=== block 1 ===
==> block_1/congestion_map.png <==
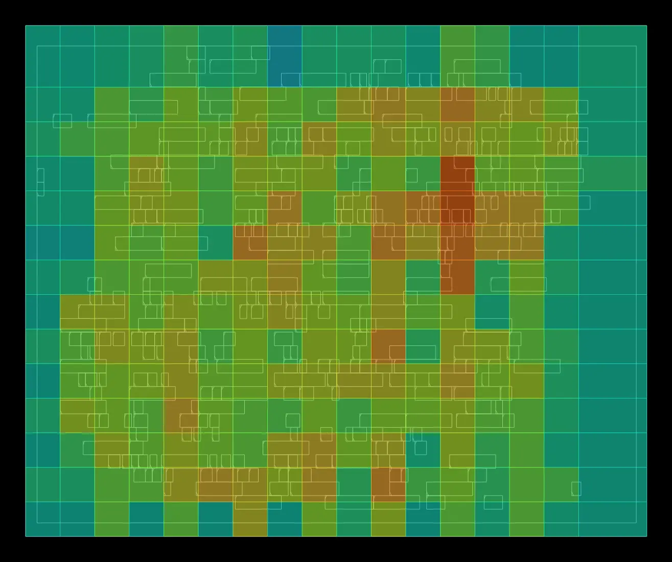
==> block_1/pinout.png <==
Pins as bars across the die edge, other pins in grey.
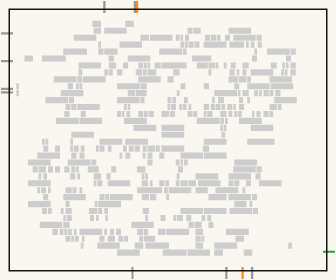
File: src/rtl/key_pkg.sv
// Shared FSM state type and default timing for the debounced key reader.
// Default counts assume a 50 MHz clock (20 ms debounce, 1 s long press).
package key_pkg;

   typedef enum logic [1:0] {
      IDLE,
      PRESS_WAIT,
      HELD,
      RELEASE_WAIT
   } key_state_e;

   localparam int DEB_CYCLES_DEF  = 1_000_000;
   localparam int LONG_CYCLES_DEF = 50_000_000;

   function automatic int cnt_width(input int long_cycles);
      return $clog2(long_cycles + 1);
   endfunction

endpackage

File: src/rtl/key_debounce_ch.sv
// One key channel: 2-flop synchroniser, debounce FSM, optional long-press counter (KEY_LONG_PRESS_EN).
// Latency: level/pulses registered DEB_CYCLES+2 clk after the pin settles; no backpressure, pulses are fire-and-forget.
module key_debounce_ch
   import key_pkg::*;
#(
   parameter int DEB_CYCLES  = DEB_CYCLES_DEF,
   parameter int LONG_CYCLES = LONG_CYCLES_DEF
) (
   input  logic clk,
   input  logic rstn,
   input  logic key_n,
   output logic key_level,
   output logic key_press,
   output logic key_release,
   output logic key_long
);

   localparam int            CW       = cnt_width(LONG_CYCLES);
   localparam logic [CW-1:0] CNT_ONE  = CW'(1);
   localparam logic [CW-1:0] DEB_LAST = CW'(DEB_CYCLES - 1);
   localparam bit            DEB_ONE  = (DEB_CYCLES == 1);

   logic [1:0]    sync_q;
   key_state_e    state_q;
   logic [CW-1:0] cnt_q;
   logic          level_q;
   logic          press_q;
   logic          release_q;
   logic          s;

`ifdef KEY_LONG_PRESS_EN
   localparam logic [CW-1:0] LONG_LAST = CW'(LONG_CYCLES - 1);
   localparam logic [CW-1:0] LONG_MAX  = CW'(LONG_CYCLES);

   logic [CW-1:0] lcnt_q;
   logic          long_q;
`endif

   assign s = ~sync_q[1];

   // cnt_q counts stable samples already seen, so the current sample completes the window at DEB_LAST.
   always_ff @(posedge clk or negedge rstn) begin
      if (!rstn) begin
         sync_q    <= 2'b11;
         state_q   <= IDLE;
         cnt_q     <= '0;
         level_q   <= 1'b0;
         press_q   <= 1'b0;
         release_q <= 1'b0;
`ifdef KEY_LONG_PRESS_EN
         lcnt_q    <= '0;
         long_q    <= 1'b0;
`endif
      end else begin
         sync_q    <= {sync_q[0], key_n};
         press_q   <= 1'b0;
         release_q <= 1'b0;
`ifdef KEY_LONG_PRESS_EN
         long_q <= 1'b0;
         if ((state_q == HELD || state_q == RELEASE_WAIT) && lcnt_q != LONG_MAX) begin
            lcnt_q <= lcnt_q + CNT_ONE;
            if (lcnt_q == LONG_LAST) long_q <= 1'b1;
         end
`endif
         unique case (state_q)
            IDLE: begin
               if (s) begin
                  if (DEB_ONE) begin
                     state_q <= HELD;
                     level_q <= 1'b1;
                     press_q <= 1'b1;
                     cnt_q   <= '0;
                  end else begin
                     state_q <= PRESS_WAIT;
                     cnt_q   <= CNT_ONE;
                  end
               end
            end
            PRESS_WAIT: begin
               if (!s) begin
                  state_q <= IDLE;
                  cnt_q   <= '0;
               end else if (cnt_q >= DEB_LAST) begin
                  state_q <= HELD;
                  level_q <= 1'b1;
                  press_q <= 1'b1;
                  cnt_q   <= '0;
               end else begin
                  cnt_q <= cnt_q + CNT_ONE;
               end
            end
            HELD: begin
               if (!s) begin
                  if (DEB_ONE) begin
                     state_q   <= IDLE;
                     level_q   <= 1'b0;
                     release_q <= 1'b1;
                     cnt_q     <= '0;
`ifdef KEY_LONG_PRESS_EN
                     lcnt_q    <= '0;
`endif
                  end else begin
                     state_q <= RELEASE_WAIT;
                     cnt_q   <= CNT_ONE;
                  end
               end
            end
            RELEASE_WAIT: begin
               if (s) begin
                  state_q <= HELD;
                  cnt_q   <= '0;
               end else if (cnt_q >= DEB_LAST) begin
                  state_q   <= IDLE;
                  level_q   <= 1'b0;
                  release_q <= 1'b1;
                  cnt_q     <= '0;
`ifdef KEY_LONG_PRESS_EN
                  lcnt_q    <= '0;
`endif
               end else begin
                  cnt_q <= cnt_q + CNT_ONE;
               end
            end
            default: begin
               state_q <= IDLE;
               cnt_q   <= '0;
            end
         endcase
      end
   end

   assign key_level   = level_q;
   assign key_press   = press_q;
   assign key_release = release_q;
`ifdef KEY_LONG_PRESS_EN
   assign key_long    = long_q;
`else
   assign key_long    = 1'b0;
`endif

endmodule

File: src/rtl/key_input.sv
// key_input: N_KEYS independent debounced readers for active-low push-buttons; KEY_LONG_PRESS_EN adds long-press pulses.
// Latency: DEB_CYCLES+2 clk from settled pin to level/pulse; no backpressure, pulses are single-cycle and unacknowledged.
module key_input
   import key_pkg::*;
#(
   parameter int N_KEYS      = 2,
   parameter int DEB_CYCLES  = DEB_CYCLES_DEF,
   parameter int LONG_CYCLES = LONG_CYCLES_DEF
) (
   input  logic              clk,
   input  logic              rstn,
   input  logic [N_KEYS-1:0] key_n,
   output logic [N_KEYS-1:0] key_level,
   output logic [N_KEYS-1:0] key_press,
   output logic [N_KEYS-1:0] key_release,
   output logic [N_KEYS-1:0] key_long
);

   for (genvar g = 0; g < N_KEYS; g++) begin : g_ch
      key_debounce_ch #(
         .DEB_CYCLES  (DEB_CYCLES),
         .LONG_CYCLES (LONG_CYCLES)
      ) u_ch (
         .clk         (clk),
         .rstn        (rstn),
         .key_n       (key_n[g]),
         .key_level   (key_level[g]),
         .key_press   (key_press[g]),
         .key_release (key_release[g]),
         .key_long    (key_long[g])
      );
   end

endmodule

File: config.mk
export PLATFORM = sky130hd
export DESIGN_NAME = key_input
export DESIGN_NICKNAME = d
export VERILOG_FILES = /design/src/rtl/key_pkg.sv /design/src/rtl/key_debounce_ch.sv /design/src/rtl/key_input.sv
export SDC_FILE = /design/constraint.sdc
export NUM_CORES = 1
export LEC_CHECK = 0
export ABC_AREA = 0
export CORE_AREA = 2 2 122 100
export DETAILED_ROUTE_END_ITERATION = 10
export DIE_AREA = 0 0 124 102
export PLACE_DENSITY_LB_ADDON = 0.1
export SYNTH_ARGS = -nofsm -noshare
export SYNTH_HDL_FRONTEND = slang
export SYNTH_SLANG_ARGS = --single-unit
File: constraint.sdc
create_clock -name clk -period 2.6 [get_ports clk]
set_input_delay 0.52 -clock clk [delete_from_list [all_inputs] [get_ports clk]]
set_output_delay 0.52 -clock clk [all_outputs]
set_load 0.02 [all_outputs]
==> impl_metrics.ini <==
; flow metrics
[power]
total_leakage_power_nw = 1.598
p_clk_mw = 1.23
comb_power_mw = 0.129

[global_route]
wire_length_of_the_first_global_routing_pass_um = 12450
grt_remaining_overflow = 0

[worst_setup_path]
worst_ep_arrival_ns = 2.47
r2r-end = g_ch[0].u_ch.cnt_q[13]
crit_path_cell_trace = ha_1 -> nand3_1 -> o21ai_1 -> a2111oi_4 -> buf_4 -> or3b_1 -> nand3_1

[cells_and_area]
finalNetCount = 362
reg_top3 = g_ch.u_ch.cnt_q (52), g_ch.u_ch.sync_q (4)
post_route_cells_drive_above_1_share = 0.1191
logic_area_um2 = 1529
nNonClkInverters = 6

[clocking]
cts.path.max_buffers = 2
tritoncts_clock_tree = built

[floorplan]
n_tap_cell = 148

[status]
status = finished clean

[logic_synthesis]
synth_cells = 350
ys_chip_area_um2 = 3353
About block_1/congestion_map.png:
detail-routed net length per standard cell: 13.98 µm
final core utilization: 0.3393
GRT met1 Usage: 0.2006
combined global-route utilization of all metal layers: 0.1277
GRT met2 Usage: 0.1602

About block_1/pinout.png:
legend:
  orange:
    port: `key_release`
    pins: 2
    direction: output
    edge: 1 north, 1 south
  green:
    port: `rstn`
    pins: 1
    direction: input
    edge: east
all pins by edge: 4 west, 4 south, 3 north, 1 east
number of port buffers: 9
Die Y: 102 µm
die width: 124 µm

stage by stage:
step	hold slack [ns]	power, mW	instance area (µm²)	utilization
final	0.1874	2.464	3864	0.3393
after global routing	0.2284	2.580	3864	0.3393
after CTS	0.1944	2.517	3864	0.3393
after detailed placement	0.3470	1.251	3558	0.3125
after global placement	0.3456	1.253	3558	0.3125
after floorplan	0.2244	1.197	3357	-
worst max-delay path by stage:
stage,endpoint,slack (ns),cells past startpoint
6_report,g_ch[0].u_ch.cnt_q[13],0.39,7
5_1_grt,g_ch[0].u_ch.cnt_q[13],0.22,7
4_1_cts,g_ch[0].u_ch.cnt_q[13],0.39,7
3_5_place_dp,g_ch[0].u_ch.cnt_q[13],0.41,7
3_3_place_gp,g_ch[0].u_ch.cnt_q[13],0.48,7
2_1_floorplan,g_ch[0].u_ch.cnt_q[10],0.64,7
cell families (layout without fill, tap and decap cells):
logic type	count (synthesis)	count (layout)	share of synthesized area
AOI/OAI and AO/OA	99	99	0.1981
xor gates and xnor gates	3	3	0.007837
adders and majority gates	2	2	0.007461
buffers and inverters	30	40	0.05112
DFF	66	66	0.4940
other	1	2	0.001118
and+or+nand+nor	149	149	0.2403

=== block 2 ===
File: src/rtl/mac_pkg.sv
// Shared types and widths for the MAC operand feeder.
package mac_pkg;

   localparam int unsigned OP_W  = 8;
   localparam int unsigned ACC_W = 10;

   typedef enum logic [2:0] {
      S_IDLE,
      S_CLEAR,
      S_ISSUE,
      S_DRAIN,
      S_DONE
   } state_t;

   typedef struct packed {
      logic [OP_W-1:0] x1;
      logic [OP_W-1:0] x2;
   } pair_t;

endpackage

File: src/rtl/mac_opfifo.sv
// Operand-pair FIFO with show-ahead read; pointers wrap modulo DEPTH.
module mac_opfifo
   import mac_pkg::*;
#(
   parameter int unsigned DEPTH = 4
) (
   input  logic  clk,
   input  logic  reset,
   input  logic  push,
   input  pair_t wdata,
   input  logic  pop,
   output pair_t rdata,
   output logic  full,
   output logic  empty
);

   localparam int unsigned AW = $clog2(DEPTH);

   pair_t          mem [DEPTH];
   logic [AW-1:0]  wptr;
   logic [AW-1:0]  rptr;
   logic [AW:0]    count;
   logic           do_push;
   logic           do_pop;

   assign full    = (count == (AW+1)'(DEPTH));
   assign empty   = (count == '0);
   assign do_push = push & ~full;
   assign do_pop  = pop & ~empty;
   assign rdata   = mem[rptr];

   // Storage array: written on accepted pushes only, contents need no reset.
   always_ff @(posedge clk) begin
      if (do_push) mem[wptr] <= wdata;
   end

   // Pointers and occupancy; simultaneous push and pop leave the count unchanged.
   always_ff @(posedge clk or negedge reset) begin
      if (!reset) begin
         wptr  <= '0;
         rptr  <= '0;
         count <= '0;
      end else begin
         if (do_push) wptr <= wptr + 1'b1;
         if (do_pop)  rptr <= rptr + 1'b1;
         case ({do_push, do_pop})
            2'b10:   count <= count + 1'b1;
            2'b01:   count <= count - 1'b1;
            default: count <= count;
         endcase
      end
   end

endmodule

File: src/rtl/mac_feeder.sv
// Feeds queued operand pairs to a MAC for a job of len pairs and captures the result.
module mac_feeder
   import mac_pkg::*;
#(
   parameter int unsigned DEPTH   = 4,
   parameter int unsigned MAC_LAT = 1
) (
   input  logic             clk,
   input  logic             reset,
   input  logic             in_valid,
   output logic             in_ready,
   input  logic [OP_W-1:0]  in_x1,
   input  logic [OP_W-1:0]  in_x2,
   input  logic             start,
   input  logic [4:0]       len,
   output logic [OP_W-1:0]  x1,
   output logic [OP_W-1:0]  x2,
   output logic             mac_rst,
   input  logic [ACC_W-1:0] y,
   output logic             res_valid,
   output logic [ACC_W-1:0] res_data,
   output logic             busy
);

   localparam int unsigned DW = (MAC_LAT > 1) ? $clog2(MAC_LAT) : 1;

   state_t         state;
   state_t         state_next;
   logic [4:0]     remaining;
   logic [DW-1:0]  dcnt;
   logic           rdy;
   logic           full;
   logic           empty;
   logic           push;
   logic           pop;
   pair_t          head;
   pair_t          wdata;

   // rdy stays low through reset so in_ready and mac_rst show their reset values.
   assign in_ready = rdy & ~full;
   assign push     = in_valid & in_ready;
   assign wdata    = '{x1: in_x1, x2: in_x2};

   mac_opfifo #(
      .DEPTH(DEPTH)
   ) u_fifo (
      .clk   (clk),
      .reset (reset),
      .push  (push),
      .wdata (wdata),
      .pop   (pop),
      .rdata (head),
      .full  (full),
      .empty (empty)
   );

   // State register.
   always_ff @(posedge clk or negedge reset) begin
      if (!reset) state <= S_IDLE;
      else        state <= state_next;
   end

   // Next-state logic.
   always_comb begin
      state_next = state;
      case (state)
         S_IDLE:  if (start) state_next = S_CLEAR;
         S_CLEAR: state_next = S_ISSUE;
         S_ISSUE: if (remaining == '0) state_next = S_DRAIN;
         S_DRAIN: if (dcnt == '0) state_next = S_DONE;
         S_DONE:  state_next = S_IDLE;
         default: state_next = S_IDLE;
      endcase
   end

   // State-decoded outputs and FIFO pop request.
   always_comb begin
      busy      = (state != S_IDLE);
      mac_rst   = ~rdy | (state == S_CLEAR);
      res_valid = (state == S_DONE);
      pop       = (state == S_ISSUE) && (remaining != '0) && !empty;
   end

   // Operand registers: a popped pair is driven next cycle, otherwise zeros.
   always_ff @(posedge clk or negedge reset) begin
      if (!reset) begin
         x1  <= '0;
         x2  <= '0;
         rdy <= 1'b0;
      end else begin
         rdy <= 1'b1;
         if (pop) begin
            x1 <= head.x1;
            x2 <= head.x2;
         end else begin
            x1 <= '0;
            x2 <= '0;
         end
      end
   end

   // Job counters: remaining pairs, drain timer and result capture.
   always_ff @(posedge clk or negedge reset) begin
      if (!reset) begin
         remaining <= '0;
         dcnt      <= '0;
         res_data  <= '0;
      end else begin
         if (state == S_IDLE && start) remaining <= len;
         else if (pop)                 remaining <= remaining - 5'd1;
         if (state == S_ISSUE)
            dcnt <= DW'(MAC_LAT - 1);
         else if (state == S_DRAIN && dcnt != '0)
            dcnt <= dcnt - 1'b1;
         // Capture on entry to DONE so res_data is valid alongside res_valid.
         if (state == S_DRAIN && dcnt == '0) res_data <= y;
      end
   end

endmodule

File: config.mk
export PLATFORM = sky130hd
export DESIGN_NAME = mac_feeder
export DESIGN_NICKNAME = d
export VERILOG_FILES = /design/src/rtl/mac_pkg.sv /design/src/rtl/mac_opfifo.sv /design/src/rtl/mac_feeder.sv
export SDC_FILE = /design/constraint.sdc
export NUM_CORES = 1
export LEC_CHECK = 0
export CAP_MARGIN = 20
export CORE_MARGIN = 4
export CORE_UTILIZATION = 57
export CTS_BUF_LIST = sky130_fd_sc_hd__clkbuf_8 sky130_fd_sc_hd__clkbuf_16
export CTS_CLUSTER_SIZE = 14
export DETAILED_ROUTE_END_ITERATION = 8
export PLACE_DENSITY = 0.84
export SLEW_MARGIN = 40
export SYNTH_ARGS = -nofsm -noshare
export SYNTH_HDL_FRONTEND = slang
export SYNTH_HIERARCHICAL = 1
export SYNTH_SLANG_ARGS = --single-unit
File: constraint.sdc
create_clock -name clk -period 7.2 [get_ports clk]
set_clock_uncertainty 0.15 [all_clocks]
set_input_delay 1.08 -clock clk [delete_from_list [all_inputs] [get_ports clk]]
set_output_delay 1.08 -clock clk [all_outputs]
set_load 0.02 [all_outputs]
==> block_2/ff_map.png <==
Other sequential cells in the stronger grey, the rest of the logic in the fainter grey.
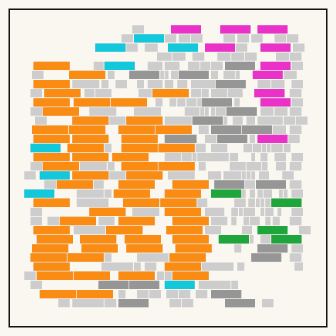
legend:
  cyan:
    netlist_name: `x1`
    sequential_cells: 8
  orange:
    netlist_name: `u_fifo/mem`
    sequential_cells: 64
  green:
    netlist_name: `remaining`
    sequential_cells: 5
  magenta:
    netlist_name: `res_data`
    sequential_cells: 10
    where: north-east
not coloured: 20
fraction of area in registers: 0.5819
final core utilization: 0.7144
Power Sequential: 0.937 mW

==> block_2/congestion_map.png <==
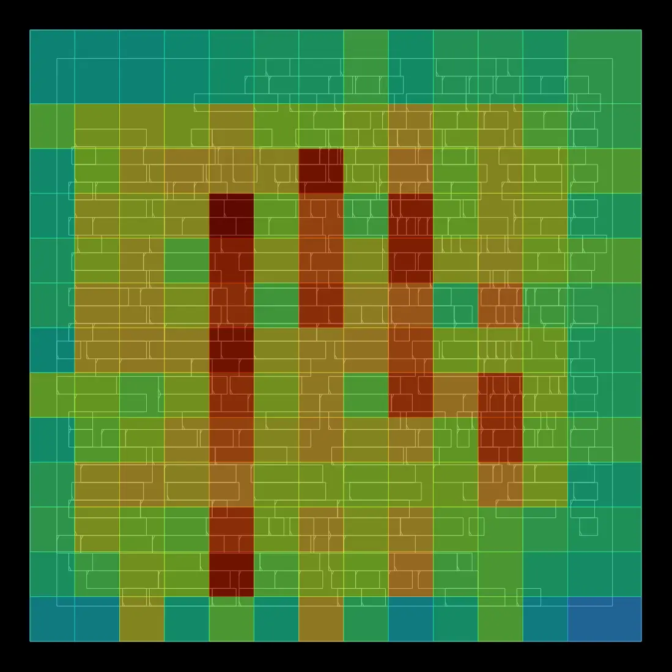
detail-routed net length per standard cell: 18.21 µm
combined global-route utilization of all metal layers: 0.1774
global-route track usage on met3: 0.03526
GRT met2 Usage: 0.2979
most used routing layer in global routing: met2

==> impl_metrics.ini <==
; flow metrics
[logic_synthesis]
synth.avg_cell_area_um2 = 17.70
post_synth_main_area_contributors = sky130_fd_sc_hd__edfxtp_1 (45%), sky130_fd_sc_hd__dfrtp_1 (25%), sky130_fd_sc_hd__mux4_1 (5.0%)
yosysWarnings = 6
mux_area_frac = 0.1263

[cells_and_area]
multi_input_gates = 110
non_clock_buffer_count_in_the_final_layout = 66
sequential_cell_total = 107
largest-register = u_fifo/mem
logic_area_um2 = 1137
final_common_cell = sky130_fd_sc_hd__edfxtp_1

[power]
totalPowerFinal_mw = 2.022
powerDensity_nw_per_um2 = 392.3

[place]
place_congestion = 0.8072

[hold_path]
holdPathEnd = res_data[8]

[sta]
worst_slew_margin_rel = 0.4307
report.final.setup_viol = 0
fin_setup_tns_ns = 0

[floorplan]
die.size.y_um = 94.15
ios = 65
row_count = 31

[worst_setup_path]
worstSetupStartpointType = flip-flop
reg2reg_from = remaining[0]

[global_route]
grt_max_degree = 44
grt_antenna_before_repair = 0

[routing]
number_of_remaining_drc_errors = 0
avgViaCountPerCell = 5.511

[status]
status = finished clean

[clocking]
ctsHtreeMaxLevel = 3
tritoncts_clock_tree = built
==> block_2/m3.png <==
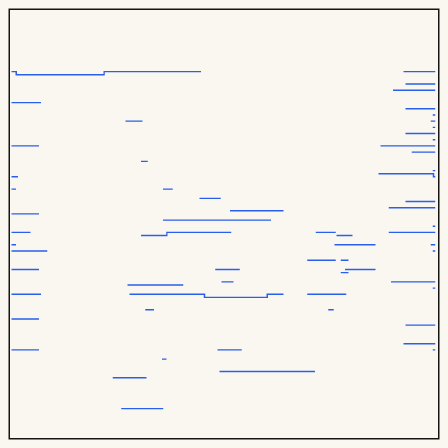
nets with wire on the layer: 50
share of all routed wire: 5.6%
total wire length: 7446 µm
vias post-DR: 2254

## report_power, final
part | switching, mW | internal, mW
registers | 0.129 | 0.808
logic | 0.345 | 0.393
clock network | 0.212 | 0.135
## kinds of logic after synthesis
kind of cell | count (synthesis)
other | 1
and+or+nand+nor | 55
buffers and inverters | 22
muxes | 29
adders and majority gates | 7
xor gates and xnor gates | 6
AOI/OAI and AO/OA | 12
DFF | 107
## layer usage
metal,up-vias,share of wire,GRT usage
met3,10,0.056,0.03526
li1,1044,-,-
met2,81,0.52,0.2979
met1,1119,0.41,0.2310
met5,-,0,0
met4,0,0.012,0.06378
## worst max-delay path: cells and delay by family (launching register included)
kind | cells | cell delay, ns
AND-OR/OR-AND | 1 | 0.29
buffers and inverters | 2 | 0.81
flip-flops | 1 | 0.49
## worst max-delay path by stage
stage                                   to  startpoint  slack (ns)
after detailed placement  u_fifo/mem[3][4]    in_valid        3.94
after global routing               mac_rst    state[0]        3.87
final                              mac_rst    state[0]        4.03
after CTS                          mac_rst    state[0]        4.03
after floorplan            u_fifo/count[2]    in_valid        4.59
after global placement    u_fifo/mem[2][4]    in_valid        4.04

=== block 3 ===
### src/rtl/adder_pkg.sv
// Shared types, constants and helper functions for the chunked add/subtract unit.
package adder_pkg;

    typedef enum logic [1:0] {
        IDLE = 2'd0,
        CALC = 2'd1,
        DONE = 2'd2
    } state_e;

    // Widest WIDTH the saturation constant helpers can describe.
    localparam int MAX_WIDTH = 64;

    function automatic int nchunk(input int width, input int chunk);
        return width / chunk;
    endfunction

    function automatic logic [MAX_WIDTH-1:0] signed_max(input int width);
        logic [MAX_WIDTH-1:0] r;
        r = '0;
        for (int i = 0; i < width - 1; i++) r[i] = 1'b1;
        return r;
    endfunction

    function automatic logic [MAX_WIDTH-1:0] signed_min(input int width);
        logic [MAX_WIDTH-1:0] r;
        r = '0;
        r[width-1] = 1'b1;
        return r;
    endfunction

endpackage

### src/rtl/ripple_slice.sv
// CHUNK-bit ripple-carry slice built from a per-bit full-adder chain.
module ripple_slice #(
    parameter int CHUNK = 4
) (
    input  logic [CHUNK-1:0] a,
    input  logic [CHUNK-1:0] b,
    input  logic             cin,
    output logic [CHUNK-1:0] sum,
    output logic             cout,
    output logic             c_msb
);

    logic [CHUNK:0] c;

    assign c[0] = cin;

    for (genvar i = 0; i < CHUNK; i++) begin : g_fa
        assign sum[i]   = a[i] ^ b[i] ^ c[i];
        assign c[i+1]   = (a[i] & b[i]) | (c[i] & (a[i] ^ b[i]));
    end

    assign cout  = c[CHUNK];
    assign c_msb = c[CHUNK-1];

endmodule

### src/rtl/chunked_addsub.sv
// Multi-cycle add/subtract: one CHUNK-bit slice per clock through a shared ripple slice.
// Optional ADDSUB_SAT_EN clamps an overflowing result to the signed limit.
//
// state | meaning
// IDLE  | ready for an operand beat
// CALC  | computing slice k, carry held in c_q
// DONE  | result registered, waiting for out_ready
module chunked_addsub
    import adder_pkg::*;
#(
    parameter int WIDTH = 16,
    parameter int CHUNK = 4
) (
    input  logic             clk,
    input  logic             rst_n,
    input  logic             in_valid,
    output logic             in_ready,
    input  logic [WIDTH-1:0] in_a,
    input  logic [WIDTH-1:0] in_b,
    input  logic             in_sub,
    input  logic             in_cin,
    output logic             out_valid,
    input  logic             out_ready,
    output logic [WIDTH-1:0] out_sum,
    output logic             out_cout,
    output logic             out_ovf
);

    localparam int NCH = nchunk(WIDTH, CHUNK);
    localparam int KW  = (NCH > 1) ? $clog2(NCH) : 1;
    localparam logic [KW-1:0] K_LAST = KW'(NCH - 1);

    localparam logic [1:0] ST_IDLE = 2'(IDLE);
    localparam logic [1:0] ST_CALC = 2'(CALC);
    localparam logic [1:0] ST_DONE = 2'(DONE);

    if ((CHUNK < 1) || (WIDTH % CHUNK != 0) || (WIDTH > MAX_WIDTH)) begin : g_bad_cfg
        $error("chunked_addsub: WIDTH must be a multiple of CHUNK and at most MAX_WIDTH");
    end

    logic [1:0]       state_q;
    logic [KW-1:0]    k_q;
    logic [WIDTH-1:0] a_q;
    logic [WIDTH-1:0] b_q;
    logic [WIDTH-1:0] acc_q;
    logic             c_q;
    logic             sub_q;
    logic [WIDTH-1:0] out_sum_q;
    logic             out_cout_q;
    logic             out_ovf_q;

    logic [CHUNK-1:0] sl_a;
    logic [CHUNK-1:0] sl_b;
    logic [CHUNK-1:0] sl_sum;
    logic             sl_cout;
    logic             sl_cmsb;
    logic [WIDTH-1:0] acc_next;
    logic [WIDTH-1:0] result;
    logic             ovf_next;

    always_comb begin
        sl_a     = '0;
        sl_b     = '0;
        acc_next = acc_q;
        for (int i = 0; i < NCH; i++) begin
            if (k_q == KW'(i)) begin
                sl_a = a_q[i*CHUNK +: CHUNK];
                sl_b = b_q[i*CHUNK +: CHUNK];
                acc_next[i*CHUNK +: CHUNK] = sl_sum;
            end
        end
    end

    ripple_slice #(.CHUNK(CHUNK)) u_slice (
        .a     (sl_a),
        .b     (sl_b),
        .cin   (c_q),
        .sum   (sl_sum),
        .cout  (sl_cout),
        .c_msb (sl_cmsb)
    );

    // Only meaningful on the final slice, where the slice MSB is the word MSB.
    assign ovf_next = sl_cmsb ^ sl_cout;

`ifdef ADDSUB_SAT_EN
    localparam logic [MAX_WIDTH-1:0] SMAX_FULL = signed_max(WIDTH);
    localparam logic [MAX_WIDTH-1:0] SMIN_FULL = signed_min(WIDTH);
    localparam logic [WIDTH-1:0]     SMAX      = SMAX_FULL[WIDTH-1:0];
    localparam logic [WIDTH-1:0]     SMIN      = SMIN_FULL[WIDTH-1:0];

    assign result = !ovf_next ? acc_next : (a_q[WIDTH-1] ? SMIN : SMAX);
`else
    assign result = acc_next;
`endif

    always_ff @(posedge clk or negedge rst_n) begin
        if (!rst_n) begin
            state_q    <= ST_IDLE;
            k_q        <= '0;
            a_q        <= '0;
            b_q        <= '0;
            acc_q      <= '0;
            c_q        <= 1'b0;
            sub_q      <= 1'b0;
            out_sum_q  <= '0;
            out_cout_q <= 1'b0;
            out_ovf_q  <= 1'b0;
        end else begin
            case (state_q)
                ST_IDLE: begin
                    if (in_valid) begin
                        a_q     <= in_a;
                        b_q     <= in_sub ? ~in_b : in_b;
                        c_q     <= in_cin ^ in_sub;
                        sub_q   <= in_sub;
                        k_q     <= '0;
                        state_q <= ST_CALC;
                    end
                end
                ST_CALC: begin
                    acc_q <= acc_next;
                    c_q   <= sl_cout;
                    if (k_q == K_LAST) begin
                        k_q        <= '0;
                        out_sum_q  <= result;
                        out_cout_q <= sl_cout ^ sub_q;
                        out_ovf_q  <= ovf_next;
                        state_q    <= ST_DONE;
                    end else begin
                        k_q <= k_q + 1'b1;
                    end
                end
                ST_DONE: begin
                    if (out_ready) state_q <= ST_IDLE;
                end
                default: state_q <= ST_IDLE;
            endcase
        end
    end

    assign in_ready  = (state_q == ST_IDLE);
    assign out_valid = (state_q == ST_DONE);
    assign out_sum   = out_sum_q;
    assign out_cout  = out_cout_q;
    assign out_ovf   = out_ovf_q;

endmodule

### config.mk
export PLATFORM = sky130hd
export DESIGN_NAME = chunked_addsub
export DESIGN_NICKNAME = d
export VERILOG_FILES = /design/src/rtl/adder_pkg.sv /design/src/rtl/ripple_slice.sv /design/src/rtl/chunked_addsub.sv
export SDC_FILE = /design/constraint.sdc
export NUM_CORES = 1
export LEC_CHECK = 0
export CORE_MARGIN = 5
export CORE_UTILIZATION = 56
export DETAILED_ROUTE_END_ITERATION = 8
export GPL_TIMING_DRIVEN = 0
export PLACE_DENSITY = 0.91
export SLEW_MARGIN = 25
export SYNTH_ARGS = -nofsm -noshare
export SYNTH_HDL_FRONTEND = slang
export SYNTH_SLANG_ARGS = --single-unit
### constraint.sdc
create_clock -name clk -period 5.8 [get_ports clk]
set_clock_uncertainty 0.05 [all_clocks]
set_input_delay 0.87 -clock clk [delete_from_list [all_inputs] [get_ports clk]]
set_output_delay 0.87 -clock clk [all_outputs]
set_load 0.01 [all_outputs]
==> impl_metrics.ini <==
; flow metrics
[status]
status = finished clean

[cells_and_area]
post_route_cells_drive_above_1_share = 0.1439
sh_comb_area = 0.3381
largest_cell_class = flip-flops and latches
finalNetCount = 437
final_layout_top_logic_cells = sky130_fd_sc_hd__nand2_1 (90), sky130_fd_sc_hd__dfrtp_1 (68), sky130_fd_sc_hd__clkdlybuf4s50_1 (55)

[run]
number_of_max_capacitance_violations_reported = 0

[routing]
number_of_remaining_drc_errors = 0

[logic_synthesis]
top_cell = sky130_fd_sc_hd__nand2_1
synth.avg_cell_area_um2 = 10.21
synthXorXnorAreaFrac = 0.05047
mux_area_frac = 0.07742
post_synthesis_compound_gate_area_fraction = 0.1233

[worst_setup_path]
rrSetupSlack_ns = 1.99
critPathKind = reg -> reg

[global_route]
grt_max_degree = 53

[floorplan]
row_count = 28

[sta]
hold_viol = 0
slew_viol_final = 0
period_minus_slack_ns = 3.809
## metrics by stage
| stage | cells | utilization | power (mW) | area, µm² |
|---|---|---|---|---|
| 2_1_floorplan | 323 | - | 1.708 | 3297 |
| 3_3_place_gp | 454 | 0.6794 | 2.081 | 3951 |
| 3_5_place_dp | 455 | 0.6837 | 2.170 | 3976 |
| 4_1_cts | 471 | 0.7203 | 2.588 | 4189 |
| 5_1_grt | 471 | 0.7203 | 2.783 | 4189 |
| 6_report | 471 | 0.7203 | 2.570 | 4189 |
## kinds of logic after synthesis
group	Yosys count
simple gates	107
flops	68
compound gates	65
buf+inv	32
mux	24
xor+xnor	19
fa+ha+maj	8
## power groups by stage
stage | clock [mW] | sequential (mW) | combinational (mW)
after CTS | 0.412 | 0.819 | 1.36
after floorplan | 0 | 0.820 | 0.888
final | 0.409 | 0.819 | 1.34
after global routing | 0.433 | 0.849 | 1.50
after global placement | 0 | 0.812 | 1.27
after detailed placement | 0 | 0.825 | 1.34
## metal layers
layer,up-vias,routed length (µm),GRT usage
li1,1206,-,-
met1,1211,2917,0.2646
met2,80,3553,0.3567
met3,16,384,0.03232
met4,0,167,0.1119
met5,-,0,0
==> block_3/pinout.png <==
Pins as bars across the die edge, other pins in grey.
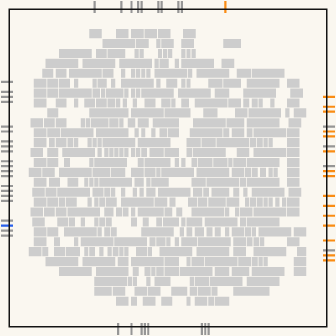
legend:
  blue:
    port: `in_sub`
    pins: 1
    direction: input
    edge: west
  orange:
    port: `out_sum`
    pins: 16
    direction: output
    edge: 15 east, 1 north
Die Y: 86.73 µm
die width: 86.73 µm
number of port buffers: 56


=== block 4 ===
**src/rtl/ps2_pkg.sv**
```systemverilog
// Shared constants for the PS/2 keyboard path: protocol bytes, byte-FSM
// state encoding and the ASCII codes the game logic compares against.
package ps2_pkg;

   localparam logic [7:0] PS2_EXT    = 8'hE0;
   localparam logic [7:0] PS2_BRK    = 8'hF0;
   localparam logic [7:0] PS2_BAT_OK = 8'hAA;
   localparam logic [7:0] PS2_ACK    = 8'hFA;
   localparam logic [7:0] PS2_ECHO   = 8'hEE;
   localparam logic [7:0] PS2_RESEND = 8'hFE;

   localparam logic [1:0] ST_IDLE    = 2'd0;
   localparam logic [1:0] ST_EXT     = 2'd1;
   localparam logic [1:0] ST_BRK     = 2'd2;
   localparam logic [1:0] ST_EXT_BRK = 2'd3;

   localparam logic [7:0] ASC_ENTER = 8'd13;
   localparam logic [7:0] ASC_SPACE = 8'h20;

   // Keyboard housekeeping replies that carry no key information.
   function automatic logic is_ignored(input logic [7:0] code);
      return (code == PS2_BAT_OK) || (code == PS2_ACK) ||
             (code == PS2_ECHO)   || (code == PS2_RESEND);
   endfunction

endpackage

```
**src/rtl/ps2_scan_to_ascii.sv**
```systemverilog
// Combinational scan-code-set-2 to ASCII lookup; 8'h00 marks an unmapped key.
module ps2_scan_to_ascii
   import ps2_pkg::*;
(
   input  logic [8:0] key,
   output logic [7:0] ascii
);

   logic       ext;
   logic [7:0] code;
   logic [7:0] base;

   assign ext  = key[8];
   assign code = key[7:0];

   always_comb begin
      base = 8'h00;
      case (code)
         8'h1C: base = 8'h61;
         8'h32: base = 8'h62;
         8'h21: base = 8'h63;
         8'h23: base = 8'h64;
         8'h24: base = 8'h65;
         8'h2B: base = 8'h66;
         8'h34: base = 8'h67;
         8'h33: base = 8'h68;
         8'h43: base = 8'h69;
         8'h3B: base = 8'h6A;
         8'h42: base = 8'h6B;
         8'h4B: base = 8'h6C;
         8'h3A: base = 8'h6D;
         8'h31: base = 8'h6E;
         8'h44: base = 8'h6F;
         8'h4D: base = 8'h70;
         8'h15: base = 8'h71;
         8'h2D: base = 8'h72;
         8'h1B: base = 8'h73;
         8'h2C: base = 8'h74;
         8'h3C: base = 8'h75;
         8'h2A: base = 8'h76;
         8'h1D: base = 8'h77;
         8'h22: base = 8'h78;
         8'h35: base = 8'h79;
         8'h1A: base = 8'h7A;
         8'h45: base = 8'h30;
         8'h16: base = 8'h31;
         8'h1E: base = 8'h32;
         8'h26: base = 8'h33;
         8'h25: base = 8'h34;
         8'h2E: base = 8'h35;
         8'h36: base = 8'h36;
         8'h3D: base = 8'h37;
         8'h3E: base = 8'h38;
         8'h46: base = 8'h39;
         8'h29: base = ASC_SPACE;
         8'h5A: base = ASC_ENTER;
         default: base = 8'h00;
      endcase
   end

   // Only the keypad Enter exists in the extended set among mapped keys.
   assign ascii = (!ext || code == 8'h5A) ? base : 8'h00;

endmodule

```
**src/rtl/ps2_key_decoder.sv**
```systemverilog
// PS/2 receiver and set-2 key decoder: frames bytes off the raw lines, tracks
// E0/F0 prefixes and presents the held key as ASCII with press/release strobes.
module ps2_key_decoder
   import ps2_pkg::*;
#(
   parameter int CLK_FREQ   = 50_000_000,
   parameter int TIMEOUT_US = 200
)(
   input  logic       clk,
   input  logic       rst_n,
   input  logic       ps2_clk,
   input  logic       ps2_data,
   output logic [7:0] ascii,
   output logic       key_valid,
   output logic       key_up,
   output logic [7:0] err_count
);

   localparam int TIMEOUT_CYCLES = CLK_FREQ / 1_000_000 * TIMEOUT_US;
   localparam int WD_W           = $clog2(TIMEOUT_CYCLES + 1);
   localparam logic [WD_W-1:0] WD_LAST = WD_W'(TIMEOUT_CYCLES - 1);

   logic [2:0]      clk_sync;
   logic [2:0]      data_sync;
   logic            fall;
   logic [3:0]      bit_cnt;
   logic [9:0]      shift;
   logic [WD_W-1:0] wd_cnt;
   logic            frame_done;
   logic            frame_ok;
   logic            timeout;
   logic            err_inc;
   logic            byte_stb;
   logic [7:0]      byte_data;

   logic [1:0] state;
   logic [1:0] state_nxt;
   logic       make_evt;
   logic       brk_evt;
   logic       ext_now;
   logic [8:0] key_now;
   logic [7:0] map_ascii;
   logic [8:0] held_key;
   logic       held_valid;

   // Sync flops reset to the idle-high line level so release never fakes an edge.
   always_ff @(posedge clk or negedge rst_n) begin
      if (!rst_n) begin
         clk_sync  <= 3'b111;
         data_sync <= 3'b111;
      end else begin
         clk_sync  <= {clk_sync[1:0], ps2_clk};
         data_sync <= {data_sync[1:0], ps2_data};
      end
   end

   assign fall       = (clk_sync[2:1] == 2'b10);
   assign frame_done = fall && (bit_cnt == 4'd10);
   assign frame_ok   = !shift[0] && (^shift[9:1]) && data_sync[2];
   assign timeout    = !fall && (bit_cnt != 4'd0) && (wd_cnt == WD_LAST);
   assign err_inc    = (frame_done && !frame_ok) || timeout;

   always_ff @(posedge clk or negedge rst_n) begin
      if (!rst_n) begin
         bit_cnt   <= 4'd0;
         shift     <= 10'd0;
         wd_cnt    <= '0;
         byte_stb  <= 1'b0;
         byte_data <= 8'h00;
      end else begin
         byte_stb <= 1'b0;
         if (fall) begin
            wd_cnt <= '0;
            if (bit_cnt == 4'd10) begin
               bit_cnt <= 4'd0;
               if (frame_ok) begin
                  byte_stb  <= 1'b1;
                  byte_data <= shift[8:1];
               end
            end else begin
               bit_cnt <= bit_cnt + 4'd1;
               shift   <= {data_sync[2], shift[9:1]};
            end
         end else if (timeout) begin
            bit_cnt <= 4'd0;
            wd_cnt  <= '0;
         end else if (bit_cnt != 4'd0) begin
            wd_cnt <= wd_cnt + 1'b1;
         end else begin
            wd_cnt <= '0;
         end
      end
   end

   always_ff @(posedge clk or negedge rst_n) begin
      if (!rst_n)
         err_count <= 8'h00;
      else if (err_inc && err_count != 8'hFF)
         err_count <= err_count + 8'd1;
   end

   assign ext_now = (state == ST_EXT) || (state == ST_EXT_BRK);
   assign key_now = {ext_now, byte_data};

   ps2_scan_to_ascii u_map (
      .key   (key_now),
      .ascii (map_ascii)
   );

   always_comb begin
      state_nxt = state;
      make_evt  = 1'b0;
      brk_evt   = 1'b0;
      if (byte_stb) begin
         case (state)
            ST_IDLE: begin
               if (byte_data == PS2_EXT)
                  state_nxt = ST_EXT;
               else if (byte_data == PS2_BRK)
                  state_nxt = ST_BRK;
               else if (!is_ignored(byte_data))
                  make_evt = 1'b1;
            end
            ST_EXT: begin
               if (byte_data == PS2_BRK) begin
                  state_nxt = ST_EXT_BRK;
               end else begin
                  make_evt  = 1'b1;
                  state_nxt = ST_IDLE;
               end
            end
            default: begin
               brk_evt   = 1'b1;
               state_nxt = ST_IDLE;
            end
         endcase
      end
   end

   // A make of the already-held key is typematic repeat and is swallowed.
   always_ff @(posedge clk or negedge rst_n) begin
      if (!rst_n) begin
         state      <= ST_IDLE;
         ascii      <= 8'h00;
         key_valid  <= 1'b0;
         key_up     <= 1'b0;
         held_key   <= 9'd0;
         held_valid <= 1'b0;
      end else begin
         state     <= state_nxt;
         key_valid <= 1'b0;
         key_up    <= 1'b0;
         if (make_evt && map_ascii != 8'h00 &&
             !(held_valid && held_key == key_now)) begin
            held_key   <= key_now;
            held_valid <= 1'b1;
            ascii      <= map_ascii;
            key_valid  <= 1'b1;
         end else if (brk_evt && held_valid && held_key == key_now) begin
            held_key   <= 9'd0;
            held_valid <= 1'b0;
            ascii      <= 8'h00;
            key_up     <= 1'b1;
         end
      end
   end

endmodule

```
**config.mk**
```make
export PLATFORM = sky130hd
export DESIGN_NAME = ps2_key_decoder
export DESIGN_NICKNAME = d
export VERILOG_FILES = /design/src/rtl/ps2_pkg.sv /design/src/rtl/ps2_scan_to_ascii.sv /design/src/rtl/ps2_key_decoder.sv
export SDC_FILE = /design/constraint.sdc
export NUM_CORES = 1
export LEC_CHECK = 0
export ABC_AREA = 1
export CORE_UTILIZATION = 65
export CTS_CLUSTER_DIAMETER = 100
export CTS_CLUSTER_SIZE = 28
export DETAILED_ROUTE_END_ITERATION = 12
export GPL_TIMING_DRIVEN = 0
export HOLD_SLACK_MARGIN = 0.02
export PLACE_DENSITY = 0.85
export SETUP_SLACK_MARGIN = 0.2
export SLEW_MARGIN = 20
export SYNTH_ARGS = -nofsm -noshare
export SYNTH_HDL_FRONTEND = slang
export SYNTH_SLANG_ARGS = --single-unit
```
**constraint.sdc**
```tcl
create_clock -name clk -period 5.7 [get_ports clk]
set_input_delay 1.14 -clock clk [delete_from_list [all_inputs] [get_ports clk]]
set_output_delay 1.14 -clock clk [all_outputs]
set_load 0.02 [all_outputs]
```
==> block_4/m3.png <==
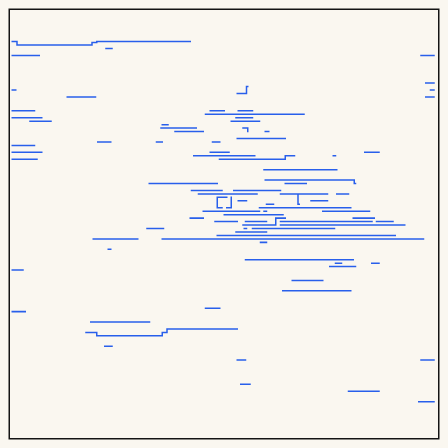
nets with wire on the layer: 63
main direction: horizontal
share of all routed wire: 6.6%
longest straight run: 51.3 µm
wire length on this layer: 648 µm
global-route track usage on met3: 0.04253
vias post-DR: 3921
total wire length: 9840 µm

==> impl_metrics.ini <==
; flow metrics
[power]
p_clk_mw = 0.416
power.combinational.fraction = 0.202
power.switching_mw = 0.3949
power.sequential.total_mw = 0.589

[status]
status = finished clean

[run]
number_of_max_capacitance_violations_reported = 0

[sta]
skew_ns = 0.01774
hold_viol = 0

[floorplan]
ios = 22

[place]
dpl_cell_area_um2 = 4691
place_congestion = 0.9455
preCtsSetupSlack_ns = 3.124

[worst_setup_path]
crit_required_ns = 5.94
critPathKind = reg -> reg

[cells_and_area]
largest_cell_class = multi-input combinational cells
logic_area_um2 = 2203
layout.clock_buffers = 10
nNonClkInverters = 66
reg_top3 = wd_cnt (14), shift (10), held_key (9)

[logic_synthesis]
yosys.area.top_type_share = 0.3774
ys_cells = 573
synth_cells = 573
synth_seq_share = 0.4134
ys_async_sr_fraction = 1.000
post_synth_main_area_contributors = sky130_fd_sc_hd__dfrtp_1 (38%), sky130_fd_sc_hd__nand2_1 (13%), sky130_fd_sc_hd__nand3_1 (7.8%)

[clocking]
cts.hold.buffers_added = 0
tritoncts_clock_tree = built
insertion_delay_ns = 0.36

[global_route]
grt_remaining_overflow = 0
grt_usage = 0.3026

[routing]
number_of_remaining_drc_errors = 0
==> block_4/pinout.png <==
Pins as bars across the die edge, other pins in grey.
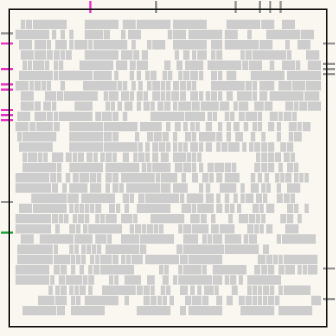
legend:
  magenta:
    port: `err_count`
    pins: 8
    direction: output
    edge: 7 west, 1 north
  green:
    port: `ps2_clk`
    pins: 1
    direction: input
    edge: west
die width: 84.06 µm
Die Y: 84.06 µm
number of port buffers: 20

[routing by layer]
layer	share of wire	GRT usage	up-vias
met5	0	0	-
met4	0.023	0.1348	0
met3	0.066	0.04253	25
met2	0.46	0.4888	152
met1	0.45	0.4079	1801
li1	-	-	1943
[worst paths after layout]
check	startpoint	end	slack, ns	cells after the start
min reg2reg	data_sync[1]	data_sync[2]	0.36	0
min	data_sync[1]	data_sync[2]	0.36	0
min in group asynchronous	rst_n	wd_cnt[13]	0.71	1
max in group asynchronous	rst_n	data_sync[1]	4.36	2
max reg2reg	byte_data[1]	ascii[3]	3.06	14
max	byte_data[1]	ascii[3]	3.06	14
[per-stage QoR]
stage	total power, mW	std cells
after floorplan	0.7850	573
after global placement	0.8383	670
after detailed placement	0.8509	671
after CTS	1.266	687
after global routing	1.330	687
final	1.258	687
[cell families (layout without fill, tap and decap cells)]
kind of cell / after synthesis / count (layout) / share of synthesized area
AND-OR/OR-AND: 69 / 69 / 0.08748
XOR/XNOR: 16 / 16 / 0.03202
adder cells (fa/ha/maj): 12 / 12 / 0.03430
buffers and inverters: 82 / 119 / 0.08319
flip-flops: 72 / 72 / 0.4134
other: 1 / 1 / 0.0008568
AND/OR/NAND/NOR: 321 / 321 / 0.3488

=== block 5 ===
**src/rtl/spectrum_peak_finder.sv**
```systemverilog
// Tracks the largest-magnitude bin inside [BIN_MIN, BIN_MAX] of each FFT frame
// and reports its bin index, magnitude and phase one cycle after the last bin.
module spectrum_peak_finder #(
    parameter  int WIDTH   = 32,
    parameter  int N_BINS  = 1024,
    parameter  int BIN_MIN = 1,
    parameter  int BIN_MAX = N_BINS / 2 - 1,
    localparam int BIN_W   = $clog2(N_BINS)
) (
    input  logic                    clk,
    input  logic                    rst,
    input  logic                    i_vld,
    input  logic                    i_sof,
    input  logic signed [WIDTH-1:0] i_mag,
    input  logic signed [31:0]      i_phase,
    output logic                    o_vld,
    output logic [BIN_W-1:0]        o_bin,
    output logic signed [WIDTH-1:0] o_mag,
    output logic signed [31:0]      o_phase,
    output logic                    o_err,
    output logic [15:0]             o_frame_cnt
);

    localparam logic [BIN_W-1:0] MIN_IDX  = BIN_W'(BIN_MIN);
    localparam logic [BIN_W-1:0] MAX_IDX  = BIN_W'(BIN_MAX);
    localparam logic [BIN_W-1:0] LAST_IDX = BIN_W'(N_BINS - 1);

    logic [BIN_W-1:0]        cnt_q, cnt_d;
    logic [BIN_W-1:0]        best_bin_q, best_bin_d;
    logic signed [WIDTH-1:0] best_mag_q, best_mag_d;
    logic signed [31:0]      best_phase_q, best_phase_d;
    logic [BIN_W-1:0]        res_bin_q, res_bin_d;
    logic signed [WIDTH-1:0] res_mag_q, res_mag_d;
    logic signed [31:0]      res_phase_q, res_phase_d;
    logic                    vld_q, vld_d;
    logic                    err_q, err_d;
    logic [15:0]             frame_cnt_q, frame_cnt_d;

    logic [BIN_W-1:0] k;
    logic             take;
    logic             last_bin;
    logic             early_sof;

    always_comb begin
        // NOTE: every signal gets a default first so no path leaves it unassigned (no latches).
        k         = i_sof ? '0 : cnt_q;
        early_sof = i_vld && i_sof && (cnt_q != '0);
        last_bin  = i_vld && (k == LAST_IDX);

        take = 1'b0;
        if (i_vld) begin
            if (k == MIN_IDX) begin
                take = 1'b1;
            end else if ((k > MIN_IDX) && (k <= MAX_IDX) && (i_mag > best_mag_q)) begin
                take = 1'b1;
            end
        end

        cnt_d        = cnt_q;
        best_bin_d   = best_bin_q;
        best_mag_d   = best_mag_q;
        best_phase_d = best_phase_q;
        res_bin_d    = res_bin_q;
        res_mag_d    = res_mag_q;
        res_phase_d  = res_phase_q;
        frame_cnt_d  = frame_cnt_q;
        vld_d        = last_bin;
        err_d        = early_sof;

        if (i_vld) begin
            cnt_d = last_bin ? '0 : k + BIN_W'(1);
        end

        if (take) begin
            best_bin_d   = k;
            best_mag_d   = i_mag;
            best_phase_d = i_phase;
        end

        // The result includes the final sample, so publish the already-updated best.
        if (last_bin) begin
            res_bin_d   = best_bin_d;
            res_mag_d   = best_mag_d;
            res_phase_d = best_phase_d;
            frame_cnt_d = frame_cnt_q + 16'd1;
        end
    end

    always_ff @(posedge clk) begin
        // NOTE: sequential state uses non-blocking assignments so all registers update together.
        if (rst) begin
            cnt_q        <= '0;
            best_bin_q   <= '0;
            best_mag_q   <= '0;
            best_phase_q <= '0;
            res_bin_q    <= '0;
            res_mag_q    <= '0;
            res_phase_q  <= '0;
            vld_q        <= 1'b0;
            err_q        <= 1'b0;
            frame_cnt_q  <= '0;
        end else begin
            cnt_q        <= cnt_d;
            best_bin_q   <= best_bin_d;
            best_mag_q   <= best_mag_d;
            best_phase_q <= best_phase_d;
            res_bin_q    <= res_bin_d;
            res_mag_q    <= res_mag_d;
            res_phase_q  <= res_phase_d;
            vld_q        <= vld_d;
            err_q        <= err_d;
            frame_cnt_q  <= frame_cnt_d;
        end
    end

    assign o_vld       = vld_q;
    assign o_err       = err_q;
    assign o_bin       = res_bin_q;
    assign o_mag       = res_mag_q;
    assign o_phase     = res_phase_q;
    assign o_frame_cnt = frame_cnt_q;

endmodule
```
**config.mk**
```make
export PLATFORM = sky130hd
export DESIGN_NAME = spectrum_peak_finder
export DESIGN_NICKNAME = d
export VERILOG_FILES = /design/src/rtl/spectrum_peak_finder.sv
export SDC_FILE = /design/constraint.sdc
export NUM_CORES = 1
export LEC_CHECK = 0
export ABC_AREA = 0
export CORE_MARGIN = 2
export CORE_UTILIZATION = 40
export DETAILED_ROUTE_END_ITERATION = 6
export MAX_ROUTING_LAYER = met4
export PLACE_DENSITY = 0.67
export SYNTH_ARGS = -nofsm -noshare
export SYNTH_HDL_FRONTEND = slang
export SYNTH_SLANG_ARGS = --single-unit
```
**constraint.sdc**
```tcl
create_clock -name clk -period 2.5 [get_ports clk]
set_input_delay 0.25 -clock clk [delete_from_list [all_inputs] [get_ports clk]]
set_output_delay 0.25 -clock clk [all_outputs]
set_load 0.02 [all_outputs]
```
==> block_5/layers.png <==
Only two layers are drawn.
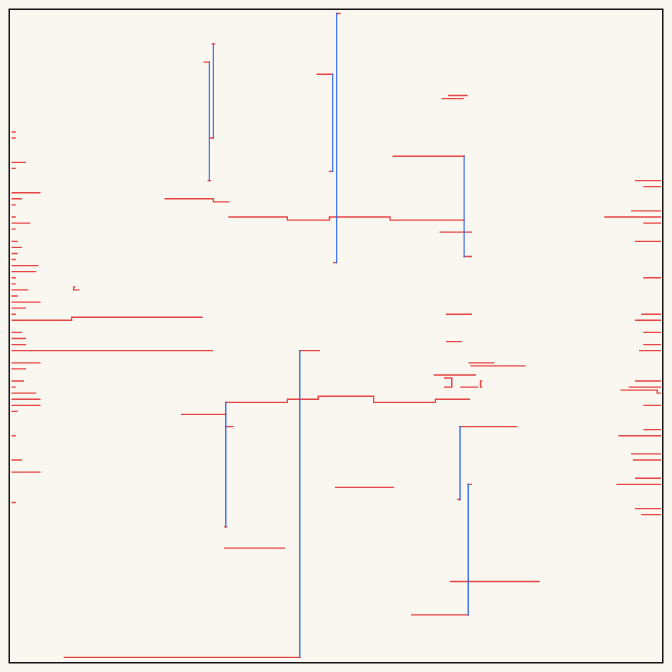
legend:
  red:
    layer: M3
    wire_length: 684 µm
  blue:
    layer: M4
    wire_length: 290 µm
vias post-DR: 6665
combined global-route utilization of all metal layers: 0.1815

==> impl_metrics.ini <==
; flow metrics
[worst_setup_path]
worstPathBufferInverterCount = 3
crit_path_cell_trace = inv_1 -> ha_1 -> nand4_1 -> nor2_1 -> a31oi_1 -> and3_4 -> o2bb2ai_4 -> nor3_4 -> buf_12 -> buf_12 -> mux2i_2
critPathKind = reg -> reg
critPathMostFrequentCell = sky130_fd_sc_hd__buf_12

[cells_and_area]
post_route_cells_drive_above_1_share = 0.1368
fill_cells = 1782
finalNetCount = 1224
register_area_um2 = 3540

[sta]
layout_setup_ws_ns = -0.03614
finalCritPeriodShare = 1.014
slew_viol_final = 0
rsz0062_at_grt = yes
report.final.setup_viol = 9

[floorplan]
row_count = 51
initCoreUtil = 0.4115
n_tap_cell = 265
die_w_um = 146.0

[run]
tool_warnings = 32

[status]
failing_checks = setup timing
status = complete, but fails checks

[clocking]
cts_root_buffer = sky130_fd_sc_hd__clkbuf_16

[logic_synthesis]
synthXorXnorAreaFrac = 0.01521
synth.cellmix.simpleShare = 0.2570
synth_top_cell_by_area = sky130_fd_sc_hd__dfxtp_1

[place]
dp_hpwl_um = 13120

[global_route]
grt_antenna_before_repair = 0
grt_max_degree = 127

[routing]
avgViaCountPerCell = 4.768

[power]
totalPowerFinal_mw = 6.245
==> block_5/m3.png <==
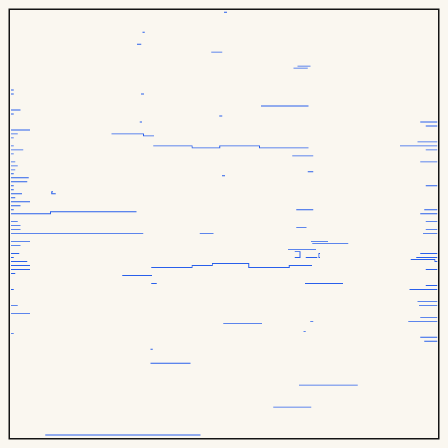
share of all routed wire: 3.6%
wire length on this layer: 684 µm
main direction: horizontal
total wire length: 18900 µm
global-route track usage on met3: 0.03887

-- flip-flops by register name (all words and copies together) (netlist names) --
| register | count |
|---|---|
| o_err | 1 |
| o_phase | 32 |
| best_bin_q | 10 |
| o_bin | 10 |
| o_mag | 32 |
| best_phase_q | 32 |
| o_vld | 1 |
| cnt_q | 10 |
| best_mag_q | 32 |
| o_frame_cnt | 16 |
-- path summary, 6_finish.rpt --
| path | from | to |
|---|---|---|
| setup reg to reg | best_mag_q[6] | best_phase_q[15] |
| setup / recovery | best_mag_q[6] | best_phase_q[15] |
| hold / removal | i_mag[30] | best_mag_q[30] |
| hold reg to reg | best_phase_q[12] | o_phase[12] |
-- report_power, final --
group,total [mW],switching [mW],internal [mW]
Clock,2.78,1.17,1.61
Combinational,0.587,0.258,0.328
Sequential,2.88,0.0273,2.85
-- through the flow --
step / setup WS [ns] / hold WS, ns / setup TNS (ns)
after global routing: -0.1747 / 0.1984 / -8.606
after CTS: -0.08107 / 0.2950 / -1.029
after global placement: -0.4021 / 0.4380 / -28.74
final: -0.03614 / 0.1987 / -0.08868
after floorplan: 0.03141 / 0.4021 / 0
after detailed placement: -0.4598 / 0.4432 / -33.79

=== block 6 ===
==> block_6/congestion_map.png <==
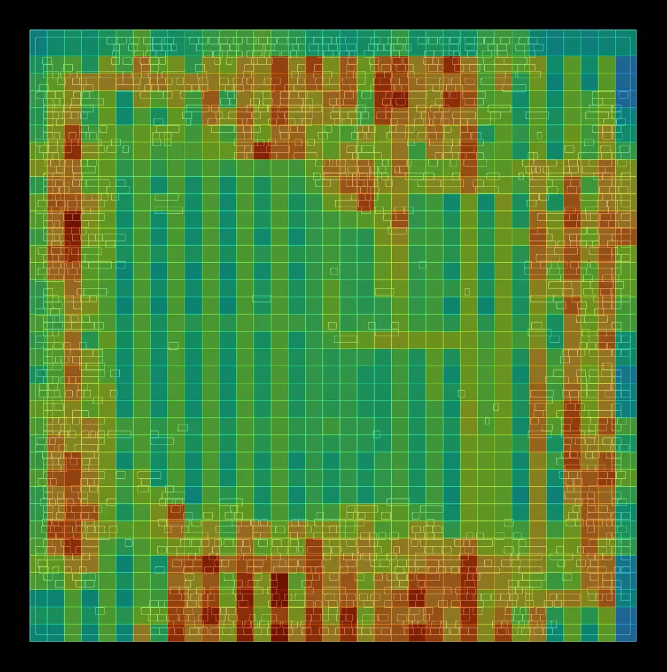
==> block_6/layers.png <==
Only two layers are drawn.
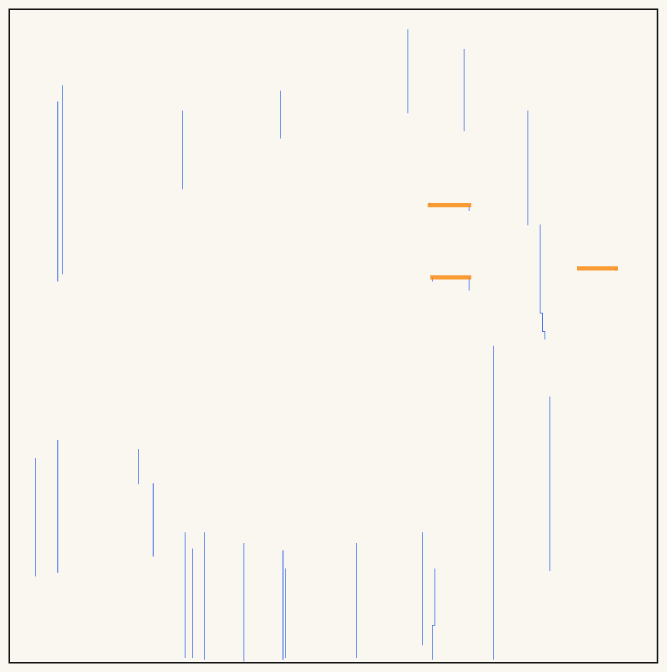
## config.mk

```make
export PLATFORM = sky130hd
export DESIGN_NAME = alu_issue_sched
export DESIGN_NICKNAME = d
export VERILOG_FILES = /design/src/rtl/alu_issue_sched.sv
export SDC_FILE = /design/constraint.sdc
export NUM_CORES = 1
export LEC_CHECK = 0
export CAP_MARGIN = 10
export CORE_AREA = 2 2 241 243
export DETAILED_ROUTE_END_ITERATION = 10
export DIE_AREA = 0 0 243 245
export PLACE_DENSITY = 0.49
export RECOVER_POWER = 50
export SLEW_MARGIN = 20
export SYNTH_ARGS = -nofsm -noshare
export SYNTH_HDL_FRONTEND = slang
export SYNTH_SLANG_ARGS = --single-unit
```

## constraint.sdc

```tcl
create_clock -name clk -period 4.4 [get_ports clk]
set_input_delay 1.32 -clock clk [delete_from_list [all_inputs] [get_ports clk]]
set_output_delay 1.32 -clock clk [all_outputs]
set_load 0.03 [all_outputs]
```

## src/rtl/alu_issue_sched.sv

```systemverilog
// alu_issue_sched: round-robin issue of reservation-station ops into the shared ALU, with a result stage that broadcasts on the CDB.
module alu_issue_sched #(
  parameter int N_REQ = 4,
  parameter int TAG_W = 6
) (
  input  logic                   clk,
  input  logic                   rst_n,
  input  logic                   flush,
  input  logic [N_REQ-1:0]       req_valid,
  input  logic [N_REQ*32-1:0]    req_rs1,
  input  logic [N_REQ*32-1:0]    req_rs2,
  input  logic [N_REQ*32-1:0]    req_imm,
  input  logic [N_REQ*4-1:0]     req_ctrl,
  input  logic [N_REQ-1:0]       req_alusrc,
  input  logic [N_REQ*TAG_W-1:0] req_tag,
  output logic [N_REQ-1:0]       grant,
  output logic [31:0]            alu_rs1,
  output logic [31:0]            alu_rs2,
  output logic [31:0]            alu_imm,
  output logic [3:0]             alu_ctrl,
  output logic                   alu_alusrc,
  input  logic [31:0]            alu_result,
  input  logic                   alu_zero,
  output logic                   cdb_valid,
  output logic [TAG_W-1:0]       cdb_tag,
  output logic [31:0]            cdb_data,
  output logic                   cdb_zero,
  input  logic                   cdb_ready,
  output logic                   busy
);
  localparam int PW = $clog2(N_REQ);
  logic [PW-1:0] ptr, win, idx;
  logic found, iv, rv, s1_en, s2_en, take;
  logic [TAG_W-1:0] s1_tag, sel_tag;
  logic [31:0] sel_rs1, sel_rs2, sel_imm;
  logic [3:0] sel_ctrl;
  logic sel_alusrc;
  int j;
  // First valid requester at or after ptr (with wrap) wins; its fields are muxed out.
  always_comb begin
    found = 1'b0;
    win = '0;
    idx = '0;
    j = 0;
    for (int i = 0; i < N_REQ; i++) begin
      j = (int'(ptr) + i) % N_REQ;
      idx = PW'(j);
      if (!found && req_valid[idx]) begin
        found = 1'b1;
        win = idx;
      end
    end
    sel_rs1 = '0;
    sel_rs2 = '0;
    sel_imm = '0;
    sel_ctrl = '0;
    sel_alusrc = 1'b0;
    sel_tag = '0;
    for (int i = 0; i < N_REQ; i++) begin
      if (win == PW'(i)) begin
        sel_rs1 = req_rs1[i*32 +: 32];
        sel_rs2 = req_rs2[i*32 +: 32];
        sel_imm = req_imm[i*32 +: 32];
        sel_ctrl = req_ctrl[i*4 +: 4];
        sel_alusrc = req_alusrc[i];
        sel_tag = req_tag[i*TAG_W +: TAG_W];
      end
    end
  end
  assign s2_en = !rv || cdb_ready;
  assign s1_en = !iv || s2_en;
  assign take = rst_n && s1_en && !flush && found;
  assign grant = take ? {{(N_REQ-1){1'b0}}, 1'b1} << win : '0;
  assign cdb_valid = rv;
  assign busy = iv || rv;
  always_ff @(posedge clk or negedge rst_n) begin
    if (!rst_n) begin
      iv <= 1'b0;
      ptr <= '0;
      alu_rs1 <= '0;
      alu_rs2 <= '0;
      alu_imm <= '0;
      alu_ctrl <= '0;
      alu_alusrc <= 1'b0;
      s1_tag <= '0;
    end else if (flush) begin
      iv <= 1'b0;
    end else if (s1_en) begin
      iv <= take;
      if (take) begin
        ptr <= (win == PW'(N_REQ-1)) ? '0 : win + 1'b1;
        alu_rs1 <= sel_rs1;
        alu_rs2 <= sel_rs2;
        alu_imm <= sel_imm;
        alu_ctrl <= sel_ctrl;
        alu_alusrc <= sel_alusrc;
        s1_tag <= sel_tag;
      end
    end
  end
  // Result fields only change when a real op moves in, so they stay put while stalled.
  always_ff @(posedge clk or negedge rst_n) begin
    if (!rst_n) begin
      rv <= 1'b0;
      cdb_data <= '0;
      cdb_zero <= 1'b0;
      cdb_tag <= '0;
    end else if (flush) begin
      rv <= 1'b0;
    end else if (s2_en) begin
      rv <= iv;
      if (iv) begin
        cdb_data <= alu_result;
        cdb_zero <= alu_zero;
        cdb_tag <= s1_tag;
      end
    end
  end
endmodule

```

==> impl_metrics.ini <==
; flow metrics
[status]
failing_checks = capacitance limit, slew limit
status = complete, but fails checks

[logic_synthesis]
yosys.area.top_type_share = 0.4598
yosysWarnings = 0
ys_async_sr_fraction = 1.000
postSynthNetCount = 1246
synth_top_cell_by_area = sky130_fd_sc_hd__dfrtp_1

[place]
dp_cells = 2073
dpl_cell_area_um2 = 15210
port_buffers = 614
place_congestion = 0.8095

[sta]
slew_viol_final = 111
hold-worst-slack_ns = 0.4925
period_minus_slack_ns = 4.322
rsz0062_at_grt = no

[worst_setup_path]
rrSetupSlack_ns = 1.74
cpPeakStageDelay_ns = 0.61

[hold_path]
hold_start = alu_imm[9]

[clocking]
ctsHtreeMaxLevel = 4
cts_root_buffer = sky130_fd_sc_hd__clkbuf_16
insertion_delay_ns = 0.48

[floorplan]
chipArea_um2 = 59540

[power]
p_clk_mw = 1.67
vdd.ir_drop.worst_mv = 0.3024
top_power_group = combinational logic

[run]
number_of_max_capacitance_violations_reported = 2

[cells_and_area]
final_common_cell = sky130_fd_sc_hd__clkdlybuf4s50_1
final_layout_top_logic_cells = sky130_fd_sc_hd__clkdlybuf4s50_1 (563), sky130_fd_sc_hd__o31ai_1 (213), sky130_fd_sc_hd__dfrtp_1 (150)
About block_6/congestion_map.png:
detail-routed net length per standard cell: 21.71 µm
combined global-route utilization of all metal layers: 0.1479
most used routing layer in global routing: met2
final core utilization: 0.2776
GRT met2 Usage: 0.2586

About block_6/layers.png:
legend:
  orange:
    layer: M5
    wire_length: 42.3 µm
  blue:
    layer: M4
    wire_length: 1030 µm
vias post-DR: 9622
total wire length: 45720 µm

-- cell type report --
type                       count  area (µm²)  area share
sequential                   150        3754      0.2371
antenna                        1       2.502   0.0001581
multi-input combinational    510        4011      0.2534
timing repair buffer         646        6457      0.4079
clock inverter                13       195.2     0.01233
inverter                       2       10.01   0.0006323
clock buffer                  19       442.9     0.02798
tap                          765       957.2     0.06046
-- flip-flops by register name (all words and copies together) (netlist names) --
signal / cells
alu_alusrc: 1
alu_ctrl: 4
alu_imm: 32
alu_rs1: 32
alu_rs2: 32
cdb_data: 32
cdb_tag: 6
cdb_valid: 1
cdb_zero: 1
iv: 1
ptr: 2
s1_tag: 6
-- layer usage --
layer / share of wire / track usage / vias up
li1: - / - / 4391
met1: 0.40 / 0.1703 / 4735
met2: 0.51 / 0.2586 / 433
met3: 0.073 / 0.04691 / 57
met4: 0.023 / 0.04944 / 6
met5: 0.00092 / 0 / -
-- worst max-delay path: cells and delay by family --
| kind | cells | cell delay, ns |
|---|---|---|
| AOI/OAI and AO/OA | 1 | 0.21 |
| adders and majority gates | 1 | 0.20 |
| and+or+nand+nor | 3 | 0.49 |
| buffers and inverters | 2 | 0.78 |

=== block 7 ===
==> block_7/layers.png <==
Only two layers are drawn.
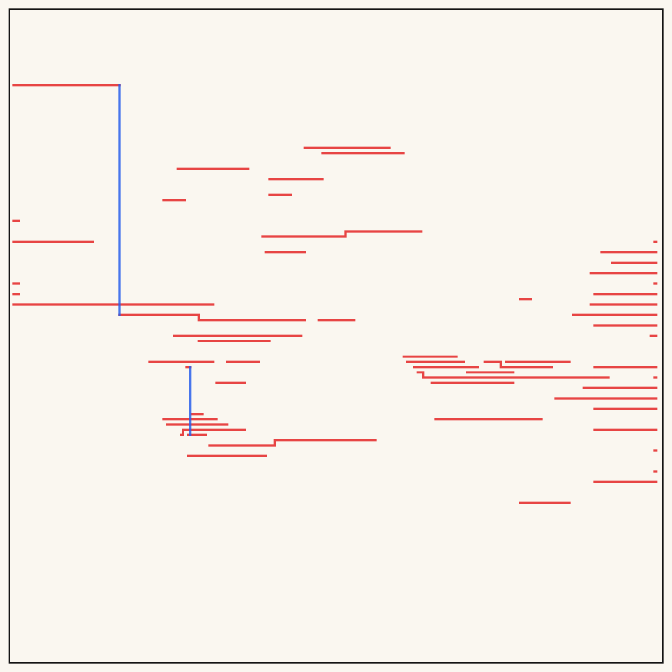
File: config.mk
export PLATFORM = sky130hd
export DESIGN_NAME = wave_fifo_reader_flat
export DESIGN_NICKNAME = d
export VERILOG_FILES = /design/src/rtl/wave_fifo_reader_pkg.sv /design/src/rtl/wave_fifo_reader_if.sv /design/src/rtl/wave_skid_buf2.sv /design/src/rtl/wave_fifo_reader.sv /design/src/flat_wrapper.sv
export SDC_FILE = /design/constraint.sdc
export NUM_CORES = 1
export LEC_CHECK = 0
export ABC_AREA = 1
export CAP_MARGIN = 25
export CORE_MARGIN = 5
export CORE_UTILIZATION = 54
export DETAILED_ROUTE_END_ITERATION = 6
export PLACE_DENSITY = 0.87
export SYNTH_ARGS = -nofsm -noshare
export SYNTH_HDL_FRONTEND = slang
export SYNTH_HIERARCHICAL = 1
export SYNTH_SLANG_ARGS = --single-unit
File: constraint.sdc
create_clock -name clk -period 2.97 [get_ports clk]
set_clock_uncertainty 0.1 [all_clocks]
set_input_delay 0.594 -clock clk [delete_from_list [all_inputs] [get_ports clk]]
set_output_delay 0.594 -clock clk [all_outputs]
set_load 0.1 [all_outputs]
File: src/rtl/wave_fifo_reader_pkg.sv
// Shared types and default sizing for the waveform FIFO reader.
package wave_fifo_reader_pkg;

    typedef enum logic [1:0] {
        ST_IDLE  = 2'd0,
        ST_RUN   = 2'd1,
        ST_DRAIN = 2'd2
    } wfr_state_e;

    localparam int unsigned WFR_DATA_W   = 10;
    localparam int unsigned WFR_LINE_LEN = 640;

endpackage

File: src/rtl/wave_fifo_reader_if.sv
// FIFO read-side and output stream signals of the waveform reader.
interface wave_fifo_reader_if
    import wave_fifo_reader_pkg::*;
#(
    parameter int unsigned DATA_W = WFR_DATA_W
);

    logic              fifo_re;
    logic [DATA_W-1:0] fifo_do;
    logic              fifo_empty;
    logic [DATA_W-1:0] out_data;
    logic              out_valid;
    logic              out_ready;
    logic              out_last;

    modport master (
        output fifo_re,
        input  fifo_do,
        input  fifo_empty,
        output out_data,
        output out_valid,
        output out_last,
        input  out_ready
    );

    modport slave (
        input  fifo_re,
        output fifo_do,
        output fifo_empty,
        input  out_data,
        input  out_valid,
        input  out_last,
        output out_ready
    );

endinterface

File: src/rtl/wave_skid_buf2.sv
// Two-entry FIFO-ordered skid buffer; ent0 always holds the oldest sample.
module wave_skid_buf2
    import wave_fifo_reader_pkg::*;
#(
    parameter int unsigned DATA_W = WFR_DATA_W
) (
    input  logic              clk,
    input  logic              rst,
    input  logic              clr,
    input  logic              push,
    input  logic [DATA_W-1:0] push_data,
    input  logic              pop,
    output logic [1:0]        occ,
    output logic [DATA_W-1:0] head
);

    logic [DATA_W-1:0] ent0;
    logic [DATA_W-1:0] ent1;

    always_ff @(posedge clk) begin
        if (rst) begin
            occ  <= '0;
            ent0 <= '0;
            ent1 <= '0;
        end else if (clr) begin
            occ <= '0;
        end else begin
            case ({push, pop})
                2'b10: begin
                    if (occ == 2'd0) ent0 <= push_data;
                    else             ent1 <= push_data;
                    occ <= occ + 2'd1;
                end
                2'b01: begin
                    ent0 <= ent1;
                    occ  <= occ - 2'd1;
                end
                2'b11: begin
                    // Occupancy is unchanged; the new sample lands behind the survivor.
                    if (occ == 2'd1) begin
                        ent0 <= push_data;
                    end else begin
                        ent0 <= ent1;
                        ent1 <= push_data;
                    end
                end
                default: ;
            endcase
        end
    end

    assign head = ent0;

endmodule

File: src/rtl/wave_fifo_reader.sv
// Reads samples from an unregistered FIFO into a 2-deep skid buffer and streams
// them out with line framing and a saturating underrun counter.
module wave_fifo_reader
    import wave_fifo_reader_pkg::*;
#(
    parameter int unsigned DATA_W   = WFR_DATA_W,
    parameter int unsigned LINE_LEN = WFR_LINE_LEN,
    parameter int unsigned CNT_W    = 16
) (
    input  logic                 clk,
    input  logic                 rst,
    input  logic                 enable,
    input  logic                 flush,
    wave_fifo_reader_if.master   bus,
    output logic                 busy,
    output logic [CNT_W-1:0]     underrun_cnt
);

    localparam int unsigned       SC_W     = (LINE_LEN > 1) ? $clog2(LINE_LEN) : 1;
    localparam logic [SC_W-1:0]   LAST_IDX = SC_W'(LINE_LEN - 1);

    wfr_state_e      state;
    logic            inflight;
    logic [1:0]      occ;
    logic            pop;
    logic [2:0]      pending;
    logic [SC_W-1:0] samp_cnt;

    assign pop     = bus.out_valid && bus.out_ready;
    assign pending = {1'b0, occ} + {2'b00, inflight} - {2'b00, pop};

    // rst also masks the strobe so no FIFO entry is consumed during reset.
    assign bus.fifo_re = !rst && !flush && (state == ST_RUN)
                         && !bus.fifo_empty && (pending < 3'd2);

    assign bus.out_valid = (occ != 2'd0);
    assign bus.out_last  = bus.out_valid && (samp_cnt == LAST_IDX);
    assign busy          = (state != ST_IDLE);

    wave_skid_buf2 #(
        .DATA_W (DATA_W)
    ) u_skid (
        .clk       (clk),
        .rst       (rst),
        .clr       (flush),
        .push      (inflight),
        .push_data (bus.fifo_do),
        .pop       (pop),
        .occ       (occ),
        .head      (bus.out_data)
    );

    always_ff @(posedge clk) begin
        if (rst || flush) begin
            state <= ST_IDLE;
        end else begin
            case (state)
                ST_IDLE:  if (enable) state <= ST_RUN;
                ST_RUN:   if (!enable) state <= ST_DRAIN;
                ST_DRAIN: begin
                    if (enable)                       state <= ST_RUN;
                    else if (occ == 2'd0 && !inflight) state <= ST_IDLE;
                end
                default:  state <= ST_IDLE;
            endcase
        end
    end

    always_ff @(posedge clk) begin
        if (rst || flush) inflight <= 1'b0;
        else              inflight <= bus.fifo_re;
    end

    always_ff @(posedge clk) begin
        if (rst || flush) begin
            samp_cnt <= '0;
        end else if (pop) begin
            if (samp_cnt == LAST_IDX) samp_cnt <= '0;
            else                      samp_cnt <= samp_cnt + SC_W'(1);
        end
    end

    always_ff @(posedge clk) begin
        if (rst) begin
            underrun_cnt <= '0;
        end else if ((state == ST_RUN) && (samp_cnt != '0) && bus.out_ready
                     && !bus.out_valid && (underrun_cnt != '1)) begin
            underrun_cnt <= underrun_cnt + CNT_W'(1);
        end
    end

endmodule

File: src/flat_wrapper.sv
// flat-port wrapper written by rule: the top's interface ports become plain ports
module wave_fifo_reader_flat import wave_fifo_reader_pkg::*;
#(
    parameter int unsigned DATA_W   = WFR_DATA_W,
    parameter int unsigned LINE_LEN = WFR_LINE_LEN,
    parameter int unsigned CNT_W    = 16
)
  (clk, rst, enable, flush, busy, underrun_cnt, bus_fifo_re, bus_fifo_do, bus_fifo_empty, bus_out_data, bus_out_valid, bus_out_last, bus_out_ready);
  wave_fifo_reader_if #(.DATA_W(DATA_W)) bus_i ();
  input  logic clk;
  input  logic rst;
  input  logic enable;
  input  logic flush;
  output logic busy;
  output logic [CNT_W-1:0] underrun_cnt;
  output wire logic [$bits(bus_i.fifo_re)-1:0] bus_fifo_re;
  input wire logic [$bits(bus_i.fifo_do)-1:0] bus_fifo_do;
  input wire logic [$bits(bus_i.fifo_empty)-1:0] bus_fifo_empty;
  output wire logic [$bits(bus_i.out_data)-1:0] bus_out_data;
  output wire logic [$bits(bus_i.out_valid)-1:0] bus_out_valid;
  output wire logic [$bits(bus_i.out_last)-1:0] bus_out_last;
  input wire logic [$bits(bus_i.out_ready)-1:0] bus_out_ready;
  assign bus_fifo_re = bus_i.fifo_re;
  assign bus_i.fifo_do = bus_fifo_do;
  assign bus_i.fifo_empty = bus_fifo_empty;
  assign bus_out_data = bus_i.out_data;
  assign bus_out_valid = bus_i.out_valid;
  assign bus_out_last = bus_i.out_last;
  assign bus_i.out_ready = bus_out_ready;
  wave_fifo_reader #(.DATA_W(DATA_W), .LINE_LEN(LINE_LEN), .CNT_W(CNT_W)) u_core (.clk(clk), .rst(rst), .enable(enable), .flush(flush), .bus(bus_i), .busy(busy), .underrun_cnt(underrun_cnt));
endmodule
==> impl_metrics.ini <==
; flow metrics
[status]
status = complete, but fails checks
failing_checks = setup timing

[cells_and_area]
finalNetCount = 529
final_common_cell = sky130_fd_sc_hd__nand2_1
non_clock_buffer_count_in_the_final_layout = 58
fill_cells = 467
largest-register = u_core/underrun_cnt
post_route_cells_drive_above_1_share = 0.1892

[logic_synthesis]
post_synth_main_area_contributors = sky130_fd_sc_hd__dfxtp_1 (34%), sky130_fd_sc_hd__nand2_1 (14%), sky130_fd_sc_hd__inv_1 (6.8%)
synth_seq_share = 0.3366
ys_types = 29
top_cell = sky130_fd_sc_hd__nand2_1

[clocking]
cts.sink_count = 51
clk_transition_reported_paths_ns = 0.10
cts.repair_timing.setup_buffer_count = 5
cts_root_buffer = sky130_fd_sc_hd__clkbuf_8

[global_route]
gr-usage-met3 = 0.04175

[floorplan]
n_tap_cell = 72
die_w_um = 84.95

[place]
preCtsSetupSlack_ns = -0.4305
port_buffers = 45

[sta]
period_minus_slack_ns = 3.083
fin_setup_tns_ns = -0.1134
report.final.setup_viol = 1
layout_setup_ws_ns = -0.1134

[routing]
antenna_violating_nets_post_route = 0

[hold_path]
hold_start = u_core/u_skid/ent1[7]
About block_7/layers.png:
legend:
  blue:
    layer: M4
    wire_length: 38.8 µm
  red:
    layer: M3
    wire_length: 471 µm
total wire length: 7286 µm
detail-routed net length per standard cell: 12.69 µm
vias post-DR: 2993
combined global-route utilization of all metal layers: 0.2065

## where the power goes
| part | total (mW) | leakage (nW) | internal, mW | switching (mW) |
|---|---|---|---|---|
| Sequential | 0.688 | 0.413 | 0.685 | 0.00254 |
| Clock | 0.422 | 0.0491 | 0.174 | 0.248 |
| Combinational | 0.105 | 1.05 | 0.0407 | 0.0644 |
## worst paths after layout
check                               end  slack (ns)
hold reg to reg   u_core/u_skid/ent1[7]        0.40
setup reg to reg  u_core/u_skid/ent1[9]        0.73
hold / removal    u_core/u_skid/ent1[7]        0.40
setup / recovery            bus_fifo_re       -0.11
## stage by stage
| step | hold WS (ns) | instance area, µm² |
|---|---|---|
| final | 0.4021 | 3682 |
| after CTS | 0.3997 | 3682 |
| after floorplan | 0.3519 | 3092 |
| after detailed placement | 0.3739 | 3546 |
| after global routing | 0.4278 | 3682 |
| after global placement | 0.3618 | 3546 |
## logic make-up after synthesis
family / after synthesis / share of synthesized area
compound gates: 49 / 0.09323
xor+xnor: 14 / 0.04043
fa+ha+maj: 12 / 0.05198
buf+inv: 71 / 0.1019
flops: 51 / 0.3366
simple gates: 250 / 0.3758

=== block 8 ===
`src/rtl/mux4_rr_arbiter_pkg.sv`:
```
// Shared constants and state type for the 4-way round-robin mux arbiter.
package mux4_rr_arbiter_pkg;

    localparam int unsigned NREQ   = 4;
    localparam int unsigned SEL_W  = 2;
    localparam int unsigned HOLD_W = 8;

    typedef enum logic {
        ST_IDLE  = 1'b0,
        ST_GRANT = 1'b1
    } state_t;

endpackage

```
`src/rtl/mux4_rr_arbiter_if.sv`:
```
// Requester-side bundle: request/done in, grant and mux selects out.
interface mux4_rr_arbiter_if;
    import mux4_rr_arbiter_pkg::*;

    logic [NREQ-1:0] req;
    logic            done;
    logic [NREQ-1:0] grant;
    logic            s1;
    logic            s0;
    logic            busy;

    modport master (
        output req, done,
        input  grant, s1, s0, busy
    );

    modport slave (
        input  req, done,
        output grant, s1, s0, busy
    );
endinterface

```
`src/rtl/mux4_rr_arbiter_rr_pick.sv`:
```
// Combinational round-robin picker: first set request at or after ptr, cyclically.
module rr_pick
    import mux4_rr_arbiter_pkg::*;
(
    input  logic [NREQ-1:0]  req,
    input  logic [SEL_W-1:0] ptr,
    output logic             any,
    output logic [SEL_W-1:0] idx,
    output logic [NREQ-1:0]  onehot
);

    logic [SEL_W-1:0] pos;

    always_comb begin
        any    = 1'b0;
        idx    = '0;
        onehot = '0;
        pos    = '0;
        for (int unsigned k = 0; k < NREQ; k++) begin
            pos = ptr + SEL_W'(k);
            if (!any && req[pos]) begin
                any = 1'b1;
                idx = pos;
            end
        end
        onehot[idx] = any;
    end

endmodule

```
`src/rtl/mux4_rr_arbiter.sv`:
```
// Round-robin arbiter sequencing a shared 4:1 mux; tenure ends on done, request drop or hold timeout.
module mux4_rr_arbiter
    import mux4_rr_arbiter_pkg::*;
#(
    parameter int unsigned MAX_HOLD = 16
) (
    input logic               clk,
    input logic               rst,
    mux4_rr_arbiter_if.slave  bus
);

    localparam bit               HOLD_EN   = (MAX_HOLD != 0);
    localparam logic [HOLD_W-1:0] HOLD_LAST = HOLD_EN ? HOLD_W'(MAX_HOLD - 1) : '0;

    state_t              state, state_nxt;
    logic [SEL_W-1:0]    ptr, ptr_nxt;
    logic [SEL_W-1:0]    sel, sel_nxt;
    logic [NREQ-1:0]     grant, grant_nxt;
    logic [HOLD_W-1:0]   hold_cnt, hold_nxt;

    logic                pick_any;
    logic [SEL_W-1:0]    pick_idx;
    logic [NREQ-1:0]     pick_onehot;
    logic                release_now;

    rr_pick u_pick (
        .req    (bus.req),
        .ptr    (ptr),
        .any    (pick_any),
        .idx    (pick_idx),
        .onehot (pick_onehot)
    );

    always_ff @(posedge clk or posedge rst) begin
        if (rst) begin
            state    <= ST_IDLE;
            ptr      <= '0;
            sel      <= '0;
            grant    <= '0;
            hold_cnt <= '0;
        end else begin
            state    <= state_nxt;
            ptr      <= ptr_nxt;
            sel      <= sel_nxt;
            grant    <= grant_nxt;
            hold_cnt <= hold_nxt;
        end
    end

    // sel doubles as the owner index while in GRANT
    assign release_now = bus.done || !bus.req[sel] || (HOLD_EN && (hold_cnt == HOLD_LAST));

    always_comb begin
        state_nxt = state;
        ptr_nxt   = ptr;
        sel_nxt   = sel;
        grant_nxt = grant;
        hold_nxt  = hold_cnt;
        unique case (state)
            ST_IDLE: begin
                if (pick_any) begin
                    grant_nxt = pick_onehot;
                    sel_nxt   = pick_idx;
                    hold_nxt  = '0;
                    state_nxt = ST_GRANT;
                end
            end
            ST_GRANT: begin
                if (release_now) begin
                    grant_nxt = '0;
                    ptr_nxt   = sel + SEL_W'(1);
                    state_nxt = ST_IDLE;
                end else begin
                    hold_nxt = hold_cnt + HOLD_W'(1);
                end
            end
            default: state_nxt = ST_IDLE;
        endcase
    end

    assign bus.grant = grant;
    assign bus.s1    = sel[1];
    assign bus.s0    = sel[0];
    assign bus.busy  = (state == ST_GRANT);

endmodule

```
`src/flat_wrapper.sv`:
```
// flat-port wrapper written by rule: the top's interface ports become plain ports
module mux4_rr_arbiter_flat import mux4_rr_arbiter_pkg::*;
#(
    parameter int unsigned MAX_HOLD = 16
)
  (clk, rst, bus_req, bus_done, bus_grant, bus_s1, bus_s0, bus_busy);
  mux4_rr_arbiter_if bus_i ();
  input logic clk;
  input logic rst;
  input wire logic [$bits(bus_i.req)-1:0] bus_req;
  input wire logic [$bits(bus_i.done)-1:0] bus_done;
  output wire logic [$bits(bus_i.grant)-1:0] bus_grant;
  output wire logic [$bits(bus_i.s1)-1:0] bus_s1;
  output wire logic [$bits(bus_i.s0)-1:0] bus_s0;
  output wire logic [$bits(bus_i.busy)-1:0] bus_busy;
  assign bus_i.req = bus_req;
  assign bus_i.done = bus_done;
  assign bus_grant = bus_i.grant;
  assign bus_s1 = bus_i.s1;
  assign bus_s0 = bus_i.s0;
  assign bus_busy = bus_i.busy;
  mux4_rr_arbiter #(.MAX_HOLD(MAX_HOLD)) u_core (.clk(clk), .rst(rst), .bus(bus_i));
endmodule
```
`config.mk`:
```
export PLATFORM = sky130hd
export DESIGN_NAME = mux4_rr_arbiter_flat
export DESIGN_NICKNAME = d
export VERILOG_FILES = /design/src/rtl/mux4_rr_arbiter_pkg.sv /design/src/rtl/mux4_rr_arbiter_if.sv /design/src/rtl/mux4_rr_arbiter_rr_pick.sv /design/src/rtl/mux4_rr_arbiter.sv /design/src/flat_wrapper.sv
export SDC_FILE = /design/constraint.sdc
export NUM_CORES = 1
export LEC_CHECK = 0
export CAP_MARGIN = 20
export CORE_MARGIN = 3
export CORE_UTILIZATION = 48
export DETAILED_ROUTE_END_ITERATION = 8
export PLACE_DENSITY = 0.83
export SLEW_MARGIN = 20
export SYNTH_ARGS = -nofsm -noshare
export SYNTH_HDL_FRONTEND = slang
export SYNTH_HIERARCHICAL = 1
export SYNTH_SLANG_ARGS = --single-unit
```
`constraint.sdc`:
```
create_clock -name clk -period 1.7 [get_ports clk]
set_clock_uncertainty 0.1 [all_clocks]
set_input_delay 0.51 -clock clk [delete_from_list [all_inputs] [get_ports clk]]
set_output_delay 0.51 -clock clk [all_outputs]
set_load 0.03 [all_outputs]
```
==> block_8/congestion_map.png <==
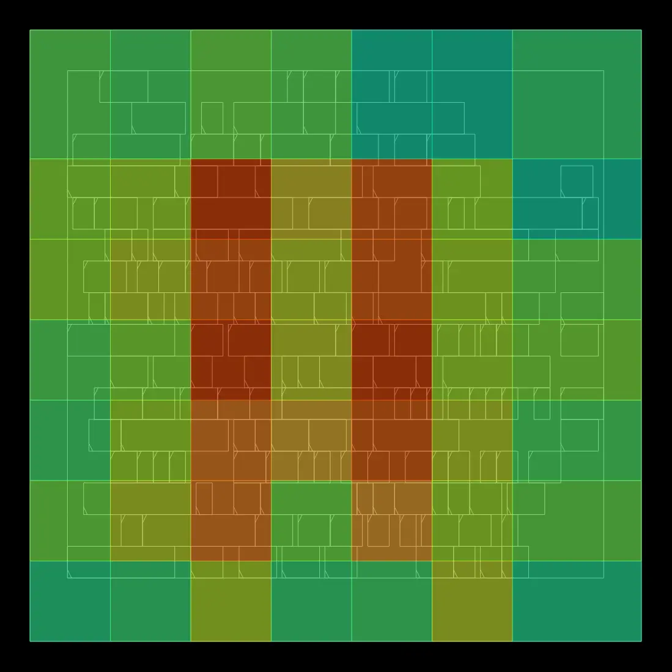
GRT met1 Usage: 0.2816
final core utilization: 0.7319
detail-routed net length per standard cell: 14.55 µm
most used routing layer in global routing: met2

==> impl_metrics.ini <==
; flow metrics
[status]
status = complete, but fails checks
failing_checks = setup timing

[cells_and_area]
area_growth_syn_to_layout_pct = 41.43
layoutNonFillerInstCount = 182
final_layout_top_logic_cells = sky130_fd_sc_hd__buf_4 (25), sky130_fd_sc_hd__nand2_1 (21), sky130_fd_sc_hd__dfrtp_1 (16)

[worst_setup_path]
crit_path_cell_trace = or4_4 -> o211ai_4 -> buf_12 -> nor3_1 -> a21o_1
reg2reg_from = u_core/hold_cnt[4]
r2r-end = u_core/hold_cnt[4]

[logic_synthesis]
synth.cell_area_um2 = 1036
synth.cellmix.simpleShare = 0.2379
synth_top_cell_by_area = sky130_fd_sc_hd__dfrtp_1
synth_seq_share = 0.4106
ys_chip_area_um2 = 1036
synth_cells = 117
ys.flops = 17

[routing]
antenna_violating_nets_post_route = 0
avgViaCountPerCell = 5.489
route.layer.met1.wl_um = 1124

[sta]
report.final.setup_viol = 9
hold_viol = 0
layout_setup_ws_ns = -0.04700

[clocking]
clk_transition_reported_paths_ns = 0.11

[run]
tool_warnings = 29
number_of_max_capacitance_violations_reported = 0
==> block_8/pinout.png <==
Pins as bars across the die edge, other pins in grey.
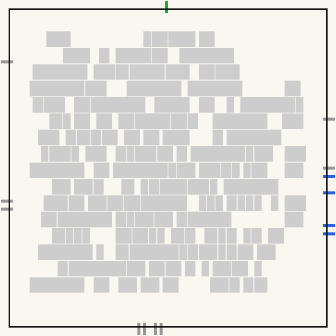
legend:
  green:
    port: `bus_done`
    pins: 1
    direction: input
    edge: north
  blue:
    port: `bus_grant`
    pins: 4
    direction: output
    edge: east
all pins by edge: 6 east, 4 south, 3 west, 1 north
die width: 52.46 µm
number of port buffers: 13

power by group:
part           internal, mW  total, mW  switching [mW]
registers             0.528      0.649           0.121
logic                 0.549       1.21           0.666
clock network        0.0876      0.225           0.138
total                  1.16       2.09           0.925
state kept, by name (all words and copies together) (netlist names):
| name | flops |
|---|---|
| u_core/bus.grant | 4 |
| u_core/hold_cnt | 8 |
| u_core/ptr | 2 |
| u_core/bus.busy | 1 |
| u_core/sel | 2 |
metrics by stage:
stage | power (mW) | instance area, µm² | utilization | worst slack, ns | hold slack (ns)
4_1_cts | 2.006 | 1405 | 0.7019 | -0.05626 | 0.4153
3_5_place_dp | 1.776 | 1339 | 0.6688 | -0.5540 | 0.4000
6_report | 2.089 | 1465 | 0.7319 | -0.04700 | 0.4118
3_3_place_gp | 1.731 | 1339 | 0.6688 | -0.4796 | 0.3909
5_1_grt | 2.231 | 1465 | 0.7319 | -0.1038 | 0.4374
2_1_floorplan | 1.325 | 1037 | - | -0.05726 | 0.3360
cell type report:
cell class                      instances  area share
Inverter                                7     0.01793
Clock buffer                            3     0.01537
Clock inverter                          1    0.003416
Multi-Input combinational cell         88      0.4193
Timing Repair Buffer                   39      0.2297
Sequential cell                        17      0.2912
Tap cell                               27     0.02306

=== block 9 ===
File: src/rtl/led_effect_gen.sv
// led_effect_gen
// Effect engine feeding the WS2812B serializer with a time-varying 24-bit GRB word.
// Control logic selects a mode and a base colour over a valid/ready handshake.
// The engine then produces one of five effects: off, solid, blink, breathe or rainbow.
// Effect state only advances on a prescaled tick.
//
// Ports
//   clk           in   system clock
//   rst           in   asynchronous, active-high reset
//   cfg_valid     in   config request, taken when cfg_valid & cfg_ready at a clk edge
//   cfg_ready     out  high when a config can be accepted
//   cfg_mode      in   0 OFF, 1 SOLID, 2 BLINK, 3 BREATHE, 4 RAINBOW, 5-7 OFF
//   cfg_rgb       in   {R,G,B} base colour (unused in OFF/RAINBOW)
//   led_color_out out  {G,R,B} colour word, two-stage pipelined from effect state
//   tick_out      out  one-cycle pulse on every effect tick
module led_effect_gen #(
    parameter int unsigned TICK_DIV           = 27000,
    parameter int unsigned BLINK_TICKS        = 500,
    parameter int unsigned BREATHE_STEP_TICKS = 4,
    parameter int unsigned RAINBOW_STEP_TICKS = 8
) (
    input  logic        clk,
    input  logic        rst,
    input  logic        cfg_valid,
    output logic        cfg_ready,
    input  logic [2:0]  cfg_mode,
    input  logic [23:0] cfg_rgb,
    output logic [23:0] led_color_out,
    output logic        tick_out
);

    localparam int unsigned PRESC_W = $clog2(TICK_DIV);
    localparam int unsigned MAX_AB  = (BLINK_TICKS > BREATHE_STEP_TICKS) ?
                                      BLINK_TICKS : BREATHE_STEP_TICKS;
    localparam int unsigned MAX_STEP = (MAX_AB > RAINBOW_STEP_TICKS) ?
                                       MAX_AB : RAINBOW_STEP_TICKS;
    localparam int unsigned STEP_W  = $clog2(MAX_STEP + 1);

    typedef enum logic [2:0] {
        ModeOff     = 3'd0,
        ModeSolid   = 3'd1,
        ModeBlink   = 3'd2,
        ModeBreathe = 3'd3,
        ModeRainbow = 3'd4
    } mode_e;

    mode_e               mode_q;
    logic [23:0]         rgb_q;
    logic                cfg_ready_q;
    logic [PRESC_W-1:0]  presc_q;
    logic [STEP_W-1:0]   step_cnt_q;
    logic                blink_on_q;
    logic [7:0]          bright_q;
    logic                dir_up_q;
    logic [7:0]          hue_q;
    logic [23:0]         mul_q;
    logic [23:0]         led_q;

    logic                tick;
    logic                accept;
    logic [STEP_W-1:0]   step_last;

    assign tick          = (presc_q == PRESC_W'(TICK_DIV - 1));
    assign accept        = cfg_valid & cfg_ready_q;
    assign cfg_ready     = cfg_ready_q;
    assign tick_out      = tick;
    assign led_color_out = led_q;

    // Number of ticks per effect step, minus one, for the active mode.
    always_comb begin
        step_last = '0;
        case (mode_q)
            ModeBlink:   step_last = STEP_W'(BLINK_TICKS - 1);
            ModeBreathe: step_last = STEP_W'(BREATHE_STEP_TICKS - 1);
            ModeRainbow: step_last = STEP_W'(RAINBOW_STEP_TICKS - 1);
            default:     step_last = '0;
        endcase
    end

    // Control and effect state. A config accept restarts everything, including on a tick.
    always_ff @(posedge clk or posedge rst) begin
        if (rst) begin
            mode_q      <= ModeOff;
            rgb_q       <= '0;
            cfg_ready_q <= 1'b1;
            presc_q     <= '0;
            step_cnt_q  <= '0;
            blink_on_q  <= 1'b1;
            bright_q    <= '0;
            dir_up_q    <= 1'b1;
            hue_q       <= '0;
        end else begin
            // Ready drops for exactly the cycle after an accept.
            cfg_ready_q <= ~accept;
            if (accept) begin
                mode_q     <= (cfg_mode > 3'd4) ? ModeOff : mode_e'(cfg_mode);
                rgb_q      <= cfg_rgb;
                presc_q    <= '0;
                step_cnt_q <= '0;
                blink_on_q <= 1'b1;
                bright_q   <= '0;
                dir_up_q   <= 1'b1;
                hue_q      <= '0;
            end else begin
                presc_q <= tick ? '0 : presc_q + 1'b1;
                if (tick) begin
                    if (step_cnt_q == step_last) begin
                        step_cnt_q <= '0;
                        case (mode_q)
                            ModeBlink: blink_on_q <= ~blink_on_q;
                            ModeBreathe: begin
                                // Triangle wave; each endpoint occupies a single step.
                                if (dir_up_q) begin
                                    if (bright_q == 8'd255) begin
                                        dir_up_q <= 1'b0;
                                        bright_q <= 8'd254;
                                    end else begin
                                        bright_q <= bright_q + 8'd1;
                                    end
                                end else begin
                                    if (bright_q == 8'd0) begin
                                        dir_up_q <= 1'b1;
                                        bright_q <= 8'd1;
                                    end else begin
                                        bright_q <= bright_q - 8'd1;
                                    end
                                end
                            end
                            ModeRainbow: hue_q <= hue_q + 8'd1;
                            default: ;
                        endcase
                    end else begin
                        step_cnt_q <= step_cnt_q + 1'b1;
                    end
                end
            end
        end
    end

    // Hue wheel: three 85-step segments, each ramping 3 LSB per hue step.
    logic [7:0] hue_k;
    logic [7:0] ramp;
    logic [7:0] rain_r, rain_g, rain_b;

    always_comb begin
        rain_r = 8'd0;
        rain_g = 8'd0;
        rain_b = 8'd0;
        if (hue_q < 8'd85) begin
            hue_k  = hue_q;
        end else if (hue_q < 8'd170) begin
            hue_k  = hue_q - 8'd85;
        end else begin
            hue_k  = hue_q - 8'd170;
        end
        ramp = hue_k + hue_k + hue_k;
        if (hue_q < 8'd85) begin
            rain_r = 8'd255 - ramp;
            rain_g = ramp;
        end else if (hue_q < 8'd170) begin
            rain_g = 8'd255 - ramp;
            rain_b = ramp;
        end else begin
            rain_r = ramp;
            rain_b = 8'd255 - ramp;
        end
    end

    // Base colour, brightness and enable for the current effect state.
    logic [23:0] base_rgb;
    logic [7:0]  bright;
    logic        enable;
    logic [8:0]  scale;

    always_comb begin
        base_rgb = rgb_q;
        bright   = 8'd255;
        enable   = 1'b0;
        case (mode_q)
            ModeSolid:   enable = 1'b1;
            ModeBlink:   enable = blink_on_q;
            ModeBreathe: begin
                enable = 1'b1;
                bright = bright_q;
            end
            ModeRainbow: begin
                enable   = 1'b1;
                base_rgb = {rain_r, rain_g, rain_b};
            end
            default:     enable = 1'b0;
        endcase
        scale = {1'b0, bright} + 9'd1;
    end

    // (c * (b + 1)) >> 8: exact pass-through at b = 255, zero at b = 0.
    function automatic logic [7:0] scale_ch(input logic [7:0] c, input logic [8:0] s);
        return 8'(({8'd0, c} * {7'd0, s}) >> 8);
    endfunction

    // Stage 1 registers the scaled channels (already in GRB order), stage 2 the output.
    always_ff @(posedge clk or posedge rst) begin
        if (rst) begin
            mul_q <= '0;
            led_q <= '0;
        end else begin
            mul_q <= enable ? {scale_ch(base_rgb[15:8], scale),
                               scale_ch(base_rgb[23:16], scale),
                               scale_ch(base_rgb[7:0], scale)} : 24'd0;
            led_q <= mul_q;
        end
    end

endmodule

File: config.mk
export PLATFORM = sky130hd
export DESIGN_NAME = led_effect_gen
export DESIGN_NICKNAME = d
export VERILOG_FILES = /design/src/rtl/led_effect_gen.sv
export SDC_FILE = /design/constraint.sdc
export NUM_CORES = 1
export LEC_CHECK = 0
export CAP_MARGIN = 20
export CORE_ASPECT_RATIO = 2
export CORE_MARGIN = 3
export CORE_UTILIZATION = 47
export CTS_CLUSTER_SIZE = 25
export DETAILED_ROUTE_END_ITERATION = 12
export GPL_TIMING_DRIVEN = 0
export HOLD_SLACK_MARGIN = 0.15
export PLACE_DENSITY = 0.74
export SLEW_MARGIN = 20
export SYNTH_ARGS = -nofsm -noshare
export SYNTH_HDL_FRONTEND = slang
export SYNTH_SLANG_ARGS = --single-unit
File: constraint.sdc
create_clock -name clk -period 8.1 [get_ports clk]
set_input_delay 2.43 -clock clk [delete_from_list [all_inputs] [get_ports clk]]
set_output_delay 2.43 -clock clk [all_outputs]
set_load 0.02 [all_outputs]
==> block_9/m3.png <==
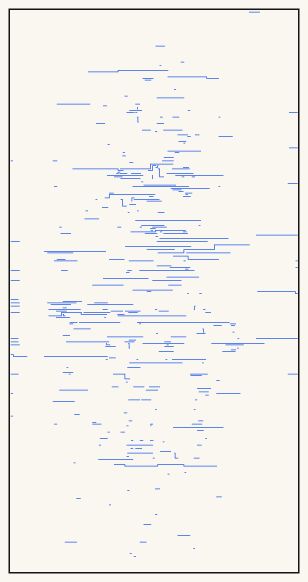
main direction: horizontal
nets with wire on the layer: 156
share of all routed wire: 4.8%
wire length on this layer: 1730 µm
longest straight run: 38.6 µm
vias post-DR: 10860
total wire length: 35890 µm
global-route track usage on met3: 0.03896

==> block_9/pinout.png <==
Pins as bars across the die edge, other pins in grey.
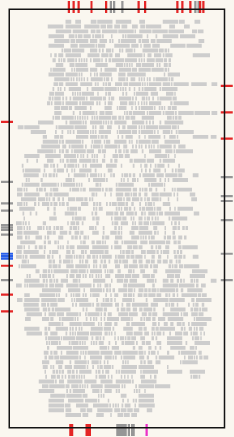
legend:
  blue:
    port: `cfg_mode`
    pins: 3
    direction: input
    edge: west
  red:
    port: `led_color_out`
    pins: 24
    direction: output
    edge: 12 north, 5 south, 4 west, 3 east
  magenta:
    port: `cfg_ready`
    pins: 1
    direction: output
    edge: south
all pins by edge: 17 north, 15 west, 15 south, 9 east
Die Y: 236.5 µm
die width: 121.3 µm

==> impl_metrics.ini <==
; flow metrics
[power]
p_clk_frac = 0.312

[sta]
hold_viol = 0
worst_slew_margin_rel = 0.2701

[status]
status = finished clean

[routing]
number_of_remaining_drc_errors = 0
routed_wire_length_per_instance_um = 18.39
antenna_violating_nets_post_route = 0

[clocking]
cts.repair_timing.setup_buffer_count = 13
cts_repair_resize_count = 44

[run]
number_of_max_capacitance_violations_reported = 0

[cells_and_area]
finalInstanceArea_um2 = 14830
area_growth_syn_to_layout_pct = 18.76

[logic_synthesis]
ys_chip_area_um2 = 12490
synth_cells = 1490
synthFlopType = sky130_fd_sc_hd__dfrtp_1
synthXorXnorAreaFrac = 0.04208

[floorplan]
ios = 56

[worst_setup_path]
first_element_of_the_critical_path = hue_q[1]
critPathKind = reg -> reg
r2r-end = mul_q[15]
==> metrics by stage <==
step	TNS [ns]	power, mW	util	setup WS (ns)
2_1_floorplan	0	1.471	-	0.001740
5_1_grt	-0.2104	2.908	0.5712	-0.07147
4_1_cts	-0.001743	2.696	0.5539	-0.001743
3_5_place_dp	-24.19	1.799	0.5201	-1.480
6_report	0	2.731	0.5712	0.2301
3_3_place_gp	-21.84	1.773	0.5189	-1.334
==> sequential cells by signal, summed over array words and instances, names as in the netlist <==
signal	cells
hue_q	8
dir_up_q	1
mode_q	3
presc_q	15
bright_q	8
rgb_q	24
blink_on_q	1
cfg_ready	1
led_color_out	24
mul_q	24
step_cnt_q	9
==> metal layers <==
metal / track usage / up-vias
met5: 0 / -
met4: 0.2214 / 0
met3: 0.03896 / 189
met2: 0.4514 / 404
met1: 0.2555 / 5298
li1: - / 4964
==> worst max-delay path: cells and delay by family (launching register included) <==
family | cells | cell delay [ns]
xor+xnor | 2 | 0.30
fa+ha+maj | 8 | 3.17
buf+inv | 7 | 0.51
compound gates | 12 | 2.00
simple gates | 7 | 1.38
flops | 1 | 0.43

=== block 10 ===
**src/rtl/scale_window_ctrl_pkg.sv**
```systemverilog
// ---------------------------------------------------------------------------
// scale_window_ctrl_pkg
// Shared types and widths for the scaled-window timing/addressing engine
// that sits between the HDMI timing core and the GBA line cache.
//   lock_state_t  : frame-lock FSM states (FREE / REQ / LOCKED)
//   SCALE_CNT_W   : width of the per-axis sub-pixel / sub-line counters
//   SRC_IDX_W     : width of the source pixel / line indices
//   CX_W / CY_W   : widths of the HDMI horizontal / vertical counters
//   window_start(): centring offset of a scaled axis inside the frame
// ---------------------------------------------------------------------------
package scale_window_ctrl_pkg;

    localparam int SCALE_CNT_W = 3;
    localparam int SRC_IDX_W   = 8;
    localparam int CX_W        = 12;
    localparam int CY_W        = 11;

    typedef enum logic [1:0] {
        FREE   = 2'd0,
        REQ    = 2'd1,
        LOCKED = 2'd2
    } lock_state_t;

    // Offset that centres an axis of src_len pixels scaled by 'scale'.
    function automatic int window_start(input int frame_len, input int scale, input int src_len);
        return (frame_len - scale * src_len) / 2;
    endfunction

endpackage

```
**src/rtl/scale_window_ctrl_if.sv**
```systemverilog
// ---------------------------------------------------------------------------
// scale_window_ctrl_if
// Bundles the HDMI-side timing inputs and the cache/pixel-mux side outputs of
// scale_window_ctrl.
//   master : the surrounding system (drives cx/cy/frame sizes/newFrameIn/
//            sameLine, consumes the window, index and handshake outputs)
//   slave  : scale_window_ctrl itself
// Optional: gridAct exists only when SCALE_GRID_EN is defined.
// ---------------------------------------------------------------------------
interface scale_window_ctrl_if;
    import scale_window_ctrl_pkg::*;

    logic [CX_W-1:0]        cx;
    logic [CY_W-1:0]        cy;
    logic [CX_W-1:0]        frameWidth;
    logic [CY_W-1:0]        frameHeight;
    logic                   newFrameIn;
    logic                   sameLine;
    logic                   setStart;
    logic [CX_W-1:0]        setStartX;
    logic [CY_W-1:0]        setStartY;
    logic                   drawActive;
    logic [SRC_IDX_W-1:0]   srcPxl;
    logic [SRC_IDX_W-1:0]   srcLine;
    logic [SCALE_CNT_W-1:0] xsel;
    logic [SCALE_CNT_W-1:0] ysel;
    logic                   nextLine;
    logic                   cacheUpdate;
    logic                   locked;
`ifdef SCALE_GRID_EN
    logic                   gridAct;
`endif

    modport master (
        output cx, cy, frameWidth, frameHeight, newFrameIn, sameLine,
        input  setStart, setStartX, setStartY, drawActive, srcPxl, srcLine,
        input  xsel, ysel, nextLine, cacheUpdate, locked
`ifdef SCALE_GRID_EN
        , input gridAct
`endif
    );

    modport slave (
        input  cx, cy, frameWidth, frameHeight, newFrameIn, sameLine,
        output setStart, setStartX, setStartY, drawActive, srcPxl, srcLine,
        output xsel, ysel, nextLine, cacheUpdate, locked
`ifdef SCALE_GRID_EN
        , output gridAct
`endif
    );

endinterface

```
**src/rtl/scale_window_ctrl_axis_scale_cnt.sv**
```systemverilog
// ---------------------------------------------------------------------------
// axis_scale_cnt
// One scaled axis: a sub-counter running 0..SCALE-1 and a source index that
// steps each time the sub-counter wraps, saturating at LEN-1.
//   clk, rst : clock and synchronous active-high reset
//   advance  : step the sub-counter this cycle
//   clear    : force sub and idx to 0 (wins over advance)
//   sub      : sub-pixel / sub-line select (registered)
//   idx      : source pixel / line index (registered, saturating)
// With SCALE == 1 the sub-counter stays 0 and idx steps on every advance.
// ---------------------------------------------------------------------------
module axis_scale_cnt
    import scale_window_ctrl_pkg::*;
#(
    parameter int SCALE = 4,
    parameter int LEN   = 240
) (
    input  logic                   clk,
    input  logic                   rst,
    input  logic                   advance,
    input  logic                   clear,
    output logic [SCALE_CNT_W-1:0] sub,
    output logic [SRC_IDX_W-1:0]   idx
);

    if ((SCALE < 1) || (SCALE > 8)) begin : g_bad_scale
        $error("axis_scale_cnt: SCALE must be 1..8");
    end
    if ((LEN < 1) || (LEN > 256)) begin : g_bad_len
        $error("axis_scale_cnt: LEN must be 1..256");
    end

    localparam logic [SCALE_CNT_W-1:0] SUB_LAST = SCALE_CNT_W'(SCALE - 1);
    localparam logic [SRC_IDX_W-1:0]   IDX_LAST = SRC_IDX_W'(LEN - 1);

    logic [SCALE_CNT_W-1:0] sub_r, sub_next_s;
    logic [SRC_IDX_W-1:0]   idx_r, idx_next_s;

    // Next-state of the sub-counter and saturating index.
    always_comb begin
        sub_next_s = sub_r;
        idx_next_s = idx_r;
        if (clear) begin
            sub_next_s = {SCALE_CNT_W{1'b0}};
            idx_next_s = {SRC_IDX_W{1'b0}};
        end else if (advance) begin
            if (sub_r == SUB_LAST) begin
                sub_next_s = {SCALE_CNT_W{1'b0}};
                if (idx_r == IDX_LAST) begin
                    idx_next_s = idx_r;
                end else begin
                    idx_next_s = idx_r + {{(SRC_IDX_W-1){1'b0}}, 1'b1};
                end
            end else begin
                sub_next_s = sub_r + {{(SCALE_CNT_W-1){1'b0}}, 1'b1};
                idx_next_s = idx_r;
            end
        end else begin
            sub_next_s = sub_r;
            idx_next_s = idx_r;
        end
    end

    // Counter registers.
    always_ff @(posedge clk) begin
        if (rst) begin
            sub_r <= {SCALE_CNT_W{1'b0}};
            idx_r <= {SRC_IDX_W{1'b0}};
        end else begin
            sub_r <= sub_next_s;
            idx_r <= idx_next_s;
        end
    end

    assign sub = sub_r;
    assign idx = idx_r;

endmodule

```
**src/rtl/scale_window_ctrl.sv**
```systemverilog
// ---------------------------------------------------------------------------
// scale_window_ctrl
// Timing/addressing engine between the HDMI core and the GBA line cache.
// Centres a SCALE_X x SCALE_Y scaled SRC_W x SRC_H window inside the frame,
// produces source pixel/line indices with per-axis sub-pixel selects, the
// per-line cache request pulses and the frame-lock handshake that presets the
// HDMI counters when a new GBA frame starts.
// Ports:
//   pxlClk : pixel clock (sole clock)
//   rst    : synchronous active-high reset
//   bus    : scale_window_ctrl_if.slave
//            in : cx, cy, frameWidth, frameHeight, newFrameIn, sameLine
//            out: setStart, setStartX, setStartY, drawActive, srcPxl, srcLine,
//                 xsel, ysel, nextLine, cacheUpdate, locked, [gridAct]
// Build option: define SCALE_GRID_EN to add the gridAct output, high on the
// first sub-pixel column or sub-line row of each scaled pixel, aligned with
// xsel.
// ---------------------------------------------------------------------------
module scale_window_ctrl
    import scale_window_ctrl_pkg::*;
#(
    parameter int FRAME_W       = 1280,
    parameter int FRAME_H       = 720,
    parameter int SRC_W         = 240,
    parameter int SRC_H         = 160,
    parameter int SCALE_X       = 4,
    parameter int SCALE_Y       = 4,
    parameter int LINE_REQ_LEAD = 8,
    parameter int LOCK_LEAD     = 2,
    parameter int XSEL_DLY      = 2
) (
    input  logic               pxlClk,
    input  logic               rst,
    scale_window_ctrl_if.slave bus
);

    if (FRAME_W < SCALE_X * SRC_W) begin : g_bad_width
        $error("scale_window_ctrl: scaled width exceeds FRAME_W");
    end
    if (FRAME_H < SCALE_Y * SRC_H) begin : g_bad_height
        $error("scale_window_ctrl: scaled height exceeds FRAME_H");
    end
    if (window_start(FRAME_H, SCALE_Y, SRC_H) < LOCK_LEAD) begin : g_bad_lead
        $error("scale_window_ctrl: LOCK_LEAD larger than vertical window offset");
    end
    if (XSEL_DLY < 0) begin : g_bad_dly
        $error("scale_window_ctrl: XSEL_DLY must be >= 0");
    end

    localparam int X_START_I = window_start(FRAME_W, SCALE_X, SRC_W);
    localparam int Y_START_I = window_start(FRAME_H, SCALE_Y, SRC_H);

    localparam logic [CX_W-1:0]        X_START     = CX_W'(X_START_I);
    localparam logic [CX_W-1:0]        X_END       = CX_W'(X_START_I + SCALE_X * SRC_W);
    localparam logic [CY_W-1:0]        Y_START     = CY_W'(Y_START_I);
    localparam logic [CY_W-1:0]        Y_END       = CY_W'(Y_START_I + SCALE_Y * SRC_H);
    localparam logic [CY_W-1:0]        SET_START_Y = CY_W'(Y_START_I - LOCK_LEAD);
    localparam logic [CX_W-1:0]        REQ_OFFSET  = CX_W'(LINE_REQ_LEAD);
    localparam logic [SCALE_CNT_W-1:0] Y_SUB_LAST  = SCALE_CNT_W'(SCALE_Y - 1);

    // ---------------- position decode ----------------
    logic in_window_s;
    logic line_end_s;
    logic req_col_s;
    logic frame_end_s;
    logic in_ylines_s;

    assign in_window_s = (bus.cx >= X_START) && (bus.cx < X_END) &&
                         (bus.cy >= Y_START) && (bus.cy < Y_END);
    assign line_end_s  = (bus.cx == (bus.frameWidth - 12'd1));
    assign req_col_s   = (bus.cx == (bus.frameWidth - REQ_OFFSET));
    assign frame_end_s = line_end_s && (bus.cy == (bus.frameHeight - 11'd1));
    // Deliberately unbounded above: ysel keeps cycling and srcLine holds
    // saturated below the window until the frame-end clear.
    assign in_ylines_s = (bus.cy >= Y_START);

    // ---------------- frame-lock FSM ----------------
    lock_state_t state_r, state_next_s;
    logic        nf_d_r;
    logic [CY_W-1:0] cy_d_r;
    logic        nf_rise_s;
    logic        cy_moved_s;

    assign nf_rise_s  = bus.newFrameIn && !nf_d_r;
    assign cy_moved_s = (bus.cy != cy_d_r);

    // Edge/change detectors; the edge history resets high so a level already
    // high at reset release is not mistaken for a new frame.
    always_ff @(posedge pxlClk) begin
        if (rst) begin
            nf_d_r <= 1'b1;
            cy_d_r <= {CY_W{1'b0}};
        end else begin
            nf_d_r <= bus.newFrameIn;
            cy_d_r <= bus.cy;
        end
    end

    // FSM state register.
    always_ff @(posedge pxlClk) begin
        if (rst) begin
            state_r <= FREE;
        end else begin
            state_r <= state_next_s;
        end
    end

    // FSM next-state: REQ waits for the HDMI core to apply the preset, which
    // shows up as cy moving; further frame edges during REQ are ignored.
    always_comb begin
        state_next_s = state_r;
        case (state_r)
            FREE: begin
                if (nf_rise_s) state_next_s = REQ;
                else           state_next_s = FREE;
            end
            REQ: begin
                if (cy_moved_s) state_next_s = LOCKED;
                else            state_next_s = REQ;
            end
            LOCKED: begin
                if (nf_rise_s) state_next_s = REQ;
                else           state_next_s = LOCKED;
            end
            default: state_next_s = FREE;
        endcase
    end

    // ---------------- axis counters ----------------
    logic [SCALE_CNT_W-1:0] x_sub_s, y_sub_s;
    logic [SRC_IDX_W-1:0]   src_pxl_s, src_line_s;
    logic                   draw_active_r;
    logic                   x_adv_s, x_clr_s, y_adv_s, y_clr_s;

    // X steps only once drawActive is already high, so sub/srcPxl line up
    // with drawActive; leaving the window clears on the same edge that drops
    // drawActive.
    assign x_adv_s = in_window_s && draw_active_r;
    assign x_clr_s = !in_window_s;
    assign y_adv_s = line_end_s && in_ylines_s;
    assign y_clr_s = frame_end_s || (state_r == REQ);

    axis_scale_cnt #(.SCALE(SCALE_X), .LEN(SRC_W)) u_x_cnt (
        .clk     (pxlClk),
        .rst     (rst),
        .advance (x_adv_s),
        .clear   (x_clr_s),
        .sub     (x_sub_s),
        .idx     (src_pxl_s)
    );

    axis_scale_cnt #(.SCALE(SCALE_Y), .LEN(SRC_H)) u_y_cnt (
        .clk     (pxlClk),
        .rst     (rst),
        .advance (y_adv_s),
        .clear   (y_clr_s),
        .sub     (y_sub_s),
        .idx     (src_line_s)
    );

    // ---------------- registered outputs ----------------
    logic                   set_start_r;
    logic [CY_W-1:0]        set_start_y_r;
    logic                   next_line_r;
    logic                   cache_update_r;
    logic                   locked_r;

    // Window flag, cache pulses and handshake outputs.
    always_ff @(posedge pxlClk) begin
        if (rst) begin
            draw_active_r  <= 1'b0;
            set_start_r    <= 1'b0;
            set_start_y_r  <= {CY_W{1'b0}};
            next_line_r    <= 1'b0;
            cache_update_r <= 1'b0;
            locked_r       <= 1'b0;
        end else begin
            draw_active_r  <= in_window_s;
            set_start_r    <= (state_next_s == REQ);
            set_start_y_r  <= (state_next_s == REQ) ? SET_START_Y : {CY_W{1'b0}};
            cache_update_r <= req_col_s;
            next_line_r    <= req_col_s && (y_sub_s == Y_SUB_LAST) && in_ylines_s &&
                              !bus.sameLine && (state_r != REQ);
            locked_r       <= (state_next_s == LOCKED);
        end
    end

    // ---------------- xsel (and grid) alignment pipe ----------------
`ifdef SCALE_GRID_EN
    localparam int PIPE_W = SCALE_CNT_W + 1;
`else
    localparam int PIPE_W = SCALE_CNT_W;
`endif

    logic [PIPE_W-1:0] pipe_in_s;
    logic [PIPE_W-1:0] pipe_out_s;

`ifdef SCALE_GRID_EN
    logic grid_raw_s;
    assign grid_raw_s = ((x_sub_s == {SCALE_CNT_W{1'b0}}) || (y_sub_s == {SCALE_CNT_W{1'b0}})) &&
                        draw_active_r;
    assign pipe_in_s  = {grid_raw_s, x_sub_s};
`else
    assign pipe_in_s  = x_sub_s;
`endif

    if (XSEL_DLY == 0) begin : g_no_dly
        assign pipe_out_s = pipe_in_s;
    end else begin : g_dly
        logic [PIPE_W-1:0] pipe_r [XSEL_DLY];

        // Shift register delaying xsel to line up with cache read data.
        always_ff @(posedge pxlClk) begin
            if (rst) begin
                for (int i = 0; i < XSEL_DLY; i++) begin
                    pipe_r[i] <= {PIPE_W{1'b0}};
                end
            end else begin
                pipe_r[0] <= pipe_in_s;
                for (int i = 1; i < XSEL_DLY; i++) begin
                    pipe_r[i] <= pipe_r[i-1];
                end
            end
        end

        assign pipe_out_s = pipe_r[XSEL_DLY-1];
    end

    // ---------------- port drive ----------------
    assign bus.setStart    = set_start_r;
    assign bus.setStartX   = {CX_W{1'b0}};
    assign bus.setStartY   = set_start_y_r;
    assign bus.drawActive  = draw_active_r;
    assign bus.srcPxl      = src_pxl_s;
    assign bus.srcLine     = src_line_s;
    assign bus.xsel        = pipe_out_s[SCALE_CNT_W-1:0];
    assign bus.ysel        = y_sub_s;
    assign bus.nextLine    = next_line_r;
    assign bus.cacheUpdate = cache_update_r;
    assign bus.locked      = locked_r;
`ifdef SCALE_GRID_EN
    assign bus.gridAct     = pipe_out_s[PIPE_W-1];
`endif

endmodule
```
**src/flat_wrapper.sv**
```systemverilog
// flat-port wrapper written by rule: the top's interface ports become plain ports
module scale_window_ctrl_flat import scale_window_ctrl_pkg::*;
#(
    parameter int FRAME_W       = 1280,
    parameter int FRAME_H       = 720,
    parameter int SRC_W         = 240,
    parameter int SRC_H         = 160,
    parameter int SCALE_X       = 4,
    parameter int SCALE_Y       = 4,
    parameter int LINE_REQ_LEAD = 8,
    parameter int LOCK_LEAD     = 2,
    parameter int XSEL_DLY      = 2
)
  (pxlClk, rst, bus_cx, bus_cy, bus_frameWidth, bus_frameHeight, bus_newFrameIn, bus_sameLine, bus_setStart, bus_setStartX, bus_setStartY, bus_drawActive, bus_srcPxl, bus_srcLine, bus_xsel, bus_ysel, bus_nextLine, bus_cacheUpdate, bus_locked);
  scale_window_ctrl_if bus_i ();
  input  logic pxlClk;
  input  logic rst;
  input wire logic [$bits(bus_i.cx)-1:0] bus_cx;
  input wire logic [$bits(bus_i.cy)-1:0] bus_cy;
  input wire logic [$bits(bus_i.frameWidth)-1:0] bus_frameWidth;
  input wire logic [$bits(bus_i.frameHeight)-1:0] bus_frameHeight;
  input wire logic [$bits(bus_i.newFrameIn)-1:0] bus_newFrameIn;
  input wire logic [$bits(bus_i.sameLine)-1:0] bus_sameLine;
  output wire logic [$bits(bus_i.setStart)-1:0] bus_setStart;
  output wire logic [$bits(bus_i.setStartX)-1:0] bus_setStartX;
  output wire logic [$bits(bus_i.setStartY)-1:0] bus_setStartY;
  output wire logic [$bits(bus_i.drawActive)-1:0] bus_drawActive;
  output wire logic [$bits(bus_i.srcPxl)-1:0] bus_srcPxl;
  output wire logic [$bits(bus_i.srcLine)-1:0] bus_srcLine;
  output wire logic [$bits(bus_i.xsel)-1:0] bus_xsel;
  output wire logic [$bits(bus_i.ysel)-1:0] bus_ysel;
  output wire logic [$bits(bus_i.nextLine)-1:0] bus_nextLine;
  output wire logic [$bits(bus_i.cacheUpdate)-1:0] bus_cacheUpdate;
  output wire logic [$bits(bus_i.locked)-1:0] bus_locked;
  assign bus_i.cx = bus_cx;
  assign bus_i.cy = bus_cy;
  assign bus_i.frameWidth = bus_frameWidth;
  assign bus_i.frameHeight = bus_frameHeight;
  assign bus_i.newFrameIn = bus_newFrameIn;
  assign bus_i.sameLine = bus_sameLine;
  assign bus_setStart = bus_i.setStart;
  assign bus_setStartX = bus_i.setStartX;
  assign bus_setStartY = bus_i.setStartY;
  assign bus_drawActive = bus_i.drawActive;
  assign bus_srcPxl = bus_i.srcPxl;
  assign bus_srcLine = bus_i.srcLine;
  assign bus_xsel = bus_i.xsel;
  assign bus_ysel = bus_i.ysel;
  assign bus_nextLine = bus_i.nextLine;
  assign bus_cacheUpdate = bus_i.cacheUpdate;
  assign bus_locked = bus_i.locked;
  scale_window_ctrl #(.FRAME_W(FRAME_W), .FRAME_H(FRAME_H), .SRC_W(SRC_W), .SRC_H(SRC_H), .SCALE_X(SCALE_X), .SCALE_Y(SCALE_Y), .LINE_REQ_LEAD(LINE_REQ_LEAD), .LOCK_LEAD(LOCK_LEAD), .XSEL_DLY(XSEL_DLY)) u_core (.pxlClk(pxlClk), .rst(rst), .bus(bus_i));
endmodule
```
**config.mk**
```make
export PLATFORM = sky130hd
export DESIGN_NAME = scale_window_ctrl_flat
export DESIGN_NICKNAME = d
export VERILOG_FILES = /design/src/rtl/scale_window_ctrl_pkg.sv /design/src/rtl/scale_window_ctrl_if.sv /design/src/rtl/scale_window_ctrl_axis_scale_cnt.sv /design/src/rtl/scale_window_ctrl.sv /design/src/flat_wrapper.sv
export SDC_FILE = /design/constraint.sdc
export NUM_CORES = 1
export LEC_CHECK = 0
export CORE_MARGIN = 8
export CORE_UTILIZATION = 32
export CTS_CLUSTER_DIAMETER = 150
export DETAILED_ROUTE_END_ITERATION = 8
export PLACE_DENSITY = 0.68
export SLEW_MARGIN = 5
export SYNTH_ARGS = -nofsm -noshare
export SYNTH_HDL_FRONTEND = slang
export SYNTH_SLANG_ARGS = --single-unit
export TNS_END_PERCENT = 50
```
**constraint.sdc**
```tcl
create_clock -name pxlClk -period 7.05 [get_ports pxlClk]
set_clock_uncertainty 0.05 [all_clocks]
set_input_delay 0.705 -clock pxlClk [delete_from_list [all_inputs] [get_ports pxlClk]]
set_output_delay 0.705 -clock pxlClk [all_outputs]
set_load 0.005 [all_outputs]
```
==> block_10/layers.png <==
Only two layers are drawn.
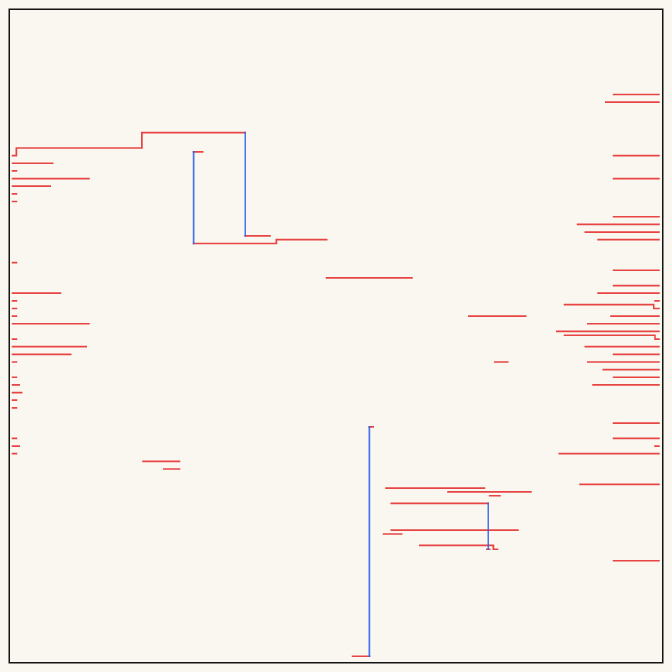
legend:
  red:
    layer: M3
    wire_length: 597 µm
  blue:
    layer: M4
    wire_length: 83.6 µm
vias post-DR: 2905
detail-routed net length per standard cell: 13.78 µm
combined global-route utilization of all metal layers: 0.1202

==> impl_metrics.ini <==
; flow metrics
[routing]
avgViaCountPerCell = 4.915

[logic_synthesis]
mux_area_frac = 0.01251
synth_top_cell_by_area = sky130_fd_sc_hd__dfxtp_1
synth.cell_area_um2 = 3201
post_synthesis_compound_gate_area_fraction = 0.1325

[floorplan]
ios = 100
design.core.area_um2 = 9729

[sta]
period_minus_slack_ns = 3.720
worst_slew_margin_rel = 0.2869
layout_setup_ws_ns = 3.330
clock.fmax_mhz = 268.8

[power]
powerDensity_nw_per_um2 = 136.1
totalPowerFinal_mw = 0.5514
total_leakage_power_nw = 1.431

[status]
status = finished clean

[place]
dp_cells = 583
port_buffers = 79

[clocking]
tritoncts_clock_tree = built
cts.sink_count = 47

[run]
tool_warnings = 26

[worst_setup_path]
first_element_of_the_critical_path = bus_frameWidth[1]
worstSetupStartpointType = input pin

[hold_path]
hold_start = u_core.g_dly.pipe_r[0][2]

[cells_and_area]
fill_cells = 1011
## final timing paths
check                         endpoint  slack [ns]  cells after the start
max reg2reg      u_core.u_y_cnt.idx[5]        4.64                      7
max              u_core.u_y_cnt.idx[5]        3.33                     10
min reg2reg  u_core.g_dly.pipe_r[0][5]        0.42                      1
min          u_core.g_dly.pipe_r[0][5]        0.42                      1
## power breakdown
| part | switching [mW] | internal (mW) | leakage (nW) |
|---|---|---|---|
| Sequential | 0.00218 | 0.270 | 0.382 |
| Clock | 0.0911 | 0.0699 | 0.0483 |
| Combinational | 0.0602 | 0.0583 | 1.00 |
## area by class of cell
class                   instances  area (µm²)  share of cell area
flip-flops and latches         47       940.9              0.2323
multi-input cells             305        1993              0.4921
repair buffers                 79       790.8              0.1952
clock inverters                 3       18.77            0.004634
inverters                      19       71.32             0.01761
well taps                     133       166.4             0.04109
clock buffers                   5       68.82             0.01699
## registers in the layout, indices dropped and copies added (netlist names), 2 cells and up
name                 flops
u_core.g_dly.pipe_r      6
u_core.u_y_cnt.idx       8
u_core.u_x_cnt.idx       8
u_core.u_y_cnt.sub       3
u_core.u_x_cnt.sub       3
u_core.cy_d_r           11
u_core.state_r           2


==> screenshots <==
M3 wires.
Plate I
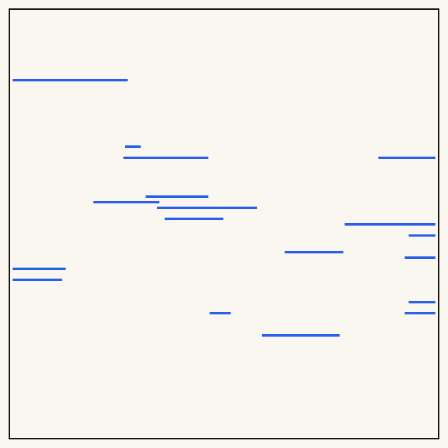
Plate II
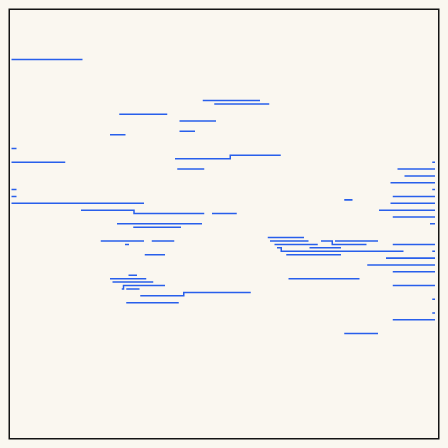
Plate III
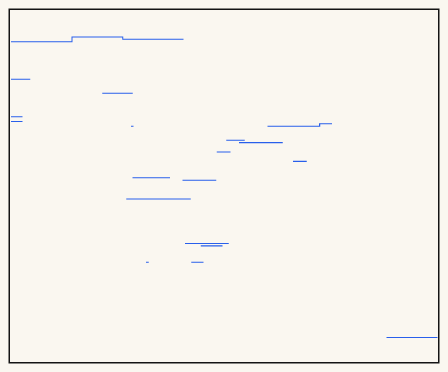
Plate IV
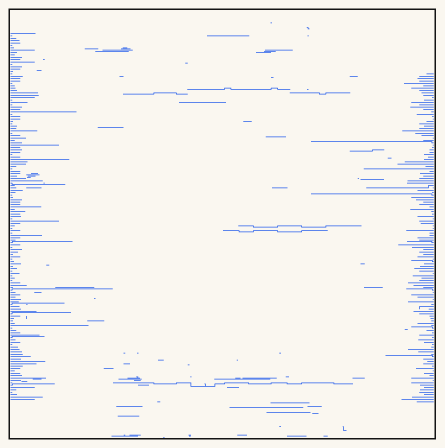
Plate V
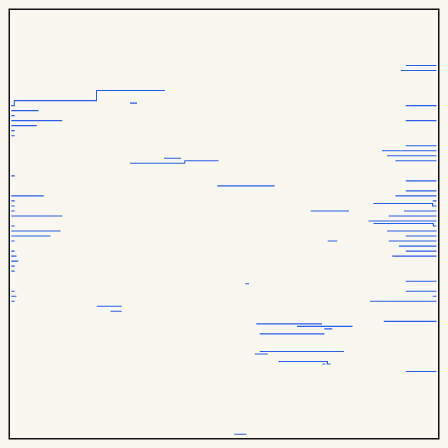
Plate VI
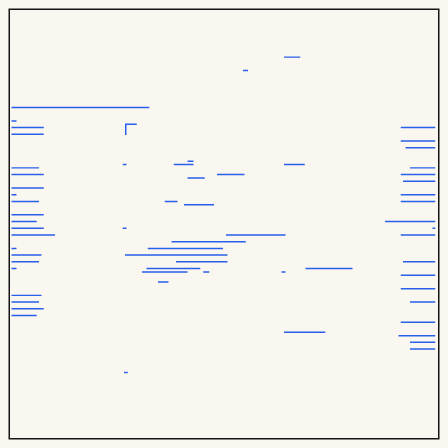
| from | picture |
|---|---|
| block 7 | Plate II |
| block 6 | Plate IV |
| block 3 | Plate VI |
| block 8 | Plate I |
| block 10 | Plate V |
| block 1 | Plate III |

Key to Plate IV:
longest straight run: 69.0 µm
main direction: horizontal
share of all routed wire: 7.3%
wire length on this layer: 3350 µm


==> layout pictures side by side <==
Ports around the boundary.
Pins as bars across the die edge, other pins in grey.
image #1
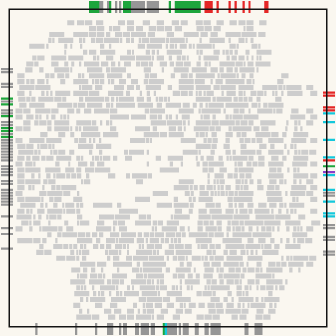
image #2
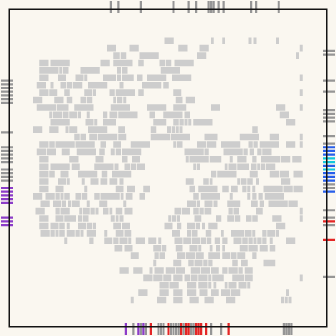
image #3
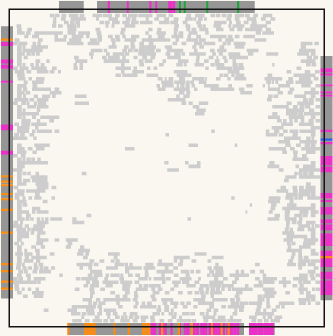
image #4
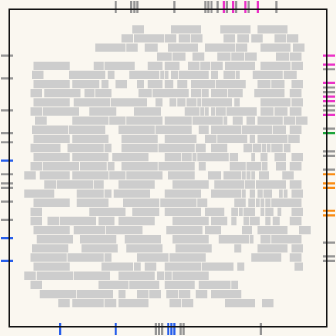
image #5
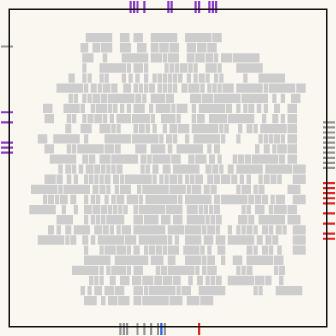
image #1: block 5
image #2: block 10
image #3: block 6
image #5: block 7
image #4: block 2
The one with the most pins is image #3.
The one with the fewest pins is image #5.

Key to image #2:
legend:
  blue:
    port: `bus_srcLine`
    pins: 8
    direction: output
    edge: east
  cyan:
    port: `bus_ysel`
    pins: 3
    direction: output
    edge: east
  red:
    port: `bus_frameWidth`
    pins: 12
    direction: input
    edge: 10 south, 2 east
  purple:
    port: `bus_frameHeight`
    pins: 11
    direction: input
    edge: 8 west, 3 south

Power and IR drop assume default switching activity.
